# ---- permutation_ctrl ----
==> permutation_ctrl/registers.png <==
Drawn at 12 px/micron.
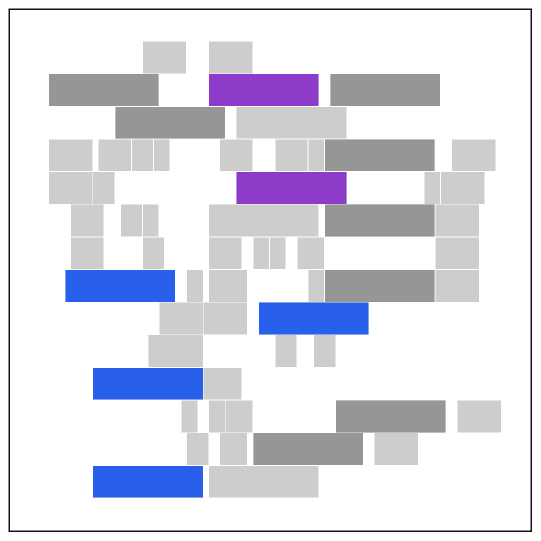

[config.mk]
export PLATFORM = sky130hd
export DESIGN_NAME = permutation_ctrl
export DESIGN_NICKNAME = d
export VERILOG_FILES = /design/src/rtl/permutation_ctrl.sv
export SDC_FILE = /design/constraint.sdc
export NUM_CORES = 1
export LEC_CHECK = 0
export CAP_MARGIN = 40
export CORE_MARGIN = 2
export CORE_UTILIZATION = 35
export CTS_BUF_LIST = sky130_fd_sc_hd__clkbuf_16
export DETAILED_ROUTE_END_ITERATION = 7
export PLACE_DENSITY_LB_ADDON = 0.25
export SKIP_CTS_REPAIR_TIMING = 1
export SYNTH_ARGS = -nofsm -noshare
export SYNTH_HDL_FRONTEND = slang
export SYNTH_SLANG_ARGS = --single-unit
[constraint.sdc]
create_clock -name clock_i -period 3 [get_ports clock_i]
set_input_delay 0.3 -clock clock_i [delete_from_list [all_inputs] [get_ports clock_i]]
set_output_delay 0.3 -clock clock_i [all_outputs]
set_load 0.05 [all_outputs]
[src/rtl/permutation_ctrl.sv]
// Round sequencer for a sponge permutation core: launches a pa or pb
// permutation, steps the round index up to 4'hB and pulses done_o on completion.
module permutation_ctrl #(
  parameter int unsigned ROUNDS_A = 12,
  parameter int unsigned ROUNDS_B = 6
) (
  input  logic       clock_i,
  input  logic       reset_i,
  input  logic       start_i,
  input  logic       mode_i,
  output logic       enable_o,
  output logic       input_mode_o,
  output logic [3:0] round_o,
  output logic       busy_o,
  output logic       done_o
);

  localparam int unsigned CNT_W = 4;
  localparam logic [CNT_W-1:0] LAST_ROUND = 4'hB;
  localparam logic [CNT_W-1:0] START_A    = CNT_W'(12 - ROUNDS_A);
  localparam logic [CNT_W-1:0] START_B    = CNT_W'(12 - ROUNDS_B);

  typedef enum logic [1:0] {
    S_IDLE = 2'd0,
    S_RUN  = 2'd1,
    S_DONE = 2'd2
  } state_t;

  state_t             r_state;
  state_t             w_state_nxt;
  logic [CNT_W-1:0]   r_cnt;
  logic [CNT_W-1:0]   w_cnt_nxt;

  logic               r_enable;
  logic               r_input_mode;
  logic [CNT_W-1:0]   r_round;
  logic               r_busy;
  logic               r_done;

  logic               w_enable_nxt;
  logic               w_input_mode_nxt;
  logic [CNT_W-1:0]   w_round_nxt;
  logic               w_busy_nxt;
  logic               w_done_nxt;

  // State, counter and output flops; outputs are pre-decoded from the next state
  always_ff @(posedge clock_i or posedge reset_i) begin
    if (reset_i) begin
      r_state      <= S_IDLE;
      r_cnt        <= '0;
      r_enable     <= 1'b0;
      r_input_mode <= 1'b0;
      r_round      <= '0;
      r_busy       <= 1'b0;
      r_done       <= 1'b0;
    end else begin
      r_state      <= w_state_nxt;
      r_cnt        <= w_cnt_nxt;
      r_enable     <= w_enable_nxt;
      r_input_mode <= w_input_mode_nxt;
      r_round      <= w_round_nxt;
      r_busy       <= w_busy_nxt;
      r_done       <= w_done_nxt;
    end
  end

  // Next-state and next-output decode
  always_comb begin
    w_state_nxt      = r_state;
    w_cnt_nxt        = r_cnt;
    w_enable_nxt     = 1'b0;
    w_input_mode_nxt = 1'b0;
    w_round_nxt      = '0;
    w_busy_nxt       = 1'b0;
    w_done_nxt       = 1'b0;

    case (r_state)
      S_IDLE: begin
        w_cnt_nxt = '0;
        if (start_i) begin
          w_state_nxt = S_RUN;
          w_cnt_nxt   = mode_i ? START_B : START_A;
        end
      end
      S_RUN: begin
        if (r_cnt == LAST_ROUND) begin
          w_state_nxt = S_DONE;
          w_cnt_nxt   = '0;
        end else begin
          w_cnt_nxt = r_cnt + CNT_W'(1);
        end
      end
      S_DONE: begin
        w_state_nxt = S_IDLE;
        w_cnt_nxt   = '0;
      end
      default: begin
        w_state_nxt = S_IDLE;
        w_cnt_nxt   = '0;
      end
    endcase

    // First RUN cycle loads external state; later cycles feed back the register
    w_enable_nxt     = (w_state_nxt == S_RUN);
    w_input_mode_nxt = (w_state_nxt == S_RUN) && (r_state == S_RUN);
    w_round_nxt      = (w_state_nxt == S_RUN) ? w_cnt_nxt : '0;
    w_busy_nxt       = (w_state_nxt != S_IDLE);
    w_done_nxt       = (w_state_nxt == S_DONE);
  end

  assign enable_o     = r_enable;
  assign input_mode_o = r_input_mode;
  assign round_o      = r_round;
  assign busy_o       = r_busy;
  assign done_o       = r_done;

endmodule
# ---- uart_tx_frame ----
==> src/rtl/uart_pkg.sv <==
// uart_pkg: shared state encoding and parity-mode encodings for the UART transmitter.
package uart_pkg;
  typedef enum logic [2:0] {ST_IDLE, ST_START, ST_DATA, ST_PARITY, ST_STOP1, ST_STOP2} state_t;
  localparam logic [1:0] PAR_EVEN  = 2'b00;
  localparam logic [1:0] PAR_ODD   = 2'b01;
  localparam logic [1:0] PAR_MARK  = 2'b10;
  localparam logic [1:0] PAR_SPACE = 2'b11;
endpackage

==> src/rtl/uart_par_gen.sv <==
// uart_par_gen: combinational parity reduction and mode select (even/odd/mark/space).
module uart_par_gen
  import uart_pkg::*;
#(
  parameter int DATA_WIDTH = 8
) (
  input  logic [DATA_WIDTH-1:0] data,
  input  logic [1:0]            mode,
  output logic                  par
);
  assign par = (mode == PAR_EVEN) ? ^data : (mode == PAR_ODD) ? ~^data : (mode != PAR_SPACE);
endmodule

==> src/rtl/uart_tx_frame.sv <==
// uart_tx_frame: UART frame serializer, one bit per CLK, with optional parity and 1/2 stop bits.
// Define UART_TX_PAR_INJ_EN to add the PAR_INJ parity-error injection input.
module uart_tx_frame
  import uart_pkg::*;
#(
  parameter int DATA_WIDTH = 8
) (
  input  logic                  CLK,
  input  logic                  RST,
  input  logic [DATA_WIDTH-1:0] P_DATA,
  input  logic                  DATA_VALID,
  input  logic                  PAR_EN,
  input  logic [1:0]            PAR_MODE,
  input  logic                  STOP2,
`ifdef UART_TX_PAR_INJ_EN
  input  logic                  PAR_INJ,
`endif
  output logic                  TX_OUT,
  output logic                  READY,
  output logic                  PAR_BIT,
  output logic                  FRAME_DONE
);
  localparam int CW = $clog2(DATA_WIDTH);
  localparam logic [CW-1:0] CNT_MAX = CW'(DATA_WIDTH - 1);
  state_t                state, state_d;
  logic [CW-1:0]         cnt, cnt_d;
  logic [DATA_WIDTH-1:0] data_q, data_d;
  logic                  par_q, par_d, par_gen, par_en_q, stop2_q, tx_q, tx_d;
  logic                  last, accept, inj_d;
  uart_par_gen #(.DATA_WIDTH(DATA_WIDTH)) u_par (.data(P_DATA), .mode(PAR_MODE), .par(par_gen));
  assign last       = (state == ST_STOP2) || (state == ST_STOP1 && !stop2_q);
  assign READY      = (state == ST_IDLE) || last;
  assign accept     = DATA_VALID && READY;
  assign FRAME_DONE = last;
  assign TX_OUT     = tx_q;
  assign PAR_BIT    = par_q;
  assign data_d     = accept ? P_DATA : data_q;
  assign par_d      = accept ? par_gen : par_q;
`ifdef UART_TX_PAR_INJ_EN
  logic inj_q;
  assign inj_d = accept ? PAR_INJ : inj_q;
  always_ff @(posedge CLK or negedge RST)
    if (!RST) inj_q <= 1'b0;
    else inj_q <= inj_d;
`else
  assign inj_d = 1'b0;
`endif
  always_comb begin
    state_d = state;
    case (state)
      ST_IDLE:   state_d = accept ? ST_START : ST_IDLE;
      ST_START:  state_d = ST_DATA;
      ST_DATA:   state_d = (cnt != CNT_MAX) ? ST_DATA : par_en_q ? ST_PARITY : ST_STOP1;
      ST_PARITY: state_d = ST_STOP1;
      ST_STOP1:  state_d = stop2_q ? ST_STOP2 : accept ? ST_START : ST_IDLE;
      ST_STOP2:  state_d = accept ? ST_START : ST_IDLE;
      default:   state_d = ST_IDLE;
    endcase
    cnt_d = (state != ST_DATA) ? cnt : (cnt == CNT_MAX) ? '0 : cnt + 1'b1;
    // TX_OUT is registered, so the line value is derived from the state being entered
    tx_d  = (state_d == ST_START) ? 1'b0 :
            (state_d == ST_DATA)   ? data_d[cnt_d] :
            (state_d == ST_PARITY) ? par_d ^ inj_d : 1'b1;
  end
  always_ff @(posedge CLK or negedge RST)
    if (!RST) begin
      state    <= ST_IDLE;
      cnt      <= '0;
      data_q   <= '0;
      par_q    <= 1'b0;
      par_en_q <= 1'b0;
      stop2_q  <= 1'b0;
      tx_q     <= 1'b1;
    end else begin
      state    <= state_d;
      cnt      <= cnt_d;
      data_q   <= data_d;
      par_q    <= par_d;
      par_en_q <= accept ? PAR_EN : par_en_q;
      stop2_q  <= accept ? STOP2 : stop2_q;
      tx_q     <= tx_d;
    end
endmodule
==> config.mk <==
export PLATFORM = sky130hd
export DESIGN_NAME = uart_tx_frame
export DESIGN_NICKNAME = d
export VERILOG_FILES = /design/src/rtl/uart_pkg.sv /design/src/rtl/uart_par_gen.sv /design/src/rtl/uart_tx_frame.sv
export SDC_FILE = /design/constraint.sdc
export NUM_CORES = 1
export LEC_CHECK = 0
export CORE_MARGIN = 2
export CORE_UTILIZATION = 55
export CTS_BUF_LIST = sky130_fd_sc_hd__clkbuf_4 sky130_fd_sc_hd__clkbuf_8 sky130_fd_sc_hd__clkbuf_16
export DETAILED_ROUTE_END_ITERATION = 8
export GPL_TIMING_DRIVEN = 0
export PLACE_DENSITY = 0.82
export SLEW_MARGIN = 25
export SYNTH_ARGS = -nofsm -noshare
export SYNTH_HDL_FRONTEND = slang
export SYNTH_SLANG_ARGS = --single-unit
export TNS_END_PERCENT = 100
==> constraint.sdc <==
create_clock -name CLK -period 4.3 [get_ports CLK]
set_input_delay 0.43 -clock CLK [delete_from_list [all_inputs] [get_ports CLK]]
set_output_delay 0.43 -clock CLK [all_outputs]
set_load 0.05 [all_outputs]
# ---- uart_rx_frame ----
`config.mk`:
```
export PLATFORM = sky130hd
export DESIGN_NAME = uart_rx_frame
export DESIGN_NICKNAME = d
export VERILOG_FILES = /design/src/rtl/uart_rx_frame.sv
export SDC_FILE = /design/constraint.sdc
export NUM_CORES = 1
export LEC_CHECK = 0
export ABC_AREA = 1
export ABC_CLOCK_PERIOD_IN_PS = 2500
export CAP_MARGIN = 30
export CORE_MARGIN = 8
export CORE_UTILIZATION = 40
export CTS_CLUSTER_SIZE = 10
export DETAILED_ROUTE_END_ITERATION = 10
export GPL_ROUTABILITY_DRIVEN = 1
export HOLD_SLACK_MARGIN = 0.15
export PLACE_DENSITY_LB_ADDON = 0.15
export RECOVER_POWER = 100
export REMOVE_ABC_BUFFERS = 1
export SLEW_MARGIN = 40
export SYNTH_ARGS = -nofsm -noshare
export SYNTH_HDL_FRONTEND = slang
export SYNTH_SLANG_ARGS = --single-unit
```
`constraint.sdc`:
```
create_clock -name clock -period 2.5 [get_ports clock]
set_clock_uncertainty 0.1 [all_clocks]
set_input_delay 0.75 -clock clock [delete_from_list [all_inputs] [get_ports clock]]
set_output_delay 0.75 -clock clock [all_outputs]
set_load 0.1 [all_outputs]
```
`src/rtl/uart_rx_frame.sv`:
```
// rtl/uart_rx_frame.sv - UART receiver, 8N1/8E1, 16x oversampling, selectable baud divider
module uart_rx_frame #(
    parameter int PARITY_EN = 1,
    parameter int DIV_B0    = 651,
    parameter int DIV_B1    = 326,
    parameter int DIV_B2    = 163,
    parameter int DIV_B3    = 54
) (
    input  logic       clock,
    input  logic       reset_n,
    input  logic [1:0] baud_sel,
    input  logic       RX_in,
    output logic [7:0] RX_DATA_OUT,
    output logic       RXvalid,
    output logic       RXbusy,
    output logic       parity_error,
    output logic       stop_bit_error
);

    typedef enum logic [2:0] {
        S_IDLE,
        S_START,
        S_DATA,
        S_PARITY,
        S_STOP
    } state_t;

    localparam logic [9:0] DIV0_M1 = 10'(DIV_B0 - 1);
    localparam logic [9:0] DIV1_M1 = 10'(DIV_B1 - 1);
    localparam logic [9:0] DIV2_M1 = 10'(DIV_B2 - 1);
    localparam logic [9:0] DIV3_M1 = 10'(DIV_B3 - 1);

    state_t      state_q, state_d;
    logic        sync1_q, rx_s_q, rx_prev_q;
    logic [1:0]  baud_q;
    logic [9:0]  tick_cnt_q, tick_cnt_d;
    logic [3:0]  samp_cnt_q, samp_cnt_d;
    logic [2:0]  bit_idx_q, bit_idx_d;
    logic [7:0]  shift_q, shift_d;
    logic        perr_q, perr_d;
    logic [7:0]  data_out_q, data_out_d;
    logic        valid_q, valid_d;
    logic        perr_out_q, perr_out_d;
    logic        serr_out_q, serr_out_d;

    logic [9:0]  div_m1;
    logic        tick;
    logic        baud_chg;
    logic        sample_pt;
    logic [3:0]  sample_cnt_target;

    always_ff @(posedge clock or negedge reset_n) begin
        if (!reset_n) begin
            sync1_q    <= 1'b1;
            rx_s_q     <= 1'b1;
            rx_prev_q  <= 1'b1;
            baud_q     <= 2'd0;
            state_q    <= S_IDLE;
            tick_cnt_q <= '0;
            samp_cnt_q <= '0;
            bit_idx_q  <= '0;
            shift_q    <= '0;
            perr_q     <= 1'b0;
            data_out_q <= '0;
            valid_q    <= 1'b0;
            perr_out_q <= 1'b0;
            serr_out_q <= 1'b0;
        end else begin
            sync1_q    <= RX_in;
            rx_s_q     <= sync1_q;
            rx_prev_q  <= rx_s_q;
            baud_q     <= baud_sel;
            state_q    <= state_d;
            tick_cnt_q <= tick_cnt_d;
            samp_cnt_q <= samp_cnt_d;
            bit_idx_q  <= bit_idx_d;
            shift_q    <= shift_d;
            perr_q     <= perr_d;
            data_out_q <= data_out_d;
            valid_q    <= valid_d;
            perr_out_q <= perr_out_d;
            serr_out_q <= serr_out_d;
        end
    end

    always_comb begin
        div_m1 = DIV0_M1;
        case (baud_q)
            2'd0:    div_m1 = DIV0_M1;
            2'd1:    div_m1 = DIV1_M1;
            2'd2:    div_m1 = DIV2_M1;
            default: div_m1 = DIV3_M1;
        endcase
    end

    // START samples half a bit in; later bits sample a full 16 ticks after the previous sample
    assign sample_cnt_target = (state_q == S_START) ? 4'd7 : 4'd15;
    assign tick              = (tick_cnt_q >= div_m1);
    assign baud_chg          = (baud_sel != baud_q);
    assign sample_pt         = tick && (samp_cnt_q == sample_cnt_target);

    always_comb begin
        state_d    = state_q;
        tick_cnt_d = tick ? 10'd0 : tick_cnt_q + 10'd1;
        samp_cnt_d = samp_cnt_q;
        bit_idx_d  = bit_idx_q;
        shift_d    = shift_q;
        perr_d     = perr_q;
        data_out_d = data_out_q;
        valid_d    = 1'b0;
        perr_out_d = perr_out_q;
        serr_out_d = serr_out_q;

        if (tick) begin
            samp_cnt_d = sample_pt ? 4'd0 : samp_cnt_q + 4'd1;
        end

        if (baud_chg) begin
            // A rate change mid-frame makes the remaining samples meaningless: abort silently
            tick_cnt_d = '0;
            samp_cnt_d = '0;
            state_d    = S_IDLE;
        end else begin
            case (state_q)
                S_IDLE: begin
                    samp_cnt_d = '0;
                    if (rx_prev_q && !rx_s_q) begin
                        state_d    = S_START;
                        tick_cnt_d = '0;
                    end
                end
                S_START: begin
                    if (sample_pt) begin
                        if (!rx_s_q) begin
                            state_d   = S_DATA;
                            bit_idx_d = '0;
                            perr_d    = 1'b0;
                        end else begin
                            state_d = S_IDLE;
                        end
                    end
                end
                S_DATA: begin
                    if (sample_pt) begin
                        shift_d   = {rx_s_q, shift_q[7:1]};
                        bit_idx_d = bit_idx_q + 3'd1;
                        if (bit_idx_q == 3'd7) begin
                            state_d = (PARITY_EN != 0) ? S_PARITY : S_STOP;
                        end
                    end
                end
                S_PARITY: begin
                    if (sample_pt) begin
                        perr_d  = (^shift_q) ^ rx_s_q;
                        state_d = S_STOP;
                    end
                end
                S_STOP: begin
                    if (sample_pt) begin
                        data_out_d = shift_q;
                        perr_out_d = (PARITY_EN != 0) ? perr_q : 1'b0;
                        serr_out_d = ~rx_s_q;
                        valid_d    = 1'b1;
                        state_d    = S_IDLE;
                    end
                end
                default: state_d = S_IDLE;
            endcase
        end
    end

    assign RX_DATA_OUT    = data_out_q;
    assign RXvalid        = valid_q;
    assign RXbusy         = (state_q != S_IDLE);
    assign parity_error   = perr_out_q;
    assign stop_bit_error = serr_out_q;

endmodule

```
# ---- multi_digit_hex_display ----
File: config.mk
export PLATFORM = sky130hd
export DESIGN_NAME = multi_digit_hex_display
export DESIGN_NICKNAME = d
export VERILOG_FILES = /design/src/rtl/multi_digit_hex_display.sv
export SDC_FILE = /design/constraint.sdc
export NUM_CORES = 1
export LEC_CHECK = 0
export CAP_MARGIN = 20
export CORE_ASPECT_RATIO = 1.75
export CORE_UTILIZATION = 30
export CTS_BUF_LIST = sky130_fd_sc_hd__clkbuf_16
export CTS_CLUSTER_DIAMETER = 120
export DETAILED_ROUTE_END_ITERATION = 16
export GPL_TIMING_DRIVEN = 0
export PLACE_DENSITY_LB_ADDON = 0.25
export SYNTH_ARGS = -nofsm -noshare
export SYNTH_HDL_FRONTEND = slang
export SYNTH_SLANG_ARGS = --single-unit
File: constraint.sdc
create_clock -name i_clk -period 3.35 [get_ports i_clk]
set_clock_uncertainty 0.15 [all_clocks]
set_input_delay 0.335 -clock i_clk [delete_from_list [all_inputs] [get_ports i_clk]]
set_output_delay 0.335 -clock i_clk [all_outputs]
set_load 0.005 [all_outputs]
File: src/rtl/multi_digit_hex_display.sv
// multi_digit_hex_display
//   N-digit multiplexed 7-segment hex display driver with an on-board up/down
//   counter. Three raw push-buttons are synchronised, debounced and
//   edge-detected. The counter value is time-multiplexed across NUM_DIGITS
//   common-ground digits at a rate chosen by a tap on a free-running prescaler.
//
// Ports
//   i_clk        system clock
//   i_rst_n      asynchronous active-low reset
//   i_btn_inc    raw button, count up
//   i_btn_dec    raw button, count down
//   i_btn_speed  raw button, step the scan-rate tap
//   i_blank_en   1 = blank leading zeros (digit 0 always shown)
//   o_segments   {a,b,c,d,e,f,g}, polarity set by SEG_ACTIVE_LOW
//   o_grounds    one-hot digit enable, active high
//   o_value      current counter value
//   o_scan_sel   current prescaler tap index
module multi_digit_hex_display #(
  parameter int                      NUM_DIGITS     = 4,
  parameter logic [4*NUM_DIGITS-1:0] INIT_VALUE     = '0,
  parameter int                      DB_CYCLES      = 500000,
  parameter int                      PRESC_W        = 26,
  parameter int                      SCAN_SEL_INIT  = 10,
  parameter int                      SCAN_STEP      = 3,
  parameter bit                      SEG_ACTIVE_LOW = 1'b1,
  localparam int                     VW             = 4*NUM_DIGITS,
  localparam int                     SW             = (PRESC_W > 1) ? $clog2(PRESC_W) : 1
) (
  input  logic                  i_clk,
  input  logic                  i_rst_n,
  input  logic                  i_btn_inc,
  input  logic                  i_btn_dec,
  input  logic                  i_btn_speed,
  input  logic                  i_blank_en,
  output logic [6:0]            o_segments,
  output logic [NUM_DIGITS-1:0] o_grounds,
  output logic [VW-1:0]         o_value,
  output logic [SW-1:0]         o_scan_sel
);

  localparam int DW = (NUM_DIGITS > 1) ? $clog2(NUM_DIGITS) : 1;
  localparam int CW = (DB_CYCLES > 1) ? $clog2(DB_CYCLES) : 1;
  localparam int NB = 3;

  // ---------------------------------------------------------------------------
  // Button lanes: 0 = inc, 1 = dec, 2 = speed
  // ---------------------------------------------------------------------------
  logic [NB-1:0] w_btn_raw;
  logic [NB-1:0] w_pulse;

  assign w_btn_raw = {i_btn_speed, i_btn_dec, i_btn_inc};

  for (genvar b = 0; b < NB; b++) begin : g_db
    logic [1:0]    r_sync;
    logic          r_stable;
    logic          r_stable_d;
    logic [CW-1:0] r_cnt;

    // r_cnt counts consecutive synchronised samples that disagree with the
    // accepted level; the level flips on the DB_CYCLES-th such sample.
    always_ff @(posedge i_clk or negedge i_rst_n) begin
      if (!i_rst_n) begin
        r_sync     <= '0;
        r_stable   <= 1'b0;
        r_stable_d <= 1'b0;
        r_cnt      <= '0;
      end else begin
        r_sync     <= {r_sync[0], w_btn_raw[b]};
        r_stable_d <= r_stable;
        if (r_sync[1] == r_stable) begin
          r_cnt <= '0;
        end else if (r_cnt == CW'(DB_CYCLES - 1)) begin
          r_stable <= r_sync[1];
          r_cnt    <= '0;
        end else begin
          r_cnt <= r_cnt + 1'b1;
        end
      end
    end

    assign w_pulse[b] = r_stable & ~r_stable_d;
  end

  logic w_inc, w_dec, w_speed;
  assign w_inc   = w_pulse[0];
  assign w_dec   = w_pulse[1];
  assign w_speed = w_pulse[2];

  // ---------------------------------------------------------------------------
  // Up/down counter, wraps naturally at the register width
  // ---------------------------------------------------------------------------
  logic [VW-1:0] r_value;

  always_ff @(posedge i_clk or negedge i_rst_n) begin
    if (!i_rst_n) begin
      r_value <= INIT_VALUE;
    end else if (w_inc && !w_dec) begin
      r_value <= r_value + 1'b1;
    end else if (w_dec && !w_inc) begin
      r_value <= r_value - 1'b1;
    end
  end

  // ---------------------------------------------------------------------------
  // Scan-rate tap selection
  // ---------------------------------------------------------------------------
  logic [SW-1:0] r_scan_sel;
  logic          r_sel_chg;

  always_ff @(posedge i_clk or negedge i_rst_n) begin
    if (!i_rst_n) begin
      r_scan_sel <= SW'(SCAN_SEL_INIT);
      r_sel_chg  <= 1'b0;
    end else begin
      r_sel_chg <= w_speed;
      if (w_speed) begin
        if (int'(r_scan_sel) + SCAN_STEP > PRESC_W - 1)
          r_scan_sel <= '0;
        else
          r_scan_sel <= r_scan_sel + SW'(SCAN_STEP);
      end
    end
  end

  // ---------------------------------------------------------------------------
  // Prescaler and scan tick
  // ---------------------------------------------------------------------------
  logic [PRESC_W-1:0] r_presc;
  logic               r_tap_prev;
  logic               w_tap;
  logic               w_tick;

  assign w_tap = r_presc[r_scan_sel];
  // r_tap_prev still holds the old tap in the cycle after a tap change, so a
  // rising edge seen then is an artefact of the switch and is suppressed.
  assign w_tick = w_tap & ~r_tap_prev & ~r_sel_chg;

  always_ff @(posedge i_clk or negedge i_rst_n) begin
    if (!i_rst_n) begin
      r_presc    <= '0;
      r_tap_prev <= 1'b0;
    end else begin
      r_presc    <= r_presc + 1'b1;
      r_tap_prev <= w_tap;
    end
  end

  // ---------------------------------------------------------------------------
  // Digit index and one-hot ground rotation
  // ---------------------------------------------------------------------------
  logic [DW-1:0]         r_digit;
  logic [NUM_DIGITS-1:0] r_grounds;

  always_ff @(posedge i_clk or negedge i_rst_n) begin
    if (!i_rst_n) begin
      r_digit   <= '0;
      r_grounds <= NUM_DIGITS'(1);
    end else if (w_tick) begin
      r_digit   <= (r_digit == DW'(NUM_DIGITS - 1)) ? '0 : r_digit + 1'b1;
      r_grounds <= (r_grounds << 1) | (r_grounds >> (NUM_DIGITS - 1));
    end
  end

  // ---------------------------------------------------------------------------
  // Segment decode and leading-zero blanking
  // ---------------------------------------------------------------------------
  function automatic logic [6:0] f_seg7(input logic [3:0] n);
    logic [6:0] c;
    case (n)
      4'h0:    c = 7'b0000001;
      4'h1:    c = 7'b1001111;
      4'h2:    c = 7'b0010010;
      4'h3:    c = 7'b0000110;
      4'h4:    c = 7'b1001100;
      4'h5:    c = 7'b0100100;
      4'h6:    c = 7'b0100000;
      4'h7:    c = 7'b0001111;
      4'h8:    c = 7'b0000000;
      4'h9:    c = 7'b0000100;
      4'hA:    c = 7'b0001000;
      4'hB:    c = 7'b1100000;
      4'hC:    c = 7'b0110001;
      4'hD:    c = 7'b1000010;
      4'hE:    c = 7'b0110000;
      default: c = 7'b0111000;
    endcase
    return c;
  endfunction

  logic [NUM_DIGITS-1:0][3:0] w_nib;
  logic [NUM_DIGITS-1:0]      w_hi_zero;
  logic [3:0]                 w_nib_sel;
  logic                       w_blank;
  logic [6:0]                 w_seg_al;

  assign w_nib = r_value;

  // w_hi_zero[d]: nibble d and every nibble above it are zero
  for (genvar d = 0; d < NUM_DIGITS; d++) begin : g_hz
    assign w_hi_zero[d] = (r_value[VW-1:4*d] == '0);
  end

  assign w_nib_sel = w_nib[r_digit];
  assign w_blank   = i_blank_en && (r_digit != '0) && w_hi_zero[r_digit];
  assign w_seg_al  = w_blank ? 7'b1111111 : f_seg7(w_nib_sel);

  assign o_segments = SEG_ACTIVE_LOW ? w_seg_al : ~w_seg_al;
  assign o_grounds  = r_grounds;
  assign o_value    = r_value;
  assign o_scan_sel = r_scan_sel;

endmodule


==> screenshots <==
Routed metal per tile.
Plate I
Drawn at 8 px/micron. 9 x 9 tiles, from dark blue (low) to red (high), scaled to the fullest tile. Values are wire area over tile area, all layers added.
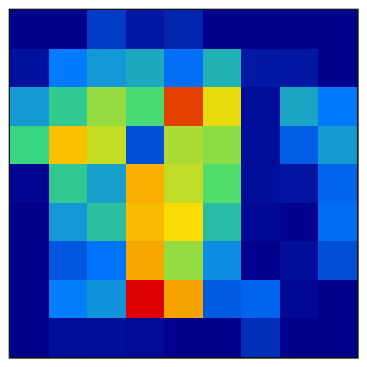
Plate II
Drawn at 2 px/micron. 12 x 20 tiles, from dark blue (low) to red (high), scaled to the fullest tile. Values are wire area over tile area, all layers added.
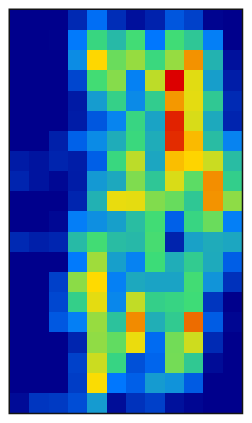
Plate III
Drawn at 8 px/micron. 10 x 10 tiles, from dark blue (low) to red (high), scaled to the fullest tile. Values are wire area over tile area, all layers added.
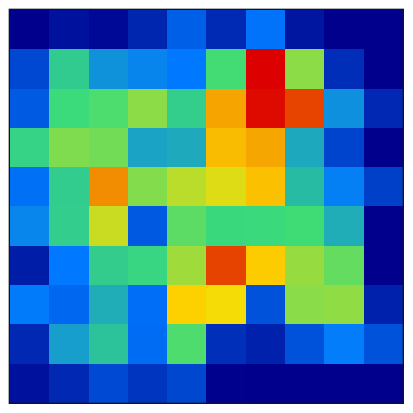
Plate IV
Drawn at 4 px/micron. 19 x 19 tiles, from dark blue (low) to red (high), scaled to the fullest tile. Values are wire area over tile area, all layers added.
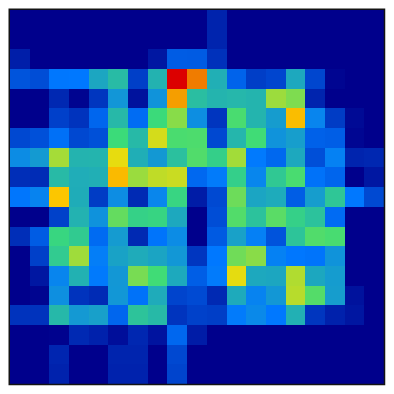
The one with the smallest die is Plate I.
The one with the largest die is Plate II.
uart_tx_frame is Plate III.
permutation_ctrl is Plate I.
uart_rx_frame is Plate IV.
multi_digit_hex_display is Plate II.

==> uart_tx_frame/port_nets.png <==
Drawn at 10 px/micron.
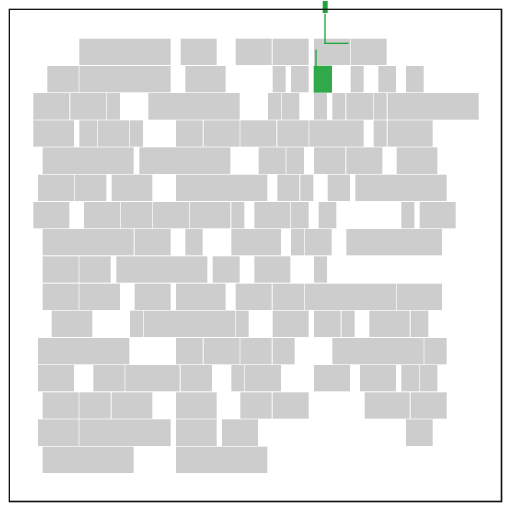
| color | port | bits | direction | edge | end cells | buffers | wire |
|---|---|---|---|---|---|---|---|
| green | FRAME_DONE | 1 | output | north | 1 | 1 | 7.20 microns |

==> ds_physical_params.txt, uart_tx_frame <==
Physical design parameters

Parameter                              Value

Worst hold path
  Worst min-delay path category .................. register to register

Critical path
  Endpoint kind of the worst setup timing path .................. primary output
  Arrival time reported for the critical path endpoint .................. 2.01 ns

Floorplanning
  Area of the core .................. roughly 2000 sq um
  DIE AREA .................. between 2000 and 2500 sq um

Status
  Status .................. finished, final reports clean

Clock tree
  Clock root buffer master .................. sky130_fd_sc_hd__clkbuf_4
  Post-cts sizing count .................. 0

Synthesis
  Post-synthesis sequential area ratio .................. between 40 and 50%

Job
  Number of OpenROAD warnings .................. 26

Pwr
  Relative contribution of the clock network to total power .................. slightly below 10%
  PwrDens .................. 796 nW/um^2

Global routing
  Grt total ovfl .................. 0

Timing
  Number of setup violations in the final report .................. 0

Drt
  Met3 WL post-DR .................. 95 microns

Finish
  Share of cells above drive strength 1 .................. between 15 and 20%
  Most instantiated logic cells after routing .................. sky130_fd_sc_hd__clkdlybuf4s50_1 (18), sky130_fd_sc_hd__dfrtp_1 (17), sky130_fd_sc_hd__mux2i_1 (10)
[uart_tx_frame: final cells by class]
cell class | count | area, sq um | area share, %
plain buffers | 3 | 21.3 | 1.56
clock buffers | 4 | 36.3 | 2.65
inverters | 7 | 26.3 | 1.92
multi-input cells | 75 | 618 | 45.2
flip-flops and latches | 18 | 452 | 33.0
well taps | 27 | 33.8 | 2.47
repair buffers | 18 | 180 | 13.2
[uart_tx_frame: cell usage after synthesis, drive strengths merged]
cell type	n
and4b	1
inv	7
nand2	6
buf	3
or2	1
ha	2
a221o	1
a32oi	1
nor3	2
mux2	12
o211ai	1
o21ai	6
nand3b	2
a311oi	1
xnor2	6
o2111ai	1
o22ai	1
and4	1
mux2i	11
nor2b	1
nand3	2
a2111oi	1
dfrtp	17
or2b	1
a21oi	3
nor3b	2
xor2	2
o221ai	1
nor2	5
nand2b	1
dfstp	1
[uart_tx_frame: registers in the layout (all words and copies together), names as in the netlist]
| signal | cells |
|---|---|
| state | 3 |
| cnt | 3 |
| PAR_BIT | 1 |
| stop2_q | 1 |
| par_en_q | 1 |
| TX_OUT | 1 |
| data_q | 8 |
==> uart_rx_frame/metal_stack.png <==
Drawn at 4 px/micron. Two of the layers only.
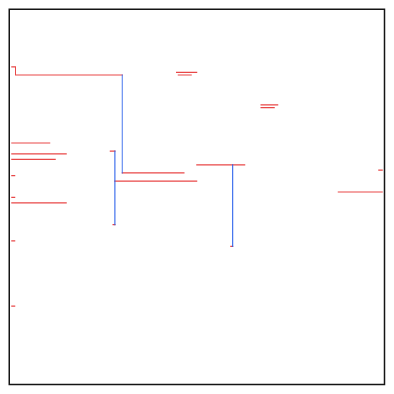
| color | layer | wire length |
|---|---|---|
| red | met3 | 157 microns |
| blue | met4 | 63.2 microns |
total vias in the final route: 1758
global router's overall resource usage: 11.1%
wire length after detailed routing: 4.31 mm

==> uart_rx_frame/registers.png <==
Drawn at 6 px/micron.
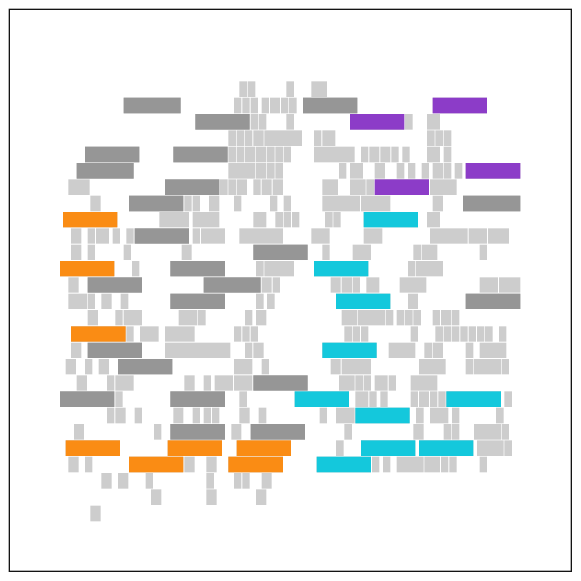
| color | name in the netlist | flops |
|---|---|---|
| purple | samp_cnt_q | 4 |
| orange | RX_DATA_OUT | 8 |
| cyan | tick_cnt_q | 10 |
not colored: 23
utilization after layout: 45.6%
footprint of the flip-flops and latches: 1130 sq um

==> ds_physical_params.txt, uart_rx_frame <==
Physical design parameters

Parameter                              Value

Status
  Status .................. finished, final reports clean

Critical path
  Critical Path End .................. RX_DATA_OUT[7]$_DFFE_PN0P_
  Critical path startpoint category .................. register

Finish
  Final cell count without fillers .................. about 370

Pwr
  Combinational power .................. 0.000336 W
  Relative contribution of the clock network to total power .................. between 30% and 40%
  Flop+latch power .................. 0.000772 W

Synthesis
  Synthesized area per cell .................. 8.75 sq um
  Cell area after technology mapping .................. roughly 2400 sq um
  Cell total in the yosys stat output .................. between 200 and 300

Global routing
  GRT busiest layer .................. met2
  Pin count of the biggest net entering global routing .................. roughly 46
  GR met3 Demand/Resource .................. 3.13%

Timing
  Tightest slew margin relative to the limit .................. 25.5%
  Max Clk Rate .................. 0.457 GHz
  Final-report max-slew violation count .................. 0

Drt
  Antenna violation net count after detailed routing .................. 0

Floorplanning
  Horiz. Die Dim .................. 93.4 microns
  I/O pins .................. 17

Clock tree
  Clock tree sinks .................. between 40 and 50

Job
  Total of max-cap violations .................. 0

Placement
  HPWL reported at the end of detailed placement .................. roughly 3.1 mm
## uart_rx_frame: cells by family after synthesis
group / count (synthesis) / share of synthesized area (%)
and+or+nand+nor: 137 / 26.0
xor gates and xnor gates: 11 / 4.02
adders and majority gates: 14 / 7.30
buffers and inverters: 37 / 6.52
DFF: 45 / 47.1
AOI/OAI and AO/OA: 30 / 9.08
## uart_rx_frame: area by class of cell
type / instances / share of cell area, %
Timing Repair Buffer: 19 / 4.41
Multi-Input combinational cell: 192 / 40.3
Tap cell: 75 / 3.52
Inverter: 35 / 5.02
Clock inverter: 3 / 1.74
Sequential cell: 45 / 42.4
Clock buffer: 5 / 2.58
## uart_rx_frame: worst min-delay path by stage
stage / end / slack [ns] / depth (start not counted)
floorplan: rx_s_q$_DFF_PN1_ / 0.25 / 0
global placement: rx_s_q$_DFF_PN1_ / 0.25 / 0
detailed placement: rx_s_q$_DFF_PN1_ / 0.25 / 0
CTS: rx_s_q$_DFF_PN1_ / 0.27 / 0
global route: rx_s_q$_DFF_PN1_ / 0.28 / 0
finish: rx_s_q$_DFF_PN1_ / 0.27 / 0
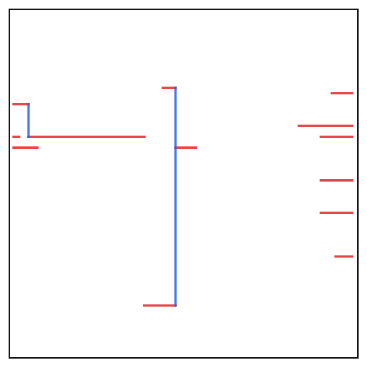
(permutation_ctrl/metal_stack.png)
Drawn at 8 px/micron. Two of the layers only.
| color | layer | wire length |
|---|---|---|
| blue | met4 | 31.3 microns |
| red | met3 | 51.1 microns |
wire length after detailed routing: 844 microns
average wire length per cell after detail routing: 11.3 microns
total vias in the final route: 378

==> permutation_ctrl/port_nets.png <==
Drawn at 12 px/micron.
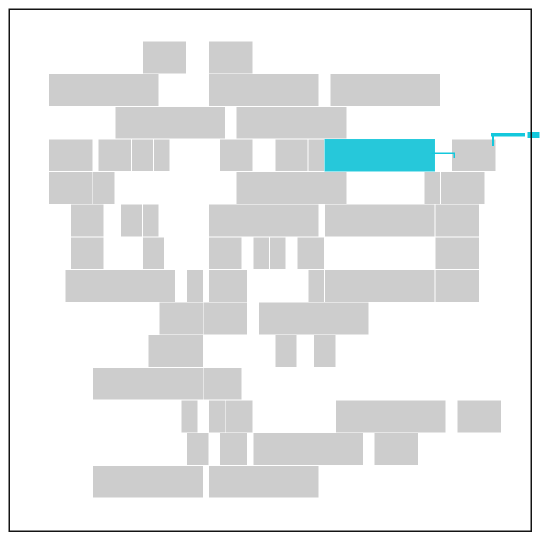
| color | port | bits | direction | edge | end cells | buffers | wire |
|---|---|---|---|---|---|---|---|
| cyan | busy_o | 1 | output | east | 1 | 1 | 5.60 microns |
I/O pins: 12
Port Buffer Count: 11

Notes on permutation_ctrl/registers.png above:
| color | name in the netlist | flops |
|---|---|---|
| purple | r_state | 2 |
| blue | r_cnt | 4 |

==> ds_physical_params.txt, permutation_ctrl <==
Physical design parameters

Parameter                              Value

Status
  Status .................. finished, final reports clean

Floorplanning
  Num rows .................. 14
  Area of the core .................. about 1500 sq um
  Init Core Util .................. 36.9%

Critical path
  Levels on crit path .................. 1
  Worst Reg2Reg Path Length in Cells .................. 3
  Reg2Reg Launch Point .................. r_cnt[0]$_DFF_PP0_

Timing
  Final-report max-slew violation count .................. 0

Global routing
  First-pass GRT wire length .................. 1.50 mm

Finish
  Post-layout instance area .................. 742 sq um
  Clock distribution area overhead in the final layout .................. 10.6%

Synthesis
  Share of flip-flops with an asynchronous set or reset .................. 100%

Pwr
  Power dissipated by switching net loads .................. 0.000366 W
  Combinational power .................. 0.000391 W

Placement
  Minimum setup slack after placement .................. roughly 1.6 ns
permutation_ctrl: kinds of logic (layout without fill, tap and decap cells):
logic type | Yosys count | count (layout) | synth area share [%]
mux | 1 | 1 | 1.84
flops | 14 | 14 | 64.5
fa+ha+maj | 1 | 1 | 2.30
buf+inv | 3 | 16 | 2.53
compound gates | 9 | 9 | 10.6
simple gates | 18 | 18 | 18.2
permutation_ctrl: sequential cells by signal (all words and copies together), names as in the netlist:
register and flops:
round_o 4, done_o 1, busy_o 1, r_cnt 4, enable_o 1, r_state 2, input_mode_o 1
permutation_ctrl: synth_stat cells, types with 2 or more instances:
master                     instances  area, sq um
sky130_fd_sc_hd__nor3_1            2         10.0
sky130_fd_sc_hd__nand3b_1          2         15.0
sky130_fd_sc_hd__nand3_1           2         10.0
sky130_fd_sc_hd__a31oi_1           2         12.5
sky130_fd_sc_hd__buf_2             2         10.0
sky130_fd_sc_hd__nand2_1           2         7.51
sky130_fd_sc_hd__a21oi_1           3         15.0
sky130_fd_sc_hd__a211oi_1          4         30.0
sky130_fd_sc_hd__nor2_1            6         22.5
sky130_fd_sc_hd__dfrtp_1          14          350
==> multi_digit_hex_display/port_nets.png <==
Drawn at 3 px/micron.
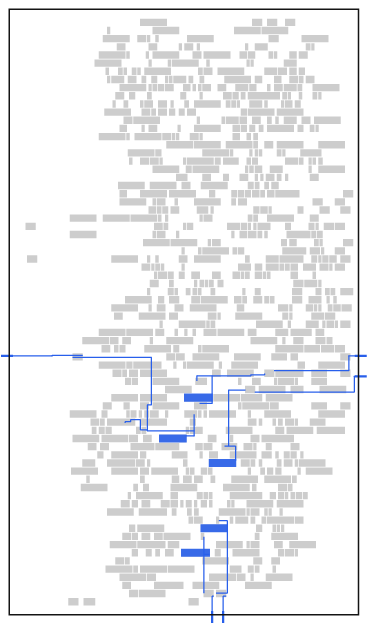
| color | port | bits | direction | edge | end cells | buffers | wire |
|---|---|---|---|---|---|---|---|
| blue | o_scan_sel | 5 | output | 2 east, 2 south, 1 west | 5 | 5 | 320 microns |
Port Buffer Count: 37
I/O pins: 38

==> multi_digit_hex_display/final_placement.png <==
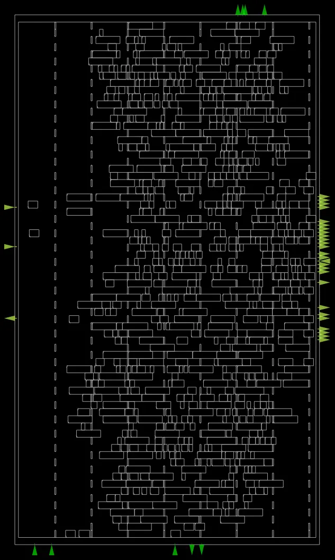
flip-flop and latch share of the layout cell area: 37.5%
final cell count without fillers: 1042
area of the core: 22200 sq um

==> ds_physical_params.txt, multi_digit_hex_display <==
Physical design parameters

Parameter                              Value

Clock tree
  Largest buffer count on any clock path .................. 2
  Number of buffers created by CTS .................. 17

Global routing
  Grt total ovfl .................. 0
  Pin count of the biggest net entering global routing .................. 85
  First-pass GRT wire length .................. between 20 and 30 mm

Status
  Status .................. finished, final reports clean

Synthesis
  Flip-flop and latch count after synthesis .................. ~120
  Post-synth top area cell .................. sky130_fd_sc_hd__dfrtp_1
  Number of distinct library cell variants in the gate-level netlist after synthesis .................. ~58
  Most frequent cell after synthesis .................. sky130_fd_sc_hd__dfrtp_1
  Synthesized area per cell .................. ~10 sq um

Job
  Total of max-cap violations .................. 0

Finish
  Reg with most FFs .................. g_db.r_cnt
  Number of flip-flops in the largest register .................. around 57
  Most frequent standard cell in the layout excluding fill and tap cells .................. sky130_fd_sc_hd__dfrtp_1
  Fin nets .................. 772

Pwr
  P_int .................. 0.00270 W

Critical path
  Arrival time reported for the critical path endpoint .................. 2.73 ns
  Reg2Reg Launch Point .................. g_db[0].r_stable$_DFFE_PN0P_
  Worst Reg2Reg Path Length in Cells .................. 11

Timing
  Worst setup slack after layout .................. 0.136 ns
  Tightest slew margin relative to the limit .................. roughly 57%

Drt
  Met1 Wirelength .................. 6.08 mm
  Count of routing violations after the opening detailed-route iteration .................. 196

Placement
  Weighted congestion reported at the end of routability-driven placement .................. 0.812
==> multi_digit_hex_display: area by class of cell <==
type                       instances  area [sq um]
clock buffer                      17           425
clock inverter                    15           173
timing repair buffer              49           499
fill                            2252         13900
sequential                       124          3110
tap                              296           370
buffer                            17          86.3
multi-input combinational        497          3520
inverter                          27           105
==> multi_digit_hex_display: power groups by stage <==
stage	logic (W)	clock network (W)	registers (W)
3_3_place_gp	0.0000718	0	0.00155
4_1_cts	0.0000784	0.00193	0.00152
5_1_grt	0.0000875	0.00198	0.00152
2_1_floorplan	0.0000273	0	0.00155
3_5_place_dp	0.0000772	0	0.00155
6_report	0.0000738	0.00187	0.00152
==> multi_digit_hex_display: stage by stage <==
stage / total power, W / area [sq um] / hold WS (ns) / TNS (ns) / std cells
2_1_floorplan: 0.00157 / 6810 / -0.111 / 0 / 667
3_3_place_gp: 0.00162 / 7550 / 0.183 / -412.43 / 1000
3_5_place_dp: 0.00163 / 7580 / 0.129 / -0.0290 / 1001
4_1_cts: 0.00353 / 8220 / 0.189 / 0 / 1037
5_1_grt: 0.00359 / 8290 / 0.203 / 0 / 1042
6_report: 0.00347 / 8290 / 0.198 / 0 / 1042

# ---- uart_rx_os ----
## config.mk

```make
export PLATFORM = sky130hd
export DESIGN_NAME = uart_rx_os
export DESIGN_NICKNAME = d
export VERILOG_FILES = /design/src/rtl/uart_rx_os.sv
export SDC_FILE = /design/constraint.sdc
export NUM_CORES = 1
export LEC_CHECK = 0
export ABC_AREA = 1
export CAP_MARGIN = 40
export CORE_ASPECT_RATIO = 1.1
export CORE_MARGIN = 2
export CORE_UTILIZATION = 62
export CTS_CLUSTER_DIAMETER = 50
export CTS_CLUSTER_SIZE = 10
export DETAILED_ROUTE_END_ITERATION = 6
export DONT_BUFFER_PORTS = 1
export MAX_ROUTING_LAYER = met4
export PLACE_DENSITY = 0.78
export SYNTH_ARGS = -nofsm -noshare
export SYNTH_HDL_FRONTEND = slang
export SYNTH_SLANG_ARGS = --single-unit
```

## constraint.sdc

```tcl
create_clock -name clk_i -period 1.9 [get_ports clk_i]
set_clock_uncertainty 0.05 [all_clocks]
set_input_delay 0.38 -clock clk_i [delete_from_list [all_inputs] [get_ports clk_i]]
set_output_delay 0.38 -clock clk_i [all_outputs]
set_load 0.01 [all_outputs]
```

## src/rtl/uart_rx_os.sv

```systemverilog
// Oversampling UART receiver: mid-bit sampling, false-start rejection, runtime parity/stop config.
// Optional break detection is compiled in with `define UART_RX_BREAK_DET_EN (adds break_o).
module uart_rx_os #(
    parameter int DataWidth  = 8,
    parameter int Oversample = 16
) (
    input  logic                 clk_i,
    input  logic                 rst_ni,
    input  logic                 tick_i,
    input  logic                 data_i,
    input  logic                 cfg_parity_en_i,
    input  logic                 cfg_parity_odd_i,
    input  logic                 cfg_two_stop_i,
    output logic                 valid_o,
    input  logic                 ready_i,
    output logic [DataWidth-1:0] data_o,
    output logic                 parity_err_o,
    output logic                 frame_err_o,
    output logic                 overrun_o,
`ifdef UART_RX_BREAK_DET_EN
    output logic                 break_o,
`endif
    output logic                 busy_o
);

    localparam int TW = $clog2(Oversample);
    localparam int BW = $clog2(DataWidth + 1);
    localparam logic [TW-1:0] TICK_MID  = TW'(Oversample / 2 - 1);
    localparam logic [TW-1:0] TICK_LAST = TW'(Oversample - 1);
    localparam logic [BW-1:0] BIT_LAST  = BW'(DataWidth - 1);

    typedef enum logic [2:0] {
        S_IDLE, S_START, S_DATA, S_PARITY, S_STOP1, S_STOP2
    } state_e;

    state_e                 state_q, state_d;
    logic                   sync1_q, sync2_q;
    logic [TW-1:0]          tick_cnt_q, tick_cnt_d;
    logic [BW-1:0]          bit_cnt_q, bit_cnt_d;
    logic [DataWidth-1:0]   shreg_q, shreg_d;
    logic                   perr_q, perr_d;
    logic                   ferr_q, ferr_d;
    logic                   par_en_q, par_en_d;
    logic                   par_odd_q, par_odd_d;
    logic                   two_stop_q, two_stop_d;
    logic                   valid_q, valid_d;
    logic [DataWidth-1:0]   data_q, data_d;
    logic                   perr_out_q, perr_out_d;
    logic                   ferr_out_q, ferr_out_d;
    logic                   overrun_q, overrun_d;
    logic                   busy_q, busy_d;
    logic                   rxd;
    logic                   ferr_fin;
    logic                   frame_done;
    logic                   load;
`ifdef UART_RX_BREAK_DET_EN
    logic                   par_bit_q, par_bit_d;
    logic                   brk_wait_q, brk_wait_d;
    logic                   break_q, break_d;
    logic                   is_break;
`endif

    assign rxd      = sync2_q;
    assign ferr_fin = ferr_q | ~rxd;

    always_comb begin
        state_d    = state_q;
        tick_cnt_d = tick_cnt_q;
        bit_cnt_d  = bit_cnt_q;
        shreg_d    = shreg_q;
        perr_d     = perr_q;
        ferr_d     = ferr_q;
        par_en_d   = par_en_q;
        par_odd_d  = par_odd_q;
        two_stop_d = two_stop_q;
        frame_done = 1'b0;
`ifdef UART_RX_BREAK_DET_EN
        par_bit_d  = par_bit_q;
        brk_wait_d = brk_wait_q;
`endif
        // Shadow config tracks the inputs only while idle; frozen for the whole frame.
        if (state_q == S_IDLE) begin
            par_en_d   = cfg_parity_en_i;
            par_odd_d  = cfg_parity_odd_i;
            two_stop_d = cfg_two_stop_i;
        end

        if (tick_i) begin
            unique case (state_q)
                S_IDLE: begin
`ifdef UART_RX_BREAK_DET_EN
                    if (brk_wait_q) begin
                        if (rxd) brk_wait_d = 1'b0;
                    end else
`endif
                    if (!rxd) begin
                        state_d    = S_START;
                        tick_cnt_d = '0;
                        perr_d     = 1'b0;
                        ferr_d     = 1'b0;
                    end
                end
                S_START: begin
                    if (tick_cnt_q == TICK_MID) begin
                        tick_cnt_d = '0;
                        bit_cnt_d  = '0;
                        state_d    = rxd ? S_IDLE : S_DATA;
                    end else begin
                        tick_cnt_d = tick_cnt_q + TW'(1);
                    end
                end
                S_DATA: begin
                    if (tick_cnt_q == TICK_LAST) begin
                        shreg_d    = {rxd, shreg_q[DataWidth-1:1]};
                        tick_cnt_d = '0;
                        bit_cnt_d  = bit_cnt_q + BW'(1);
                        if (bit_cnt_q == BIT_LAST)
                            state_d = par_en_q ? S_PARITY : S_STOP1;
                    end else begin
                        tick_cnt_d = tick_cnt_q + TW'(1);
                    end
                end
                S_PARITY: begin
                    if (tick_cnt_q == TICK_LAST) begin
                        perr_d     = rxd ^ (^shreg_q) ^ par_odd_q;
`ifdef UART_RX_BREAK_DET_EN
                        par_bit_d  = rxd;
`endif
                        tick_cnt_d = '0;
                        state_d    = S_STOP1;
                    end else begin
                        tick_cnt_d = tick_cnt_q + TW'(1);
                    end
                end
                S_STOP1, S_STOP2: begin
                    if (tick_cnt_q == TICK_LAST) begin
                        ferr_d     = ferr_fin;
                        tick_cnt_d = '0;
                        if (state_q == S_STOP1 && two_stop_q) begin
                            state_d = S_STOP2;
                        end else begin
                            // Back to idle at mid-stop: half a bit of resync margin.
                            frame_done = 1'b1;
                            state_d    = S_IDLE;
                        end
                    end else begin
                        tick_cnt_d = tick_cnt_q + TW'(1);
                    end
                end
                default: state_d = S_IDLE;
            endcase
        end
        busy_d = (state_d != S_IDLE);
    end

`ifdef UART_RX_BREAK_DET_EN
    assign is_break = frame_done && (shreg_q == '0) && (!par_en_q || !par_bit_q) && ferr_fin;
    assign load     = frame_done && !is_break;
    assign break_d  = is_break;
    assign break_o  = break_q;
`else
    assign load     = frame_done;
`endif

    always_comb begin
        valid_d    = valid_q;
        data_d     = data_q;
        perr_out_d = perr_out_q;
        ferr_out_d = ferr_out_q;
        overrun_d  = 1'b0;
        if (load) begin
            valid_d    = 1'b1;
            data_d     = shreg_q;
            perr_out_d = perr_q;
            ferr_out_d = ferr_fin;
            overrun_d  = valid_q && !ready_i;
        end else if (valid_q && ready_i) begin
            valid_d = 1'b0;
        end
    end

    always_ff @(posedge clk_i or negedge rst_ni) begin
        if (!rst_ni) begin
            sync1_q    <= 1'b1;
            sync2_q    <= 1'b1;
            state_q    <= S_IDLE;
            tick_cnt_q <= '0;
            bit_cnt_q  <= '0;
            shreg_q    <= '0;
            perr_q     <= 1'b0;
            ferr_q     <= 1'b0;
            par_en_q   <= 1'b0;
            par_odd_q  <= 1'b0;
            two_stop_q <= 1'b0;
            valid_q    <= 1'b0;
            data_q     <= '0;
            perr_out_q <= 1'b0;
            ferr_out_q <= 1'b0;
            overrun_q  <= 1'b0;
            busy_q     <= 1'b0;
        end else begin
            sync1_q    <= data_i;
            sync2_q    <= sync1_q;
            state_q    <= state_d;
            tick_cnt_q <= tick_cnt_d;
            bit_cnt_q  <= bit_cnt_d;
            shreg_q    <= shreg_d;
            perr_q     <= perr_d;
            ferr_q     <= ferr_d;
            par_en_q   <= par_en_d;
            par_odd_q  <= par_odd_d;
            two_stop_q <= two_stop_d;
            valid_q    <= valid_d;
            data_q     <= data_d;
            perr_out_q <= perr_out_d;
            ferr_out_q <= ferr_out_d;
            overrun_q  <= overrun_d;
            busy_q     <= busy_d;
        end
    end

`ifdef UART_RX_BREAK_DET_EN
    always_ff @(posedge clk_i or negedge rst_ni) begin
        if (!rst_ni) begin
            par_bit_q  <= 1'b0;
            brk_wait_q <= 1'b0;
            break_q    <= 1'b0;
        end else begin
            par_bit_q  <= par_bit_d;
            brk_wait_q <= is_break ? 1'b1 : brk_wait_d;
            break_q    <= break_d;
        end
    end
`endif

    assign valid_o      = valid_q;
    assign data_o       = data_q;
    assign parity_err_o = perr_out_q;
    assign frame_err_o  = ferr_out_q;
    assign overrun_o    = overrun_q;
    assign busy_o       = busy_q;

endmodule

```

# ---- sqd_stream_ctrl ----
==> config.mk <==
export PLATFORM = sky130hd
export DESIGN_NAME = sqd_stream_ctrl
export DESIGN_NICKNAME = d
export VERILOG_FILES = /design/src/rtl/sqd_pkg.sv /design/src/rtl/sqd_piso.sv /design/src/rtl/sqd_stream_ctrl.sv
export SDC_FILE = /design/constraint.sdc
export NUM_CORES = 1
export LEC_CHECK = 0
export CORE_MARGIN = 3
export CORE_UTILIZATION = 51
export CTS_CLUSTER_SIZE = 24
export DETAILED_ROUTE_END_ITERATION = 16
export MAX_ROUTING_LAYER = met4
export PLACE_DENSITY_LB_ADDON = 0.05
export SETUP_SLACK_MARGIN = 0.4
export SYNTH_ARGS = -nofsm -noshare
export SYNTH_HDL_FRONTEND = slang
export SYNTH_SLANG_ARGS = --single-unit
==> constraint.sdc <==
create_clock -name clk -period 2.14 [get_ports clk]
set_input_delay 0.642 -clock clk [delete_from_list [all_inputs] [get_ports clk]]
set_output_delay 0.642 -clock clk [all_outputs]
set_load 0.03 [all_outputs]
==> src/rtl/sqd_pkg.sv <==
// Shared types and constants for the sequence-detector stream controller.
package sqd_pkg;

  localparam int unsigned DEF_WORD_W = 16;
  localparam int unsigned DEF_CNT_W  = 5;

  typedef enum logic [1:0] {
    IDLE  = 2'd0,
    CLEAR = 2'd1,
    SHIFT = 2'd2,
    DONE  = 2'd3
  } state_t;

  // A request of 0 bits or more than the word holds means "send the whole word".
  function automatic int unsigned norm_len(input int unsigned len, input int unsigned word_w);
    return ((len == 0) || (len > word_w)) ? word_w : len;
  endfunction

endpackage

==> src/rtl/sqd_piso.sv <==
// Loadable MSB-first shift register with bit index and last-bit flag.
module sqd_piso
  import sqd_pkg::*;
#(
  parameter int unsigned WORD_W = DEF_WORD_W,
  parameter int unsigned CNT_W  = DEF_CNT_W
) (
  input  logic              clk,
  input  logic              rst,
  input  logic              load,
  input  logic [WORD_W-1:0] word,
  input  logic [CNT_W-1:0]  len,
  input  logic              clr_idx,
  input  logic              shift,
  output logic              msb,
  output logic              nxt,
  output logic [CNT_W-1:0]  idx,
  output logic              last_c
);

  logic [WORD_W-1:0] sr;
  logic [CNT_W-1:0]  len_q;

  always_ff @(posedge clk) begin
    if (rst) begin
      sr    <= '0;
      len_q <= '0;
      idx   <= '0;
    end else begin
      if (load) begin
        sr    <= word;
        len_q <= len;
      end else if (shift) begin
        sr    <= {sr[WORD_W-2:0], 1'b0};
      end
      if (clr_idx) begin
        idx <= '0;
      end else if (shift) begin
        idx <= idx + CNT_W'(1);
      end
    end
  end

  assign msb    = sr[WORD_W-1];
  assign nxt    = sr[WORD_W-2];
  assign last_c = (idx == (len_q - CNT_W'(1)));

endmodule

==> src/rtl/sqd_stream_ctrl.sv <==
// Feeds a parallel word bit-serially into an external Mealy detector and
// collects match count and first-match position.
module sqd_stream_ctrl
  import sqd_pkg::*;
#(
  parameter int unsigned WORD_W = DEF_WORD_W,
  parameter int unsigned CNT_W  = DEF_CNT_W
) (
  input  logic              clk,
  input  logic              rst,
  input  logic              start,
  input  logic [WORD_W-1:0] word_in,
  input  logic [CNT_W-1:0]  len_in,
  output logic              det_clr,
  output logic              det_x,
  input  logic              det_z,
  output logic              busy,
  output logic              done,
  output logic [CNT_W-1:0]  match_cnt,
  output logic [CNT_W-1:0]  first_pos,
  output logic              found
);

  state_t            state;
  logic              load_c;
  logic              clr_idx_c;
  logic              shift_c;
  logic              msb;
  logic              nxt;
  logic [CNT_W-1:0]  idx;
  logic              last_c;
  logic [CNT_W-1:0]  eff_len_c;

  assign eff_len_c = CNT_W'(norm_len(32'(len_in), WORD_W));
  assign load_c    = (state == IDLE) && start;
  assign clr_idx_c = (state == CLEAR);
  assign shift_c   = (state == SHIFT);

  sqd_piso #(
    .WORD_W (WORD_W),
    .CNT_W  (CNT_W)
  ) u_piso (
    .clk     (clk),
    .rst     (rst),
    .load    (load_c),
    .word    (word_in),
    .len     (eff_len_c),
    .clr_idx (clr_idx_c),
    .shift   (shift_c),
    .msb     (msb),
    .nxt     (nxt),
    .idx     (idx),
    .last_c  (last_c)
  );

  // det_x is registered one step ahead so it equals the shift-register MSB
  // during every SHIFT cycle and is 0 everywhere else.
  always_ff @(posedge clk) begin
    if (rst) begin
      state     <= IDLE;
      busy      <= 1'b0;
      done      <= 1'b0;
      det_x     <= 1'b0;
      det_clr   <= 1'b1;
      found     <= 1'b0;
      match_cnt <= '0;
      first_pos <= '0;
    end else begin
      done    <= 1'b0;
      det_clr <= 1'b0;
      det_x   <= 1'b0;
      case (state)
        IDLE: begin
          if (start) begin
            busy      <= 1'b1;
            det_clr   <= 1'b1;
            match_cnt <= '0;
            first_pos <= '0;
            found     <= 1'b0;
            state     <= CLEAR;
          end
        end
        CLEAR: begin
          det_x <= msb;
          state <= SHIFT;
        end
        SHIFT: begin
          if (det_z) begin
            match_cnt <= match_cnt + CNT_W'(1);
            if (!found) begin
              first_pos <= idx;
              found     <= 1'b1;
            end
          end
          if (last_c) begin
            busy  <= 1'b0;
            done  <= 1'b1;
            state <= DONE;
          end else begin
            det_x <= nxt;
          end
        end
        DONE: begin
          state <= IDLE;
        end
        default: begin
          state <= IDLE;
        end
      endcase
    end
  end

endmodule
==> uart_rx_os/wire_density.png <==
Drawn at 6 px/micron. 11 x 13 tiles, from dark blue (low) to red (high), scaled to the fullest tile. Values are wire area over tile area, all layers added.
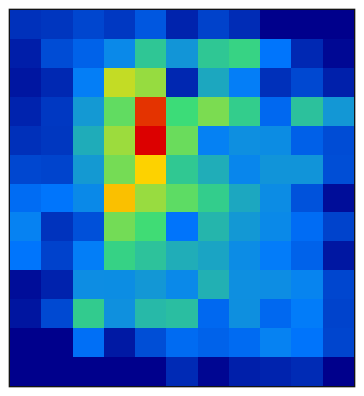
emptiest ninth of the die: south-west
tiles over half the peak: 11%
densest ninth of the die: center

==> ds_physical_params.txt, uart_rx_os <==
Physical design parameters

Parameter                              Value

Status
  Status .................. finished, final reports clean

Critical path
  Capturing point of the worst reg2reg path .................. busy_o$_DFF_PN0_
  Worst EP required .................. 2.08 ns
  Arrival time reported for the critical path endpoint .................. roughly 1.8 ns
  Critical Path End .................. busy_o$_DFF_PN0_
  Dominant cell type by count on the critical path .................. sky130_fd_sc_hd__nand2_1
  Critical path start-end classification .................. register to register
  Worst path bufs/invs .................. 1

Finish
  Clock distribution area overhead in the final layout .................. 4.16%
  Multi-Input Combinational .................. 166
  Flip-flop and latch share of the layout cell area .................. 47.1%
  Top cell class by occupied area .................. registers

Drt
  Count of routing violations after the opening detailed-route iteration .................. 104
  Wire length after detailed routing .................. 3.41 mm
  Drt drc .................. 0
  Met2 wire length .................. 1.55 mm

Synthesis
  Area fraction in full adders, half adders and majority gates .................. 1.29%
  Number of distinct library cell variants in the gate-level netlist after synthesis .................. 24
  Area fraction in mux cells .................. 0%
  Post-synth top area cell .................. sky130_fd_sc_hd__dfrtp_1
  Area share of the largest cell type after synthesis .................. 47.8%

Job
  Total of max-cap violations .................. 0

Pwr
  Logic pwr share .................. 25.5%
  Relative contribution of the clock network to total power .................. 26.7%
  Leakage .................. ~1.1 nW
  VDD IR max .................. 0.840 mV
  Main power-consuming group .................. registers

Timing
  Number of setup violations in the final report .................. 0
  Max Clk Rate .................. ~0.62 GHz

Global routing
  Grt met1 use .................. 29.2%
  Via count of the first global-routing pass .................. 1441
  Pin count of the biggest net entering global routing .................. approximately 40
  GRT busiest layer .................. met2

Floorplanning
  Horiz. Die Dim .................. 57.3 microns
  Area of the core .................. slightly above 3000 sq um
  Init Core Util .................. 64.1%
  Tapcells inserted .................. 34

Clock tree
  Clock root buffer master .................. sky130_fd_sc_hd__clkbuf_4
  CTS H-tree depth .................. 2
==> uart_rx_os: synthesized netlist by cell type (all sizes together) <==
master and count:
clkbuf 1, nor2 17, buf 4, nand3 25, or2 1, nand2 75
o21ai 28, clkinv 1, xor2 1, nand3b 1, dfrtp 37, inv 34
nand4 1, nor3 3, ha 2, a21oi 12, dfstp 2
==> uart_rx_os: logic make-up (layout without fill, tap and decap cells) <==
| family | after synthesis | count (layout) |
|---|---|---|
| buf+inv | 40 | 46 |
| flops | 39 | 39 |
| simple gates | 123 | 123 |
| compound gates | 40 | 40 |
| fa+ha+maj | 2 | 2 |
| xor+xnor | 1 | 1 |
==> uart_rx_os: layout by cell type, fill, tap and decap left out, drive strengths merged, types with 3 or more instances in the layout <==
master,netlist,routed
clkbuf,1,6
inv,34,34
nand3,25,25
nand2,75,75
o21ai,28,28
nor2,17,17
nor3,3,3
dfrtp,37,37
a21oi,12,12
==> uart_rx_os: repair_timing <==
item / CTS / global route
resized: 0 / 2
hold buffers: 3 / 0
setup endpoints to repair: 0 / 12
hold endpoints to repair: 40 / 0
==> sqd_stream_ctrl/registers.png <==
Drawn at 8 px/micron.
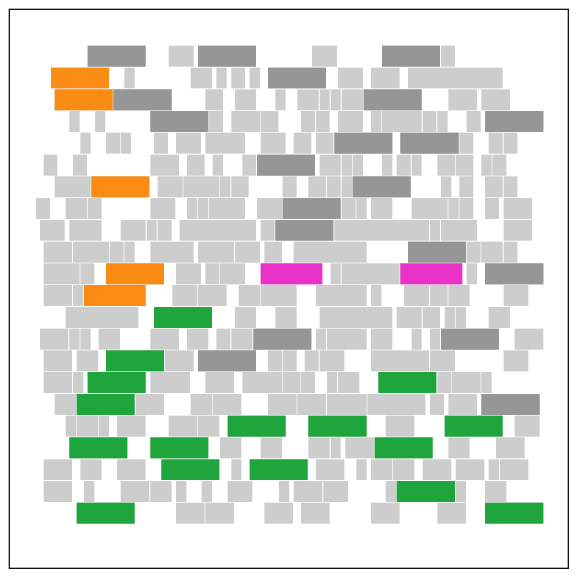
| color | name in the netlist | flops |
|---|---|---|
| orange | u_piso.len_q | 5 |
| green | u_piso.sr | 16 |
| magenta | state | 2 |
not colored: 20

==> ds_physical_params.txt, sqd_stream_ctrl <==
Physical design parameters

Parameter                              Value

Status
  Status .................. finished, final reports clean

Timing
  Worst hold slack across all endpoints .................. 0.487 ns
  Clock period minus final worst setup slack .................. 1.71 ns
  Final worst path period share .................. between 70% and 80%
  Final sum of negative setup slack .................. 0 ns

Synthesis
  Synthesized area per cell .................. 8.84 sq um
  Prevailing logic family in the synthesized netlist .................. simple AND/OR/NAND/NOR gates
  Most numerous cell types in the synthesized netlist .................. sky130_fd_sc_hd__dfxtp_1 (43), sky130_fd_sc_hd__nor2_1 (32), sky130_fd_sc_hd__mux2i_1 (17)
  Post-synthesis sequential area ratio .................. 41.6%
  Cell total in the yosys stat output .................. 234
  Area fraction in full adders, half adders and majority gates .................. 4.23%
  Cell area after technology mapping .................. 2070 sq um

Global routing
  Via count of the first global-routing pass .................. 1672

Clock tree
  CTS H-tree depth .................. 2

Drt
  Wire length after detailed routing .................. 4.29 mm
  Total vias in the final route .................. around 1800

Finish
  Clock distribution area overhead in the final layout .................. between 2 and 3%
  Multi-Input Combinational .................. around 170
  Non-clock buffer area fraction after layout .................. 19.6%
  Registers .................. 43

Worst hold path
  Min-Delay Startpoint .................. u_piso.sr[15]$_SDFFE_PP0P_

Critical path
  Reg2Reg Launch Point .................. state[0]$_SDFFE_PP0P_
sqd_stream_ctrl: power groups by stage:
stage               clock network (W)  logic (W)  registers (W)
floorplan                           0   0.000810        0.00109
global placement                    0    0.00119        0.00108
detailed placement                  0    0.00120        0.00108
CTS                          0.000481    0.00152        0.00106
global route                 0.000517    0.00170        0.00109
finish                       0.000471    0.00157        0.00107
sqd_stream_ctrl: per-layer routing:
metal | global-route usage (%) | part of all wire [%]
met2 | 30.7 | 47
met5 | - | 0
met1 | 22.2 | 47
met3 | 4.78 | 4.5
met4 | 7.66 | 1.5
sqd_stream_ctrl: cells by family after synthesis:
kind of cell | Yosys count
buf+inv | 23
compound gates | 53
mux | 17
simple gates | 81
xor+xnor | 10
fa+ha+maj | 7
flops | 43
sqd_stream_ctrl: what timing repair did:
action / in CTS / in global routing
setup endpoints to repair: 33 / 28
pin swaps: 10 / 8
buffers inserted: 1 / 0
resized: 36 / 24
cloned: 2 / 0
hold endpoints to repair: 0 / 0
sqd_stream_ctrl: state kept, by name (all words and copies together) (netlist names):
register,flops
first_pos,5
det_x,1
u_piso.sr,16
match_cnt,5
found,1
u_piso.len_q,5
state,2
det_clr,1
done,1
u_piso.idx,5
busy,1

# ---- data_mem_arbiter ----
==> data_mem_arbiter/port_nets.png <==
Drawn at 4 px/micron.
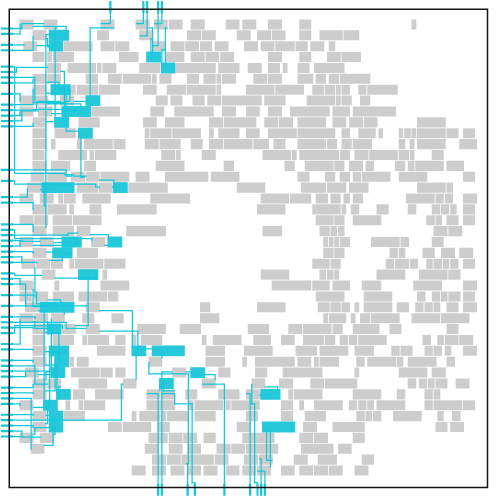

==> config.mk <==
export PLATFORM = sky130hd
export DESIGN_NAME = data_mem_arbiter
export DESIGN_NICKNAME = d
export VERILOG_FILES = /design/src/rtl/data_mem_arbiter.sv
export SDC_FILE = /design/constraint.sdc
export NUM_CORES = 1
export LEC_CHECK = 0
export CORE_MARGIN = 2
export CORE_UTILIZATION = 26
export CTS_BUF_LIST = sky130_fd_sc_hd__clkbuf_8
export CTS_CLUSTER_SIZE = 8
export DETAILED_ROUTE_END_ITERATION = 10
export SLEW_MARGIN = 20
export SYNTH_ARGS = -nofsm -noshare
export SYNTH_HDL_FRONTEND = slang
export SYNTH_SLANG_ARGS = --single-unit
==> constraint.sdc <==
create_clock -name clk -period 1.6 [get_ports clk]
set_input_delay 0.32 -clock clk [delete_from_list [all_inputs] [get_ports clk]]
set_output_delay 0.32 -clock clk [all_outputs]
set_load 0.02 [all_outputs]
==> src/rtl/data_mem_arbiter.sv <==
// Round-robin arbiter sharing one data RAM port among NUM_CORES requesters.
// Sequences address setup, a single-cycle RD/WR strobe and a registered completion.
//
// state  | meaning
// IDLE   | waiting for a request; arbitration from rr_ptr
// SETUP  | address/data driven to RAM, range check
// STROBE | RD or WR strobe is registered out for the next cycle
// DONE   | read data captured, ack/err registered out, rr_ptr advanced
module data_mem_arbiter #(
    parameter int NUM_CORES = 4,
    parameter int ADDR_W    = 16,
    parameter int DATA_W    = 16,
    parameter int MEM_DEPTH = 1024
) (
    input  logic                        clk,
    input  logic                        rst_n,
    input  logic [NUM_CORES-1:0]        core_req,
    input  logic [NUM_CORES-1:0]        core_wr,
    input  logic [NUM_CORES*ADDR_W-1:0] core_addr,
    input  logic [NUM_CORES*DATA_W-1:0] core_wdata,
    output logic [NUM_CORES-1:0]        core_ack,
    output logic                        core_err,
    output logic [DATA_W-1:0]           core_rdata,
    output logic [2:0]                  grant_id,
    output logic                        busy,
    output logic [ADDR_W-1:0]           mem_addr,
    output logic [DATA_W-1:0]           mem_wdata,
    output logic                        mem_wr,
    output logic                        mem_rd,
    input  logic [DATA_W-1:0]           mem_rdata
);

    localparam logic [1:0] IDLE   = 2'd0;
    localparam logic [1:0] SETUP  = 2'd1;
    localparam logic [1:0] STROBE = 2'd2;
    localparam logic [1:0] DONE   = 2'd3;

    localparam logic [ADDR_W:0] DEPTH_LIM = (ADDR_W+1)'(MEM_DEPTH);
    localparam logic [2:0]      LAST_ID   = 3'(NUM_CORES - 1);

    logic [1:0]        state;
    logic [2:0]        rr_ptr;
    logic [2:0]        owner;
    logic              wr_q;
    logic              err_q;
    logic              found;
    logic [2:0]        pick;
    logic              wr_sel;
    logic [ADDR_W-1:0] addr_sel;
    logic [DATA_W-1:0] wdata_sel;
    logic              out_of_range;
    logic [2:0]        rr_next;

    // Lowest requester overall, then overridden by the lowest at or above rr_ptr.
    always_comb begin
        found = 1'b0;
        pick  = '0;
        for (int i = NUM_CORES - 1; i >= 0; i--) begin
            if (core_req[i]) begin
                found = 1'b1;
                pick  = 3'(i);
            end
        end
        for (int i = NUM_CORES - 1; i >= 0; i--) begin
            if (core_req[i] && (3'(i) >= rr_ptr)) begin
                pick = 3'(i);
            end
        end
    end

    always_comb begin
        wr_sel    = 1'b0;
        addr_sel  = '0;
        wdata_sel = '0;
        for (int i = 0; i < NUM_CORES; i++) begin
            if (pick == 3'(i)) begin
                wr_sel    = core_wr[i];
                addr_sel  = core_addr[i*ADDR_W +: ADDR_W];
                wdata_sel = core_wdata[i*DATA_W +: DATA_W];
            end
        end
    end

    assign out_of_range = ({1'b0, mem_addr} >= DEPTH_LIM);
    assign rr_next      = (owner == LAST_ID) ? 3'd0 : owner + 3'd1;

    always_ff @(posedge clk) begin
        if (!rst_n) begin
            state      <= IDLE;
            rr_ptr     <= '0;
            owner      <= '0;
            wr_q       <= 1'b0;
            err_q      <= 1'b0;
            busy       <= 1'b0;
            grant_id   <= '0;
            mem_addr   <= '0;
            mem_wdata  <= '0;
            mem_wr     <= 1'b0;
            mem_rd     <= 1'b0;
            core_ack   <= '0;
            core_err   <= 1'b0;
            core_rdata <= '0;
        end else begin
            mem_wr   <= (state == STROBE) && wr_q;
            mem_rd   <= (state == STROBE) && !wr_q;
            core_ack <= '0;
            core_err <= 1'b0;
            case (state)
                IDLE: begin
                    if (found) begin
                        owner     <= pick;
                        grant_id  <= pick;
                        busy      <= 1'b1;
                        wr_q      <= wr_sel;
                        mem_addr  <= addr_sel;
                        mem_wdata <= wdata_sel;
                        state     <= SETUP;
                    end
                end
                SETUP: begin
                    err_q <= out_of_range;
                    state <= out_of_range ? DONE : STROBE;
                end
                STROBE: begin
                    state <= DONE;
                end
                DONE: begin
                    // mem_rd is high during this cycle, so RAM output is valid here
                    core_ack   <= NUM_CORES'(1) << owner;
                    core_err   <= err_q;
                    core_rdata <= (err_q || wr_q) ? '0 : mem_rdata;
                    rr_ptr     <= rr_next;
                    busy       <= 1'b0;
                    state      <= IDLE;
                end
                default: state <= IDLE;
            endcase
        end
    end

endmodule
# ---- ram_port_arbiter ----
**src/rtl/arb_pkg.sv**
```systemverilog
`default_nettype none
// ============================================================================
//  Module   : arb_pkg
//  Brief    : Shared state encoding and default widths for the RAM port-A
//             arbiter.
//  Revision : 1.0  initial release
// ============================================================================
package arb_pkg;

    // Arbiter ownership state
    typedef enum logic {
        S_CORE      = 1'b0,
        S_AUX_BURST = 1'b1
    } arb_state_t;

    // Default RAM geometry
    localparam int ARB_ADDR_W = 15;
    localparam int ARB_DATA_W = 16;

endpackage
`default_nettype wire

```
**src/rtl/arb_starve_counter.sv**
```systemverilog
`default_nettype none
// ============================================================================
//  Module   : arb_starve_counter
//  Brief    : Saturating up-counter with synchronous clear. hit is high while
//             the count sits at LIMIT.
//  Revision : 1.0  initial release
// ============================================================================
module arb_starve_counter #(
    parameter int LIMIT = 8
) (
    input  logic clk,
    input  logic reset,
    input  logic inc,
    input  logic clr,
    output logic hit
);

    localparam int CNT_W = $clog2(LIMIT + 1);

    logic [CNT_W-1:0] count;

    // Count waiting cycles, clear wins over increment, stop at LIMIT
    always_ff @(posedge clk) begin
        if (reset) begin
            count <= '0;
        end else if (clr) begin
            count <= '0;
        end else if (inc && (count != CNT_W'(LIMIT))) begin
            count <= count + 1'b1;
        end
    end

    assign hit = (count == CNT_W'(LIMIT));

endmodule
`default_nettype wire

```
**src/rtl/ram_port_arbiter.sv**
```systemverilog
`default_nettype none
// ============================================================================
//  Module   : ram_port_arbiter
//  Brief    : Shares RAM port A between the CPU core (fixed priority) and an
//             auxiliary master protected by a starvation counter and allowed
//             short locked bursts.
//  Options  : ARB_STATS_EN adds grant / conflict statistics counters.
//  Revision : 1.0  initial release
// ============================================================================
module ram_port_arbiter
    import arb_pkg::*;
#(
    parameter int ADDR_W       = ARB_ADDR_W,
    parameter int DATA_W       = ARB_DATA_W,
    parameter int STARVE_LIMIT = 8,
    parameter int MAX_BURST    = 16
) (
    input  logic              clk,
    input  logic              reset,
    input  logic              core_req,
    input  logic              core_we,
    input  logic [ADDR_W-1:0] core_addr,
    input  logic [DATA_W-1:0] core_wdata,
    output logic              core_gnt,
    output logic              core_rvalid,
    output logic [DATA_W-1:0] core_rdata,
    input  logic              aux_req,
    input  logic              aux_we,
    input  logic [ADDR_W-1:0] aux_addr,
    input  logic [DATA_W-1:0] aux_wdata,
    input  logic              aux_lock,
    output logic              aux_gnt,
    output logic              aux_rvalid,
    output logic [DATA_W-1:0] aux_rdata,
    output logic              ram_we,
    output logic [ADDR_W-1:0] ram_addr,
    output logic [DATA_W-1:0] ram_din,
    input  logic [DATA_W-1:0] ram_dout
`ifdef ARB_STATS_EN
    ,
    output logic [15:0]       core_grants,
    output logic [15:0]       aux_grants,
    output logic [15:0]       conflicts
`endif
);

    localparam int BURST_W = $clog2(MAX_BURST + 1);

    arb_state_t         state;
    arb_state_t         next_state;
    logic [BURST_W-1:0] burst_cnt;
    logic [BURST_W-1:0] burst_next;
    logic               burst_active;
    logic               starve_hit;

    arb_starve_counter #(
        .LIMIT (STARVE_LIMIT)
    ) u_starve (
        .clk   (clk),
        .reset (reset),
        .inc   (aux_req & ~aux_gnt),
        .clr   (aux_gnt),
        .hit   (starve_hit)
    );

    // State and burst-length registers
    always_ff @(posedge clk) begin
        if (reset) begin
            state     <= S_CORE;
            burst_cnt <= '0;
        end else begin
            state     <= next_state;
            burst_cnt <= burst_next;
        end
    end

    // Grant decision and next state. Once a burst has used MAX_BURST grants
    // the cycle is arbitrated exactly like S_CORE, so a waiting core takes
    // the port immediately instead of losing a cycle to the release.
    always_comb begin
        core_gnt     = 1'b0;
        aux_gnt      = 1'b0;
        next_state   = S_CORE;
        burst_next   = '0;
        burst_active = (state == S_AUX_BURST) && (burst_cnt != BURST_W'(MAX_BURST));
        if (burst_active) begin
            aux_gnt = aux_req;
            if (aux_req && aux_lock) begin
                next_state = S_AUX_BURST;
                burst_next = burst_cnt + 1'b1;
            end
        end else begin
            // A starved aux only overrides the core while it is still asking
            if (core_req && !(starve_hit && aux_req)) begin
                core_gnt = 1'b1;
            end else if (aux_req) begin
                aux_gnt = 1'b1;
            end
            if (aux_gnt && aux_lock) begin
                next_state = S_AUX_BURST;
                burst_next = BURST_W'(1);
            end
        end
    end

    // Port-A mux: core values are presented whenever aux is not granted
    always_comb begin
        ram_we   = core_gnt & core_we;
        ram_addr = core_addr;
        ram_din  = core_wdata;
        if (aux_gnt) begin
            ram_we   = aux_we;
            ram_addr = aux_addr;
            ram_din  = aux_wdata;
        end
    end

    // Read-return pulses one cycle after a granted read
    always_ff @(posedge clk) begin
        if (reset) begin
            core_rvalid <= 1'b0;
            aux_rvalid  <= 1'b0;
        end else begin
            core_rvalid <= core_gnt & ~core_we;
            aux_rvalid  <= aux_gnt & ~aux_we;
        end
    end

    assign core_rdata = ram_dout;
    assign aux_rdata  = ram_dout;

`ifdef ARB_STATS_EN
    // Free-running wrap-around statistics
    always_ff @(posedge clk) begin
        if (reset) begin
            core_grants <= '0;
            aux_grants  <= '0;
            conflicts   <= '0;
        end else begin
            if (core_gnt)            core_grants <= core_grants + 16'd1;
            if (aux_gnt)             aux_grants  <= aux_grants + 16'd1;
            if (core_req && aux_req) conflicts   <= conflicts + 16'd1;
        end
    end
`endif

endmodule
`default_nettype wire

```
**config.mk**
```make
export PLATFORM = sky130hd
export DESIGN_NAME = ram_port_arbiter
export DESIGN_NICKNAME = d
export VERILOG_FILES = /design/src/rtl/arb_pkg.sv /design/src/rtl/arb_starve_counter.sv /design/src/rtl/ram_port_arbiter.sv
export SDC_FILE = /design/constraint.sdc
export NUM_CORES = 1
export LEC_CHECK = 0
export CAP_MARGIN = 15
export CORE_AREA = 3 3 76 78
export CTS_BUF_LIST = sky130_fd_sc_hd__clkbuf_4 sky130_fd_sc_hd__clkbuf_8
export CTS_CLUSTER_SIZE = 16
export DETAILED_ROUTE_END_ITERATION = 7
export DIE_AREA = 0 0 79 81
export PLACE_DENSITY = 0.77
export SLEW_MARGIN = 20
export SYNTH_ARGS = -nofsm -noshare
export SYNTH_HDL_FRONTEND = slang
export SYNTH_SLANG_ARGS = --single-unit
```
**constraint.sdc**
```tcl
create_clock -name clk -period 1.8 [get_ports clk]
set_input_delay 0.27 -clock clk [delete_from_list [all_inputs] [get_ports clk]]
set_output_delay 0.27 -clock clk [all_outputs]
set_load 0.005 [all_outputs]
```
==> ram_port_arbiter/registers.png <==
Drawn at 8 px/micron.
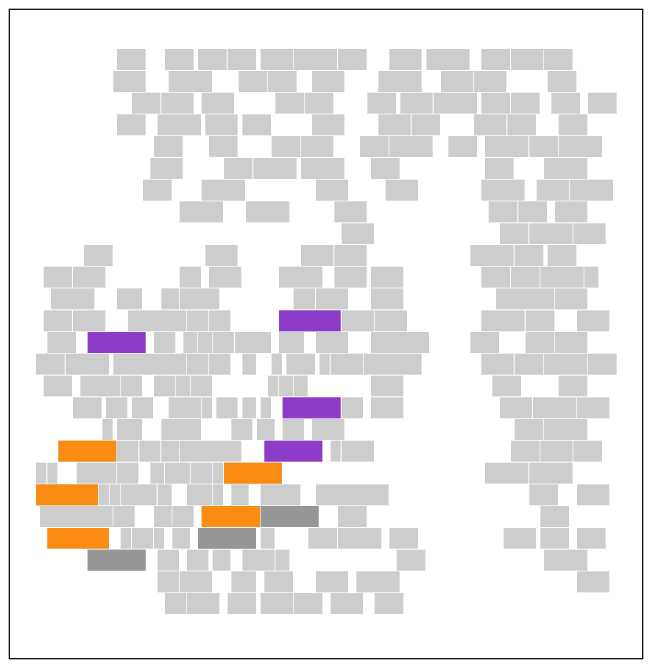
| color | name in the netlist | flops | where |
|---|---|---|---|
| orange | burst_cnt | 5 | south-west |
| purple | u_starve.count | 4 | center |
not colored: 3

==> ram_port_arbiter/metal_stack.png <==
Drawn at 4 px/micron. Two of the layers only.
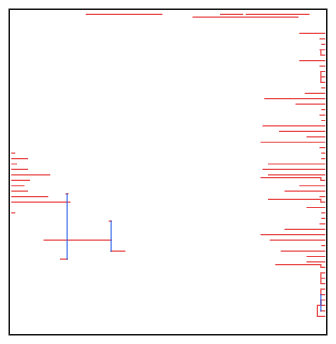
| color | layer | wire length |
|---|---|---|
| red | met3 | 437 microns |
| blue | met4 | 27.9 microns |
global router's overall resource usage: 13.0%
wire length after detailed routing: 4.53 mm

==> ds_physical_params.txt, ram_port_arbiter <==
Physical design parameters

Parameter                              Value

Status
  Status .................. complete, but fails checks
  Violations in the final reports .................. setup timing

Synthesis
  Gate count after technology mapping .................. 131
  Most numerous cell types in the synthesized netlist .................. sky130_fd_sc_hd__buf_4 (32), sky130_fd_sc_hd__mux2_2 (31), sky130_fd_sc_hd__dfxtp_1 (12)
  Cell area after technology mapping .................. 1230 sq um

Pwr
  Clock network power .................. around 0.00029 W
  Post-layout power .................. 0.00115 W
  Sw Ratio .................. 22.3%
  Main power-consuming group .................. combinational cells

Finish
  Layout Area Growth over Synthesis .................. 132%

Global routing
  Met2 capacity usage during global routing .................. a little under a quarter
  GRT busiest layer .................. met2

Timing
  Final Hold Violation Tally .................. 0
  Worst hold slack across all endpoints .................. 0.540 ns
  Number of setup violations in the final report .................. 35
  Final worst path period share .................. 130%
  Worst clock skew .................. 0.00173 ns
  Worst setup slack after layout .................. -0.533 ns

Clock tree
  Hold buffer count at CTS .................. 0
  Number of buffers created by CTS .................. 3

Drt
  Average wire length per cell after detail routing .................. 14.0 microns
  Highest metal layer with signal wires .................. met4
  First drt pass iteration count .................. 4
  Post-detailed-route via-to-cell ratio .................. 4.17

Job
  Total of max-cap violations .................. 0

Placement
  Area of placed instances .................. 2370 sq um
  # placed instances .................. 295

Floorplanning
  Init Core Util .................. 24.0%
ram_port_arbiter: worst max-delay path by stage:
stage	startpoint	end	slack (ns)	depth (start not counted)
2_1_floorplan	burst_cnt[1]$_SDFF_PP0_	ram_addr[0]	-0.14	8
3_3_place_gp	core_req	ram_addr[9]	-0.53	6
3_5_place_dp	core_req	ram_addr[9]	-0.56	6
4_1_cts	burst_cnt[0]$_SDFF_PP0_	ram_din[2]	-0.61	10
5_1_grt	burst_cnt[0]$_SDFF_PP0_	ram_din[2]	-0.61	9
6_report	burst_cnt[0]$_SDFF_PP0_	ram_din[2]	-0.53	9
ram_port_arbiter: cell type report:
type / count / area (sq um) / share of cell area [%]
clock buffer: 4 / 55.1 / 1.93
sequential: 12 / 244 / 8.53
tap: 70 / 87.6 / 3.06
timing repair buffer: 156 / 1600 / 55.9
multi-input combinational: 75 / 841 / 29.4
inverter: 8 / 32.5 / 1.14
ram_port_arbiter: critical path: cells and delay by family, from the launching register on:
family	cells	cell delay, ns
flip-flops	1	0.33
multiplexers	1	0.31
AND-OR/OR-AND	1	0.28
adder cells (fa/ha/maj)	1	0.15
AND/OR/NAND/NOR	2	0.34
buffers and inverters	4	0.43
==> data_mem_arbiter/metal_stack.png <==
Drawn at 3 px/micron. Two of the layers only.
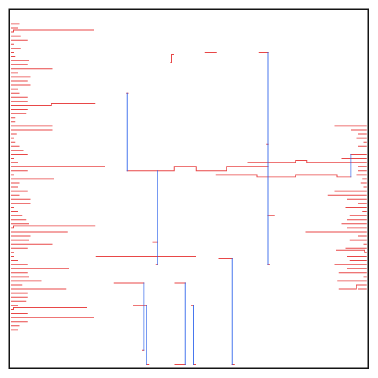
| color | layer | wire length |
|---|---|---|
| blue | met4 | 260 microns |
| red | met3 | 959 microns |
average wire length per cell after detail routing: 15.9 microns
global router's overall resource usage: 17.2%

## Picture notes: data_mem_arbiter/port_nets.png
| color | port | bits | direction | edge | end cells | buffers | wire |
|---|---|---|---|---|---|---|---|
| cyan | core_addr | 64 | input | 50 west, 9 south, 5 north | 32 | 64 | 1330 microns |

==> ds_physical_params.txt, data_mem_arbiter <==
Physical design parameters

Parameter                              Value

Status
  Status .................. complete, but fails checks
  Violations in the final reports .................. setup timing

Pwr
  Main power-consuming group .................. combinational cells
  Clock network power .................. roughly 0.0016 W
  Sequential share of power .................. 28.1%

Synthesis
  Most numerous cell types in the synthesized netlist .................. sky130_fd_sc_hd__mux2i_1 (71), sky130_fd_sc_hd__dfxtp_1 (64), sky130_fd_sc_hd__nand2_1 (39)
  Synthesized area per cell .................. 10.4 sq um
  AO/OA Area Share .................. around 18%
  Prevailing logic family in the synthesized netlist .................. multiplexers

Job
  Number of OpenROAD warnings .................. 32

Timing
  Number of setup violations in the final report .................. 20
  Worst setup slack after layout .................. -0.0466 ns
  RSZ-0062 raised after global routing .................. true
  Final Hold Violation Tally .................. 0
  Final worst path period share .................. 103%

Global routing
  First-pass GRT wire length .................. 19.0 mm
  GRT busiest layer .................. met2
  Grt total ovfl .................. 0

Drt
  Met3 WL post-DR .................. ~960 microns
  Total vias in the final route .................. around 3500

Worst hold path
  Worst min-delay path category .................. register to register
  Min-Delay Startpoint .................. mem_addr[0]$_SDFFE_PN0P_

Finish
  Top flop regs .................. core_rdata (16), mem_addr (16), mem_wdata (16)
  Top cell class by occupied area .................. non-clock buffers
  Utilization after layout .................. 52.2%
  Multi-Input Combinational .................. 238
  Non-clock buffer area fraction after layout .................. 41.7%
  Share of cells above drive strength 1 .................. 24.4%

Critical path
  Capturing point of the worst reg2reg path .................. mem_addr[8]$_SDFFE_PN0P_
  Category of cells accounting for the largest share of critical-path delay .................. buffers and inverters
==> data_mem_arbiter: cells in the final DEF, fill, tap and decap left out, types with 3 or more instances in the layout <==
master and instances:
sky130_fd_sc_hd__buf_12 11, sky130_fd_sc_hd__dfxtp_1 62, sky130_fd_sc_hd__mux2i_2 18, sky130_fd_sc_hd__buf_16 12, sky130_fd_sc_hd__mux2i_1 43, sky130_fd_sc_hd__nor2_1 6
sky130_fd_sc_hd__inv_1 4, sky130_fd_sc_hd__mux2i_4 10, sky130_fd_sc_hd__ha_1 6, sky130_fd_sc_hd__o221ai_2 30, sky130_fd_sc_hd__nand2_1 38, sky130_fd_sc_hd__o221ai_1 3
sky130_fd_sc_hd__dlygate4sd2_1 60, sky130_fd_sc_hd__a21oi_1 18, sky130_fd_sc_hd__clkdlybuf4s50_1 149, sky130_fd_sc_hd__buf_4 26, sky130_fd_sc_hd__nand3_1 3, sky130_fd_sc_hd__buf_6 3
sky130_fd_sc_hd__clkbuf_8 11, sky130_fd_sc_hd__nor2b_1 36

# ---- pps_in_capture ----
==> pps_in_capture/wire_density.png <==
Drawn at 1.5 px/micron. 24 x 24 tiles, from dark blue (low) to red (high), scaled to the fullest tile. Values are wire area over tile area, all layers added.
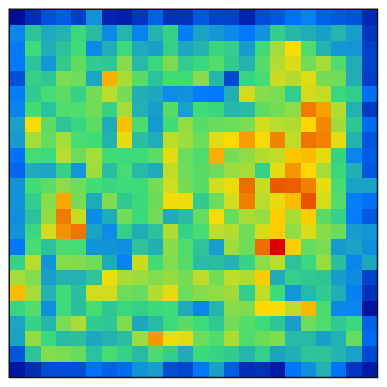

--- src/rtl/pps_in_capture.sv ---
// rtl/pps_in_capture.sv - 1PPS input capture: synchroniser, compensated timestamp, period/width, lock and missing-pulse monitor
module pps_in_capture #(
    parameter int unsigned SYNC_STAGES   = 2,
    parameter logic [31:0] PERIOD_TOL_NS = 32'd1000,
    parameter int unsigned LOCK_CNT      = 4
) (
    input  logic        rtc_clk,
    input  logic        rtc_rst_n,
    input  logic        enable_i,
    input  logic [31:0] tick_inc_i,
    input  logic [79:0] rtc_std_i,
    input  logic [15:0] rtc_fns_i,
    input  logic        pps_i,
    output logic [79:0] ts_std_o,
    output logic [15:0] ts_fns_o,
    output logic [31:0] period_ns_o,
    output logic [31:0] width_ns_o,
    output logic        ts_valid_o,
    input  logic        ts_ack_i,
    output logic        overrun_o,
    output logic        missing_o,
    output logic        locked_o,
    output logic        irq_o
);

    localparam logic [31:0] NS_PER_SEC = 32'd1_000_000_000;
    localparam logic [31:0] PERIOD_LO  = NS_PER_SEC - PERIOD_TOL_NS;
    localparam logic [31:0] PERIOD_HI  = NS_PER_SEC + PERIOD_TOL_NS;
    localparam logic [47:0] SEC_FX     = 48'd65_536_000_000_000;
    localparam logic [24:0] LAT_MULT   = 25'(SYNC_STAGES + 1);
    localparam logic [3:0]  LOCK_TGT   = 4'(LOCK_CNT);

    typedef enum logic {
        ST_UNLOCKED,
        ST_LOCKED
    } lock_state_t;

    // Interval between two sec/ns instants; anything beyond 2 s saturates.
    function automatic logic [31:0] span_ns(
        input logic [47:0] sec_a,
        input logic [31:0] ns_a,
        input logic [47:0] sec_b,
        input logic [31:0] ns_b
    );
        logic [47:0] dsec;
        dsec    = sec_a - sec_b;
        span_ns = 32'hFFFF_FFFF;
        if (dsec == 48'd0)
            span_ns = ns_a - ns_b;
        else if (dsec == 48'd1)
            span_ns = NS_PER_SEC + ns_a - ns_b;
        else if (dsec == 48'd2)
            span_ns = 32'd2_000_000_000 + ns_a - ns_b;
    endfunction

    logic [SYNC_STAGES-1:0] sync_q;
    logic                   sync_d_q;
    logic                   sync_last;
    logic                   rise;
    logic                   fall;

    logic [21:0] tick_fx;
    logic [24:0] lat_fx;
    logic [47:0] now_fx;
    logic [47:0] now_sec;
    logic [47:0] comp_fx;
    logic [47:0] comp_sec;
    logic [31:0] comp_ns;
    logic        borrow;
    logic        unused_tick;

    logic [47:0] ref_sec_q;
    logic [31:0] ref_ns_q;
    logic [31:0] rise_ns_q;
    logic        have_ref_q;
    logic        have_rise_q;

    logic [31:0] span_now;
    logic [31:0] width_new;
    logic        period_good;
    logic        period_evt;
    logic        miss_fire;

    lock_state_t state_q, state_d;
    logic [3:0]  good_cnt_q, good_cnt_d;

    assign sync_last = sync_q[SYNC_STAGES-1];
    assign rise      = sync_last & ~sync_d_q;
    assign fall      = ~sync_last & sync_d_q;

    always_ff @(posedge rtc_clk or negedge rtc_rst_n) begin
        if (!rtc_rst_n) begin
            sync_q   <= '0;
            sync_d_q <= 1'b0;
        end else if (!enable_i) begin
            sync_q   <= '0;
            sync_d_q <= 1'b0;
        end else begin
            sync_q   <= {sync_q[SYNC_STAGES-2:0], pps_i};
            sync_d_q <= sync_last;
        end
    end

    // The edge happened (SYNC_STAGES+1) ticks before detection; back the RTC off by that much.
    assign tick_fx     = tick_inc_i[31:10];
    assign unused_tick = ^tick_inc_i[9:0];
    assign lat_fx      = {3'b000, tick_fx} * LAT_MULT;
    assign now_fx      = {rtc_std_i[31:0], rtc_fns_i};
    assign now_sec     = rtc_std_i[79:32];
    assign borrow      = now_fx < {23'd0, lat_fx};
    assign comp_fx     = borrow ? (now_fx + SEC_FX - {23'd0, lat_fx})
                                : (now_fx - {23'd0, lat_fx});
    assign comp_sec    = borrow ? (now_sec - 48'd1) : now_sec;
    assign comp_ns     = comp_fx[47:16];

    // Elapsed-since-reference and capture period share one comparator: both use compensated now.
    assign span_now    = span_ns(comp_sec, comp_ns, ref_sec_q, ref_ns_q);
    assign period_good = (span_now >= PERIOD_LO) && (span_now <= PERIOD_HI);
    assign period_evt  = rise & have_ref_q;
    assign miss_fire   = have_ref_q & ~missing_o & ~rise & (span_now > PERIOD_HI);
    assign width_new   = (comp_ns >= rise_ns_q) ? (comp_ns - rise_ns_q)
                                                : (comp_ns + NS_PER_SEC - rise_ns_q);

    always_ff @(posedge rtc_clk or negedge rtc_rst_n) begin
        if (!rtc_rst_n) begin
            ts_std_o    <= '0;
            ts_fns_o    <= '0;
            period_ns_o <= '0;
            width_ns_o  <= '0;
            ts_valid_o  <= 1'b0;
            overrun_o   <= 1'b0;
            missing_o   <= 1'b0;
            irq_o       <= 1'b0;
            ref_sec_q   <= '0;
            ref_ns_q    <= '0;
            rise_ns_q   <= '0;
            have_ref_q  <= 1'b0;
            have_rise_q <= 1'b0;
        end else if (!enable_i) begin
            ts_std_o    <= '0;
            ts_fns_o    <= '0;
            period_ns_o <= '0;
            width_ns_o  <= '0;
            ts_valid_o  <= 1'b0;
            overrun_o   <= 1'b0;
            missing_o   <= 1'b0;
            irq_o       <= 1'b0;
            ref_sec_q   <= '0;
            ref_ns_q    <= '0;
            rise_ns_q   <= '0;
            have_ref_q  <= 1'b0;
            have_rise_q <= 1'b0;
        end else begin
            irq_o <= rise | miss_fire;
            if (rise) begin
                ts_std_o    <= {comp_sec, comp_ns};
                ts_fns_o    <= comp_fx[15:0];
                ts_valid_o  <= 1'b1;
                // A same-cycle ack consumes the old value, so the new one is not an overrun.
                overrun_o   <= (overrun_o | ts_valid_o) & ~ts_ack_i;
                missing_o   <= 1'b0;
                ref_sec_q   <= comp_sec;
                ref_ns_q    <= comp_ns;
                rise_ns_q   <= comp_ns;
                have_ref_q  <= 1'b1;
                have_rise_q <= 1'b1;
                if (have_ref_q)
                    period_ns_o <= span_now;
            end else begin
                if (ts_ack_i) begin
                    ts_valid_o <= 1'b0;
                    overrun_o  <= 1'b0;
                end
                if (miss_fire)
                    missing_o <= 1'b1;
            end
            if (fall && have_rise_q)
                width_ns_o <= width_new;
        end
    end

    always_ff @(posedge rtc_clk or negedge rtc_rst_n) begin
        if (!rtc_rst_n) begin
            state_q    <= ST_UNLOCKED;
            good_cnt_q <= '0;
        end else if (!enable_i) begin
            state_q    <= ST_UNLOCKED;
            good_cnt_q <= '0;
        end else begin
            state_q    <= state_d;
            good_cnt_q <= good_cnt_d;
        end
    end

    always_comb begin
        state_d    = state_q;
        good_cnt_d = good_cnt_q;
        if (miss_fire) begin
            state_d    = ST_UNLOCKED;
            good_cnt_d = '0;
        end else if (period_evt) begin
            case (state_q)
                ST_UNLOCKED: begin
                    if (period_good) begin
                        good_cnt_d = good_cnt_q + 4'd1;
                        if (good_cnt_q + 4'd1 == LOCK_TGT)
                            state_d = ST_LOCKED;
                    end else begin
                        good_cnt_d = '0;
                    end
                end
                ST_LOCKED: begin
                    if (!period_good) begin
                        state_d    = ST_UNLOCKED;
                        good_cnt_d = '0;
                    end
                end
                default: begin
                    state_d    = ST_UNLOCKED;
                    good_cnt_d = '0;
                end
            endcase
        end
    end

    assign locked_o = (state_q == ST_LOCKED);

endmodule

--- config.mk ---
export PLATFORM = sky130hd
export DESIGN_NAME = pps_in_capture
export DESIGN_NICKNAME = d
export VERILOG_FILES = /design/src/rtl/pps_in_capture.sv
export SDC_FILE = /design/constraint.sdc
export NUM_CORES = 1
export LEC_CHECK = 0
export ABC_CLOCK_PERIOD_IN_PS = 14700
export CAP_MARGIN = 20
export CELL_PAD_IN_SITES_DETAIL_PLACEMENT = 1
export CELL_PAD_IN_SITES_GLOBAL_PLACEMENT = 1
export CORE_MARGIN = 3
export CORE_UTILIZATION = 40
export CTS_CLUSTER_SIZE = 16
export DETAILED_ROUTE_END_ITERATION = 8
export PLACE_DENSITY_LB_ADDON = 0.1
export SLEW_MARGIN = 30
export SYNTH_ARGS = -nofsm -noshare
export SYNTH_HDL_FRONTEND = slang
export SYNTH_SLANG_ARGS = --single-unit
--- constraint.sdc ---
create_clock -name rtc_clk -period 14.7 [get_ports rtc_clk]
set_clock_uncertainty 0.05 [all_clocks]
set_input_delay 2.94 -clock rtc_clk [delete_from_list [all_inputs] [get_ports rtc_clk]]
set_output_delay 2.94 -clock rtc_clk [all_outputs]
set_load 0.005 [all_outputs]
# ---- dmem_arbiter ----
File: src/rtl/dmem_arbiter.sv
// dmem_arbiter: lets the core load/store path and a debug/loader port share the
// single-port data memory.
//
// The core has priority. An anti-starvation counter forces a debug grant after
// MAX_WAIT consecutive denied debug cycles. Grants are combinational, in the same
// cycle as the request. Read data is registered and returned one cycle after the
// grant, together with a one-cycle rvalid pulse. rdata keeps its value after that.
//
// Optional feature: defining DMEM_ARB_LOCK_EN adds a LOCKED state. In that state
// the debug port keeps ownership of the memory while dbg_lock_i is high. When the
// macro is undefined, dbg_lock_i is ignored.
//
// Ports:
//   clk_i, reset_i           clock; synchronous active-low reset
//   core_req/we/addr/wdata_i core access request
//   core_gnt_o, core_stall_o core issued this cycle / core held off
//   core_rvalid/rdata_o      registered core read return
//   dbg_*                    same set of signals for the debug/loader port
//   dbg_lock_i               hold debug ownership (lock build only)
//   mem_we/re/addr/wdata_o   data memory command (granted port, else 0)
//   mem_rdata_i              data memory read data, valid with mem_re_o
module dmem_arbiter #(
  parameter int unsigned DATA_WIDTH = 32,
  parameter int unsigned ADDR_WIDTH = 5,
  parameter int unsigned MAX_WAIT   = 4
) (
  input  logic                  clk_i,
  input  logic                  reset_i,
  input  logic                  core_req_i,
  input  logic                  core_we_i,
  input  logic [ADDR_WIDTH-1:0] core_addr_i,
  input  logic [DATA_WIDTH-1:0] core_wdata_i,
  output logic                  core_gnt_o,
  output logic                  core_stall_o,
  output logic                  core_rvalid_o,
  output logic [DATA_WIDTH-1:0] core_rdata_o,
  input  logic                  dbg_req_i,
  input  logic                  dbg_we_i,
  input  logic [ADDR_WIDTH-1:0] dbg_addr_i,
  input  logic [DATA_WIDTH-1:0] dbg_wdata_i,
  output logic                  dbg_gnt_o,
  output logic                  dbg_rvalid_o,
  output logic [DATA_WIDTH-1:0] dbg_rdata_o,
  input  logic                  dbg_lock_i,
  output logic                  mem_we_o,
  output logic                  mem_re_o,
  output logic [ADDR_WIDTH-1:0] mem_addr_o,
  output logic [DATA_WIDTH-1:0] mem_wdata_o,
  input  logic [DATA_WIDTH-1:0] mem_rdata_i
);

  localparam int unsigned CntW = $clog2(MAX_WAIT + 1);

  typedef enum logic [0:0] {StIdle, StLocked} state_e;

  state_e                state_q, state_d;
  logic [CntW-1:0]       wait_cnt_q, wait_cnt_d;
  logic                  lock_hold;
  logic                  core_rvalid_q, dbg_rvalid_q;
  logic [DATA_WIDTH-1:0] core_rdata_q, dbg_rdata_q;

`ifndef DMEM_ARB_LOCK_EN
  logic unused_lock;
  assign unused_lock = dbg_lock_i;
`endif

  always_comb begin
    state_d    = state_q;
    lock_hold  = 1'b0;
    core_gnt_o = 1'b0;
    dbg_gnt_o  = 1'b0;
    wait_cnt_d = '0;

`ifdef DMEM_ARB_LOCK_EN
    // Once the lock drops, normal arbitration resumes in that same cycle.
    lock_hold = (state_q == StLocked) && dbg_lock_i;
`endif

    if (lock_hold) begin
      dbg_gnt_o = dbg_req_i;
    end else if (dbg_req_i && (!core_req_i || wait_cnt_q == CntW'(MAX_WAIT))) begin
      dbg_gnt_o = 1'b1;
    end else if (core_req_i) begin
      core_gnt_o = 1'b1;
    end

    if (state_q != StLocked && dbg_req_i && !dbg_gnt_o) begin
      wait_cnt_d = (wait_cnt_q == CntW'(MAX_WAIT)) ? wait_cnt_q : wait_cnt_q + CntW'(1);
    end

`ifdef DMEM_ARB_LOCK_EN
    if (state_q == StIdle && dbg_gnt_o && dbg_lock_i) begin
      state_d = StLocked;
    end else if (state_q == StLocked && !dbg_lock_i) begin
      state_d = StIdle;
    end
`endif
  end

  assign core_stall_o = core_req_i & ~core_gnt_o;

  // At most one grant is active, so OR-ing the gated commands acts as the mux.
  assign mem_we_o    = (core_gnt_o & core_we_i) | (dbg_gnt_o & dbg_we_i);
  assign mem_re_o    = (core_gnt_o & ~core_we_i) | (dbg_gnt_o & ~dbg_we_i);
  assign mem_addr_o  = ({ADDR_WIDTH{core_gnt_o}} & core_addr_i) |
                       ({ADDR_WIDTH{dbg_gnt_o}} & dbg_addr_i);
  assign mem_wdata_o = ({DATA_WIDTH{core_gnt_o}} & core_wdata_i) |
                       ({DATA_WIDTH{dbg_gnt_o}} & dbg_wdata_i);

  always_ff @(posedge clk_i) begin
    if (!reset_i) begin
      state_q       <= StIdle;
      wait_cnt_q    <= '0;
      core_rvalid_q <= 1'b0;
      dbg_rvalid_q  <= 1'b0;
      core_rdata_q  <= '0;
      dbg_rdata_q   <= '0;
    end else begin
      state_q       <= state_d;
      wait_cnt_q    <= wait_cnt_d;
      core_rvalid_q <= core_gnt_o & ~core_we_i;
      dbg_rvalid_q  <= dbg_gnt_o & ~dbg_we_i;
      if (core_gnt_o && !core_we_i) core_rdata_q <= mem_rdata_i;
      if (dbg_gnt_o && !dbg_we_i)   dbg_rdata_q  <= mem_rdata_i;
    end
  end

  assign core_rvalid_o = core_rvalid_q;
  assign core_rdata_o  = core_rdata_q;
  assign dbg_rvalid_o  = dbg_rvalid_q;
  assign dbg_rdata_o   = dbg_rdata_q;

endmodule

File: config.mk
export PLATFORM = sky130hd
export DESIGN_NAME = dmem_arbiter
export DESIGN_NICKNAME = d
export VERILOG_FILES = /design/src/rtl/dmem_arbiter.sv
export SDC_FILE = /design/constraint.sdc
export NUM_CORES = 1
export LEC_CHECK = 0
export ABC_CLOCK_PERIOD_IN_PS = 3450
export CORE_UTILIZATION = 45
export CTS_CLUSTER_DIAMETER = 120
export DETAILED_ROUTE_END_ITERATION = 10
export DONT_BUFFER_PORTS = 1
export GPL_TIMING_DRIVEN = 0
export SYNTH_ARGS = -nofsm -noshare
export SYNTH_HDL_FRONTEND = slang
export SYNTH_SLANG_ARGS = --single-unit
File: constraint.sdc
create_clock -name clk_i -period 3.45 [get_ports clk_i]
set_input_delay 0.345 -clock clk_i [delete_from_list [all_inputs] [get_ports clk_i]]
set_output_delay 0.345 -clock clk_i [all_outputs]
set_load 0.05 [all_outputs]
# ---- cpu_io_sched ----
===== src/rtl/cpu_io_sched.sv =====
// cpu_io_sched: sequencer between the CPU execute stage and the shared data
// RAM (64 x 32) and UART. Services one held execute request at a time
// (write > read > tx), returns a single-cycle ack, and owns the rx interrupt
// flag, the rx data latch and the tx_busy view.
//
// Ports:
//   clk, rst                 clock, synchronous active-high reset
//   ex_mem_w_req/r_req       execute RAM write/read request (held until ack)
//   ex_mem_addr, ex_w_data   RAM word address and write data
//   ex_tx_req, ex_tx_data    execute UART send request and byte
//   ack, r_data              one-cycle completion pulse, read data
//   ram_we/re/addr/wdata     RAM strobes, address, write data
//   ram_rdata                RAM read data, RD_LAT cycles after ram_re
//   uart_tx_start/data       one-cycle tx start pulse and byte
//   uart_tx_busy             UART tx shifting
//   uart_rx_valid/data       received byte strobe and byte
//   irr_clr, irr, rx_data    interrupt clear, interrupt pending, last rx byte
//   tx_busy                  UART busy or scheduler owns a tx
//   err_timeout/overrun/multi sticky error flags
module cpu_io_sched #(
   parameter int unsigned RD_LAT     = 1,
   parameter int unsigned TX_TIMEOUT = 1023
) (
   input  logic        clk,
   input  logic        rst,
   input  logic        ex_mem_w_req,
   input  logic        ex_mem_r_req,
   input  logic [5:0]  ex_mem_addr,
   input  logic [31:0] ex_w_data,
   input  logic        ex_tx_req,
   input  logic [7:0]  ex_tx_data,
   output logic        ack,
   output logic [31:0] r_data,
   output logic        ram_we,
   output logic        ram_re,
   output logic [5:0]  ram_addr,
   output logic [31:0] ram_wdata,
   input  logic [31:0] ram_rdata,
   output logic        uart_tx_start,
   output logic [7:0]  uart_tx_data,
   input  logic        uart_tx_busy,
   input  logic        uart_rx_valid,
   input  logic [7:0]  uart_rx_data,
   input  logic        irr_clr,
   output logic        irr,
   output logic [7:0]  rx_data,
   output logic        tx_busy,
   output logic        err_timeout,
   output logic        err_overrun,
   output logic        err_multi
);

   typedef enum logic [1:0] {IDLE, RD_WAIT, TX_WAIT, DONE} state_t;

   localparam logic [15:0] RdLat = 16'(RD_LAT);
   localparam logic [15:0] TxTo  = 16'(TX_TIMEOUT);

   state_t      state_q;
   logic [15:0] cnt_q;
   logic [15:0] cnt_inc;
   logic        ack_q, ram_we_q, ram_re_q, tx_start_q;
   logic [31:0] r_data_q, ram_wdata_q;
   logic [5:0]  ram_addr_q;
   logic [7:0]  tx_data_q, rx_data_q;
   logic        irr_q, err_timeout_q, err_overrun_q, err_multi_q;
   logic        multi_req, any_req;

   assign cnt_inc   = cnt_q + 16'd1;
   assign multi_req = (ex_mem_w_req & ex_mem_r_req) | (ex_mem_w_req & ex_tx_req) |
                      (ex_mem_r_req & ex_tx_req);
   assign any_req   = ex_mem_w_req | ex_mem_r_req | ex_tx_req;

   always_ff @(posedge clk) begin
      if (rst) begin
         state_q       <= IDLE;
         cnt_q         <= '0;
         ack_q         <= 1'b0;
         r_data_q      <= '0;
         ram_we_q      <= 1'b0;
         ram_re_q      <= 1'b0;
         ram_addr_q    <= '0;
         ram_wdata_q   <= '0;
         tx_start_q    <= 1'b0;
         tx_data_q     <= '0;
         irr_q         <= 1'b0;
         rx_data_q     <= '0;
         err_timeout_q <= 1'b0;
         err_overrun_q <= 1'b0;
         err_multi_q   <= 1'b0;
      end else begin
         // Pulses default low; each state raises at most one of them.
         ack_q      <= 1'b0;
         ram_we_q   <= 1'b0;
         ram_re_q   <= 1'b0;
         tx_start_q <= 1'b0;

         case (state_q)
            IDLE: begin
               if (multi_req) err_multi_q <= 1'b1;
               if (ex_mem_w_req) begin
                  ram_we_q    <= 1'b1;
                  ram_addr_q  <= ex_mem_addr;
                  ram_wdata_q <= ex_w_data;
                  ack_q       <= 1'b1;
                  state_q     <= DONE;
               end else if (ex_mem_r_req) begin
                  ram_re_q   <= 1'b1;
                  ram_addr_q <= ex_mem_addr;
                  cnt_q      <= '0;
                  state_q    <= RD_WAIT;
               end else if (ex_tx_req) begin
                  cnt_q   <= '0;
                  state_q <= TX_WAIT;
               end
            end
            RD_WAIT: begin
               // First RD_WAIT cycle is the ram_re cycle, so data lands when cnt == RD_LAT.
               if (cnt_q == RdLat) begin
                  r_data_q <= ram_rdata;
                  ack_q    <= 1'b1;
                  state_q  <= DONE;
               end else begin
                  cnt_q <= cnt_inc;
               end
            end
            TX_WAIT: begin
               if (!uart_tx_busy) begin
                  tx_start_q <= 1'b1;
                  tx_data_q  <= ex_tx_data;
                  ack_q      <= 1'b1;
                  state_q    <= DONE;
               end else if (cnt_inc == TxTo) begin
                  ack_q         <= 1'b1;
                  err_timeout_q <= 1'b1;
                  state_q       <= DONE;
               end else begin
                  cnt_q <= cnt_inc;
               end
            end
            DONE: begin
               // Wait for execute to drop its request so it is not serviced twice.
               if (!any_req) state_q <= IDLE;
            end
            default: state_q <= IDLE;
         endcase

         // Rx side runs in every state; a byte arriving with irr_clr keeps irr set.
         if (uart_rx_valid) begin
            rx_data_q <= uart_rx_data;
            irr_q     <= 1'b1;
            if (irr_q && !irr_clr) err_overrun_q <= 1'b1;
         end else if (irr_clr) begin
            irr_q <= 1'b0;
         end
      end
   end

   assign ack           = ack_q;
   assign r_data        = r_data_q;
   assign ram_we        = ram_we_q;
   assign ram_re        = ram_re_q;
   assign ram_addr      = ram_addr_q;
   assign ram_wdata     = ram_wdata_q;
   assign uart_tx_start = tx_start_q;
   assign uart_tx_data  = tx_data_q;
   assign irr           = irr_q;
   assign rx_data       = rx_data_q;
   assign err_timeout   = err_timeout_q;
   assign err_overrun   = err_overrun_q;
   assign err_multi     = err_multi_q;
   assign tx_busy       = uart_tx_busy | (state_q == TX_WAIT) | tx_start_q;

endmodule


===== config.mk =====
export PLATFORM = sky130hd
export DESIGN_NAME = cpu_io_sched
export DESIGN_NICKNAME = d
export VERILOG_FILES = /design/src/rtl/cpu_io_sched.sv
export SDC_FILE = /design/constraint.sdc
export NUM_CORES = 1
export LEC_CHECK = 0
export ABC_AREA = 1
export CAP_MARGIN = 20
export CORE_ASPECT_RATIO = 0.7
export CORE_UTILIZATION = 35
export DETAILED_ROUTE_END_ITERATION = 12
export PLACE_DENSITY = 0.68
export SLEW_MARGIN = 20
export SYNTH_ARGS = -nofsm -noshare
export SYNTH_HDL_FRONTEND = slang
export SYNTH_SLANG_ARGS = --single-unit
export TNS_END_PERCENT = 100

===== constraint.sdc =====
create_clock -name clk -period 3.3 [get_ports clk]
set_clock_uncertainty 0.2 [all_clocks]
set_input_delay 0.495 -clock clk [delete_from_list [all_inputs] [get_ports clk]]
set_output_delay 0.495 -clock clk [all_outputs]
set_load 0.05 [all_outputs]

==> cpu_io_sched/wire_density.png <==
Drawn at 3 px/micron. 28 x 20 tiles, from dark blue (low) to red (high), scaled to the fullest tile. Values are wire area over tile area, all layers added.
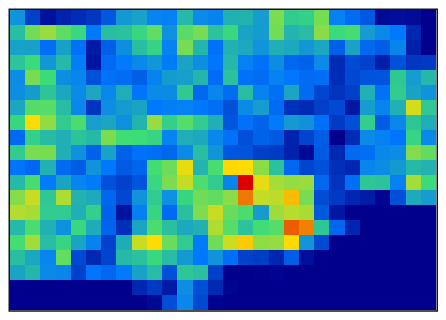
fullest tile: 0.57
emptiest ninth of the die: south-east
tiles over half the peak: 15%
nearly empty tiles: 17%
densest ninth of the die: center
mean over tiles: 0.16
average wire length per cell after detail routing: 13.4 microns
global router's overall resource usage: 20.0%
wire length after detailed routing: 14.1 mm
total vias in the final route: 4845

==> ds_physical_params.txt, cpu_io_sched <==
Physical design parameters

Parameter                              Value

Placement
  HPWL reported at the end of detailed placement .................. just over 10 mm
  Weighted congestion reported at the end of routability-driven placement .................. 0.922
  Area of placed instances .................. approximately 6900 sq um

Critical path
  Ordered list of cells on the worst path .................. inv_1 -> ha_1 -> inv_1 -> nand2_1 -> clkdlybuf4s50_1
  Critical path start-end classification .................. register to primary output

Timing
  Max Clk Rate .................. 0.367 GHz
  Final worst path period share .................. 82.5%
  Final sum of negative setup slack .................. 0 ns

Clock tree
  CTS H-tree depth .................. 3

Synthesis
  Chip area from the yosys synthesis statistics .................. 4810 sq um
  Post-Synth XOR/XNOR Area .................. less than 1%
  Top cells by area .................. sky130_fd_sc_hd__dfxtp_1 (47%), sky130_fd_sc_hd__nor2_1 (12%), sky130_fd_sc_hd__o21ai_0 (9.4%), sky130_fd_sc_hd__nand2_1 (7.3%), sky130_fd_sc_hd__inv_1 (6.3%)
  Warning count from the yosys run .................. 0
  AO/OA Area Share .................. 14.1%
  Share of flip-flops with an asynchronous set or reset .................. 0%

Pwr
  P_int .................. 0.00298 W

Status
  Status .................. finished, final reports clean
==> cpu_io_sched: layer usage <==
layer	vias up	track usage [%]
li1	2519	-
met1	2141	27.2
met2	176	30.4
met3	9	6.73
met4	0	4.63
met5	-	0
==> cpu_io_sched: final timing paths <==
check,cells past startpoint,start,slack [ns],end
worst max-delay path,5,state_q[0]$_SDFFE_PP0P_,0.58,tx_busy
worst min register to register,2,r_data[25]$_SDFFE_PP0P_,0.24,r_data[25]$_SDFFE_PP0P_
worst min-delay path,2,r_data[25]$_SDFFE_PP0P_,0.24,r_data[25]$_SDFFE_PP0P_
worst max register to register,14,cnt_q[1]$_SDFFE_PP0P_,0.71,cnt_q[1]$_SDFFE_PP0P_
==> cpu_io_sched: cell type report <==
cell class                 instances  area [sq um]
tap                              185           231
sequential                       112          2240
multi-input combinational        452          2120
timing repair buffer             197          1950
clock inverter                     6          58.8
clock buffer                      10           239
inverter                          87           327
fill                            1279          6100
==> cpu_io_sched: tightest hold or removal path: cells and delay by family (launching register included) <==
family                 cells  cell delay [ns]
flip-flops                 1             0.31
buffers and inverters      1             0.04
AND-OR/OR-AND              1             0.04
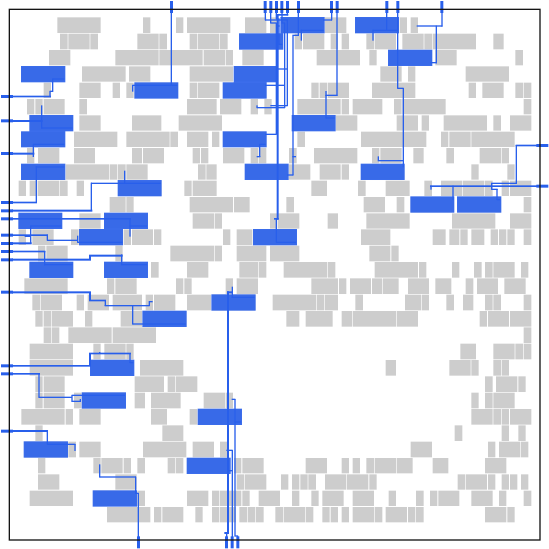
(dmem_arbiter/port_nets.png)
Drawn at 6 px/micron.
| color | port | bits | direction | edge | end cells | buffers | wire |
|---|---|---|---|---|---|---|---|
| blue | dbg_rdata_o | 32 | output | 14 west, 12 north, 4 south, 2 east | 32 | 0 | 680 microns |

==> ds_physical_params.txt, dmem_arbiter <==
Physical design parameters

Parameter                              Value

Status
  Status .................. finished, final reports clean

Finish
  Footprint of the flip-flops and latches .................. 1380 sq um
  Most instantiated logic cells after routing .................. sky130_fd_sc_hd__nand2_1 (135), sky130_fd_sc_hd__mux2i_1 (102), sky130_fd_sc_hd__dfxtp_1 (69)
  Clock distribution area overhead in the final layout .................. roughly 5.1%
  Fin nets .................. roughly 520
  Buffers outside the clock class .................. 26

Global routing
  GR met3 Demand/Resource .................. 8.48%
  Grt total ovfl .................. 0
  GRT busiest layer .................. met2

Timing
  Number of setup violations in the final report .................. 0
  Final sum of negative setup slack .................. 0 ns
  Final-report max-slew violation count .................. 0
  Worst hold slack across all endpoints .................. 0.156 ns

Synthesis
  Top cells by area .................. sky130_fd_sc_hd__dfxtp_1 (41%), sky130_fd_sc_hd__mux2i_1 (31%), sky130_fd_sc_hd__nand2_1 (15%), sky130_fd_sc_hd__inv_1 (4.5%), sky130_fd_sc_hd__buf_4 (1.8%)
  Synthesized-area fraction occupied by and/or/nand/nor cells .................. 16.7%
  Post-Synth XOR/XNOR Area .................. 0%
  Most numerous cell types in the synthesized netlist .................. sky130_fd_sc_hd__nand2_1 (135), sky130_fd_sc_hd__mux2i_1 (102), sky130_fd_sc_hd__dfxtp_1 (69)
  Mapped Nets .................. 508
  Share of flip-flops with an asynchronous set or reset .................. 0%
  AO/OA Area Share .................. under 10%

Clock tree
  Largest buffer count on any clock path .................. 2
  Clock-pin slew of the registers on the worst-case setup and hold paths .................. 0.09 ns

Drt
  Count of routing violations after the opening detailed-route iteration .................. roughly 73
  Post-detailed-route via-to-cell ratio .................. 5.06
  Met1 Wirelength .................. 3.50 mm

Pwr
  Post-layout power .................. just under 0.002 W
  Leakage .................. roughly 1.9 nW

Critical path
  Endpoint kind of the worst setup timing path .................. primary output
  Levels on crit path .................. 6

Floorplanning
  Area of the core .................. approximately 7200 sq um
dmem_arbiter: sequential cells by signal, summed over array words and instances (netlist names):
signal	count
core_rdata_o	32
core_rvalid_o	1
dbg_rdata_o	32
dbg_rvalid_o	1
wait_cnt_q	3
dmem_arbiter: worst max-delay path by stage:
stage                                     from         endpoint
global route        wait_cnt_q[0]$_SDFFE_PN0N_  mem_wdata_o[19]
CTS                 wait_cnt_q[0]$_SDFFE_PN0N_  mem_wdata_o[19]
detailed placement  wait_cnt_q[0]$_SDFFE_PN0N_  mem_wdata_o[19]
floorplan           wait_cnt_q[0]$_SDFFE_PN0N_    mem_addr_o[0]
global placement    wait_cnt_q[0]$_SDFFE_PN0N_  mem_wdata_o[19]
finish              wait_cnt_q[0]$_SDFFE_PN0N_  mem_wdata_o[19]
dmem_arbiter: power by group:
part	total (W)	switching (W)	internal, W
combinational	0.000323	0.000246	0.0000762
sequential	0.000967	0.000138	0.000830
clock	0.000648	0.000318	0.000330
total	0.00194	0.000702	0.00124
==> pps_in_capture/final_placement.png <==
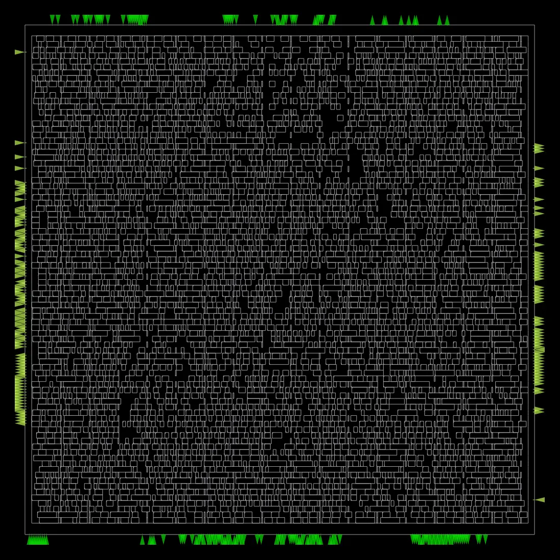
num rows: 86
flip-flop and latch share of the layout cell area: 13.7%

Notes on pps_in_capture/wire_density.png above:
mean over tiles: 0.27
fullest tile: 0.56
tiles over half the peak: 46%
wire length after detailed routing: 101 mm
global router's overall resource usage: 33.3%

==> ds_physical_params.txt, pps_in_capture <==
Physical design parameters

Parameter                              Value

Status
  Status .................. finished, final reports clean

Worst hold path
  Min-Delay Startpoint .................. period_ns_o[9]$_DFFE_PN0P_

Pwr
  Post-layout power .................. 0.00319 W
  P_int .................. roughly 0.0017 W

Timing
  Slew at the pin closest to its max-slew limit .................. 1.03 ns
  Number of setup violations in the final report .................. 0
  Worst hold slack across all endpoints .................. 0.424 ns
  Max Clk Rate .................. 0.0699 GHz
  Final worst path period share .................. between 90% and 100%

Global routing
  First-pass GRT wire length .................. 157 mm
  GR met3 Demand/Resource .................. 4.19%
  Via count of the first global-routing pass .................. 27500

Critical path
  Reg2Reg Launch Point .................. ts_std_o[32]$_DFFE_PN0N_
  Worst Reg2Reg Path Length in Cells .................. 20
  Category of cells accounting for the largest share of critical-path delay .................. AND-OR/OR-AND gates

Drt
  Antenna violation net count after detailed routing .................. 0
  Met1 Wirelength .................. 44.0 mm

Placement
  # placed instances .................. 4485

Synthesis
  Area fraction in mux cells .................. between 1 and 1.5%
  Post-Synth XOR/XNOR Area .................. 8.58%
  Prevailing logic family in the synthesized netlist .................. AND-OR/OR-AND gates
  Most frequent cell after synthesis .................. sky130_fd_sc_hd__nand2_1
  Most used DFF post-synth .................. sky130_fd_sc_hd__dfrtp_1
  Most numerous cell types in the synthesized netlist .................. sky130_fd_sc_hd__nand2_1 (345), sky130_fd_sc_hd__inv_1 (273), sky130_fd_sc_hd__ha_1 (260)

Clock tree
  Clock-pin slew of the registers on the worst-case setup and hold paths .................. 0.08 ns
  Clock root buffer master .................. sky130_fd_sc_hd__clkbuf_16

Finish
  Share of cells above drive strength 1 .................. around 19%

Floorplanning
  Overall die height .................. approximately 240 microns
pps_in_capture: state kept, by name, summed over array words and instances (netlist names), 2 cells and up:
name / flops
period_ns_o: 32
good_cnt_q: 4
width_ns_o: 32
ts_fns_o: 16
ts_std_o: 80
sync_q: 2
pps_in_capture: tightest hold or removal path, cell delays in order (launching register included):
cell                      delay, ns
sky130_fd_sc_hd__dfrtp_1       0.34
sky130_fd_sc_hd__nand2_1       0.06
sky130_fd_sc_hd__nand2_1       0.05
pps_in_capture: power by group through the flow:
stage                     clock, W  combinational, W  sequential [W]
after global placement           0           0.00205        0.000514
final                     0.000487           0.00220        0.000505
after global routing      0.000514           0.00238        0.000507
after CTS                 0.000495           0.00215        0.000505
after floorplan                  0           0.00114        0.000511
after detailed placement         0           0.00213        0.000514
pps_in_capture: area by class of cell:
| cell class | instances | area (sq um) | area share [%] |
|---|---|---|---|
| repair buffers | 880 | 7400 | 23.5 |
| multi-input cells | 2416 | 17200 | 54.7 |
| clock inverters | 14 | 170 | 0.540 |
| inverters | 273 | 1020 | 3.25 |
| flip-flops and latches | 173 | 4330 | 13.7 |
| clock buffers | 18 | 429 | 1.36 |
| well taps | 748 | 936 | 2.97 |

==> layout pictures side by side <==
Wiring by layer.
panel A
Drawn at 4 px/micron. Two of the layers only.
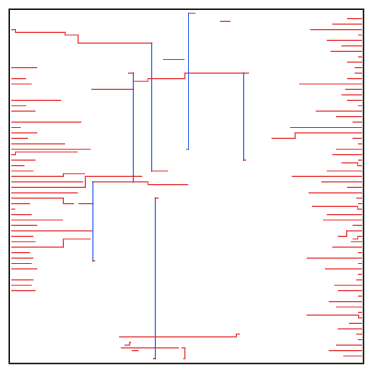
panel B
Drawn at 1.5 px/micron. Two of the layers only.
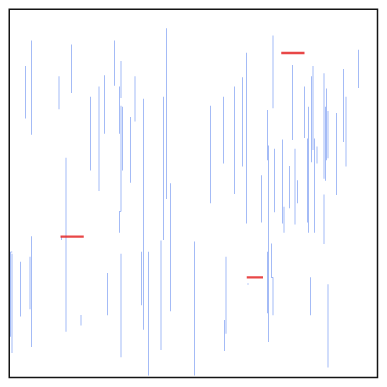
panel C
Drawn at 3 px/micron. Two of the layers only.
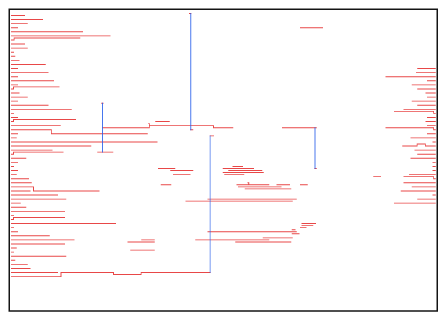
- largest die: panel B
For cpu_io_sched, see panel C.
For dmem_arbiter, see panel A.
For pps_in_capture, see panel B.

Key to panel C:
| color | layer | wire length |
|---|---|---|
| blue | met4 | 114 microns |
| red | met3 | 1360 microns |



## Gallery

I/O nets highlighted.
(a)
Drawn at 6 px/micron.
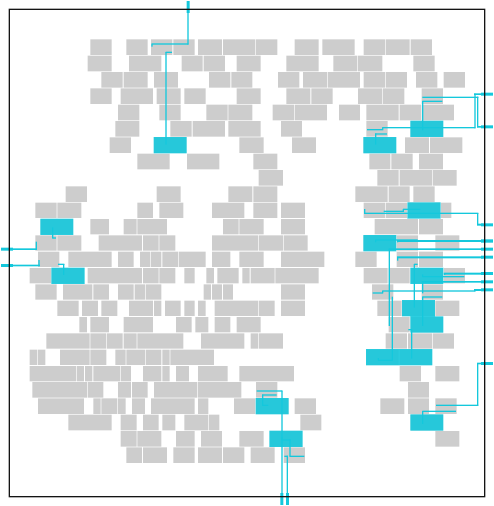
(b)
Drawn at 2 px/micron.
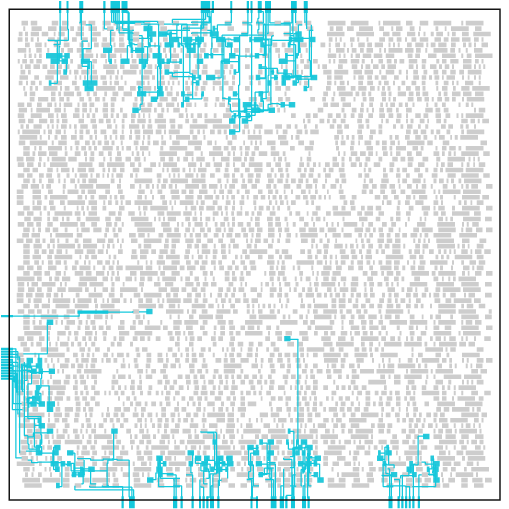
(c)
Drawn at 8 px/micron.
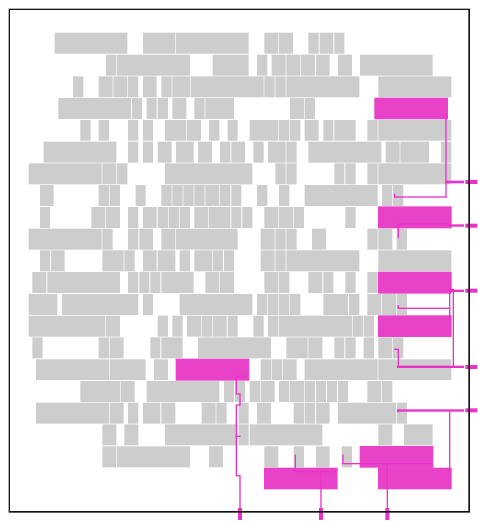
(d)
Drawn at 6 px/micron.
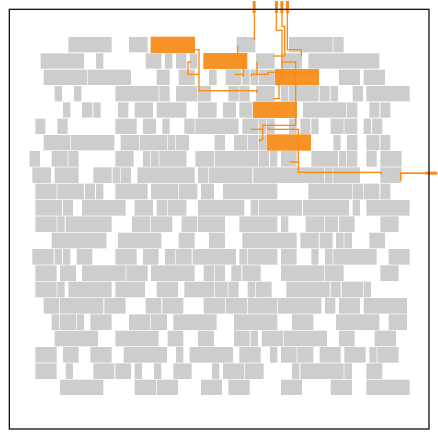
(e)
Drawn at 3 px/micron.
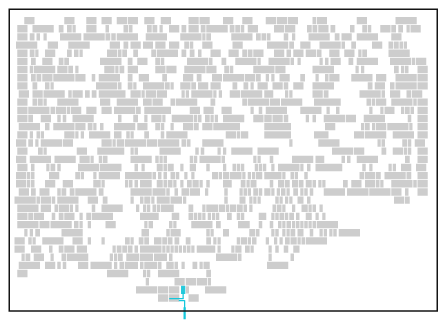
(f)
Drawn at 4 px/micron.
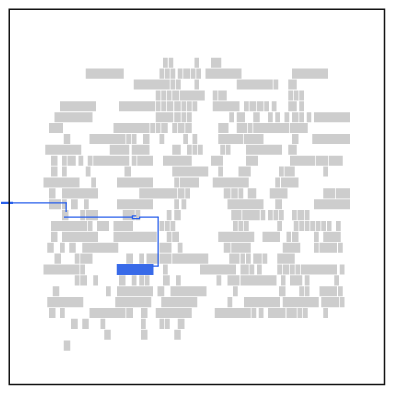
- (b) = pps_in_capture
- (a) = ram_port_arbiter
- (d) = sqd_stream_ctrl
- (f) = uart_rx_frame
- (c) = uart_rx_os
- (e) = cpu_io_sched

Key to (e):
| color | port | bits | direction | edge | end cells | buffers | wire |
|---|---|---|---|---|---|---|---|
| cyan | tx_busy | 1 | output | south | 1 | 1 | 11.4 microns |


==> layout pictures side by side <==
Routed metal per tile.
image #1
Drawn at 3 px/micron. 24 x 24 tiles, from dark blue (low) to red (high), scaled to the fullest tile. Values are wire area over tile area, all layers added.
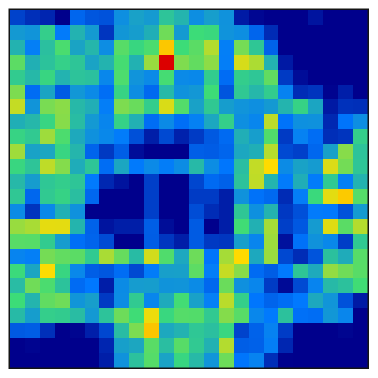
image #2
Drawn at 6 px/micron. 14 x 14 tiles, from dark blue (low) to red (high), scaled to the fullest tile. Values are wire area over tile area, all layers added.
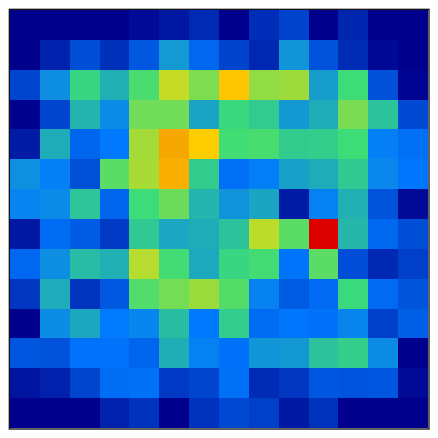
image #3
Drawn at 4 px/micron. 18 x 18 tiles, from dark blue (low) to red (high), scaled to the fullest tile. Values are wire area over tile area, all layers added.
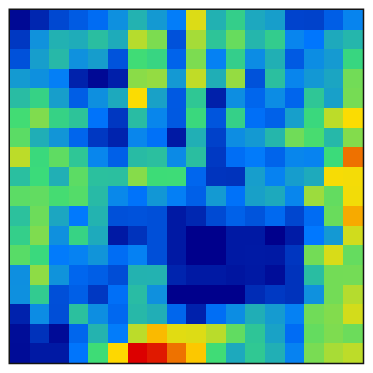
image #4
Drawn at 4 px/micron. 16 x 16 tiles, from dark blue (low) to red (high), scaled to the fullest tile. Values are wire area over tile area, all layers added.
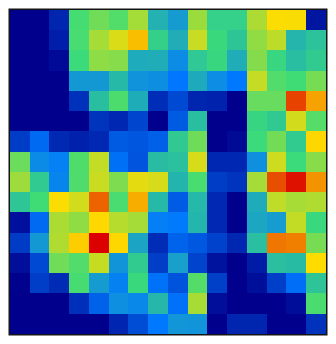
| picture | from |
|---|---|
| image #3 | dmem_arbiter |
| image #2 | sqd_stream_ctrl |
| image #4 | ram_port_arbiter |
| image #1 | data_mem_arbiter |
- smallest die: image #2

Power is estimated from default activity; no workload was simulated.
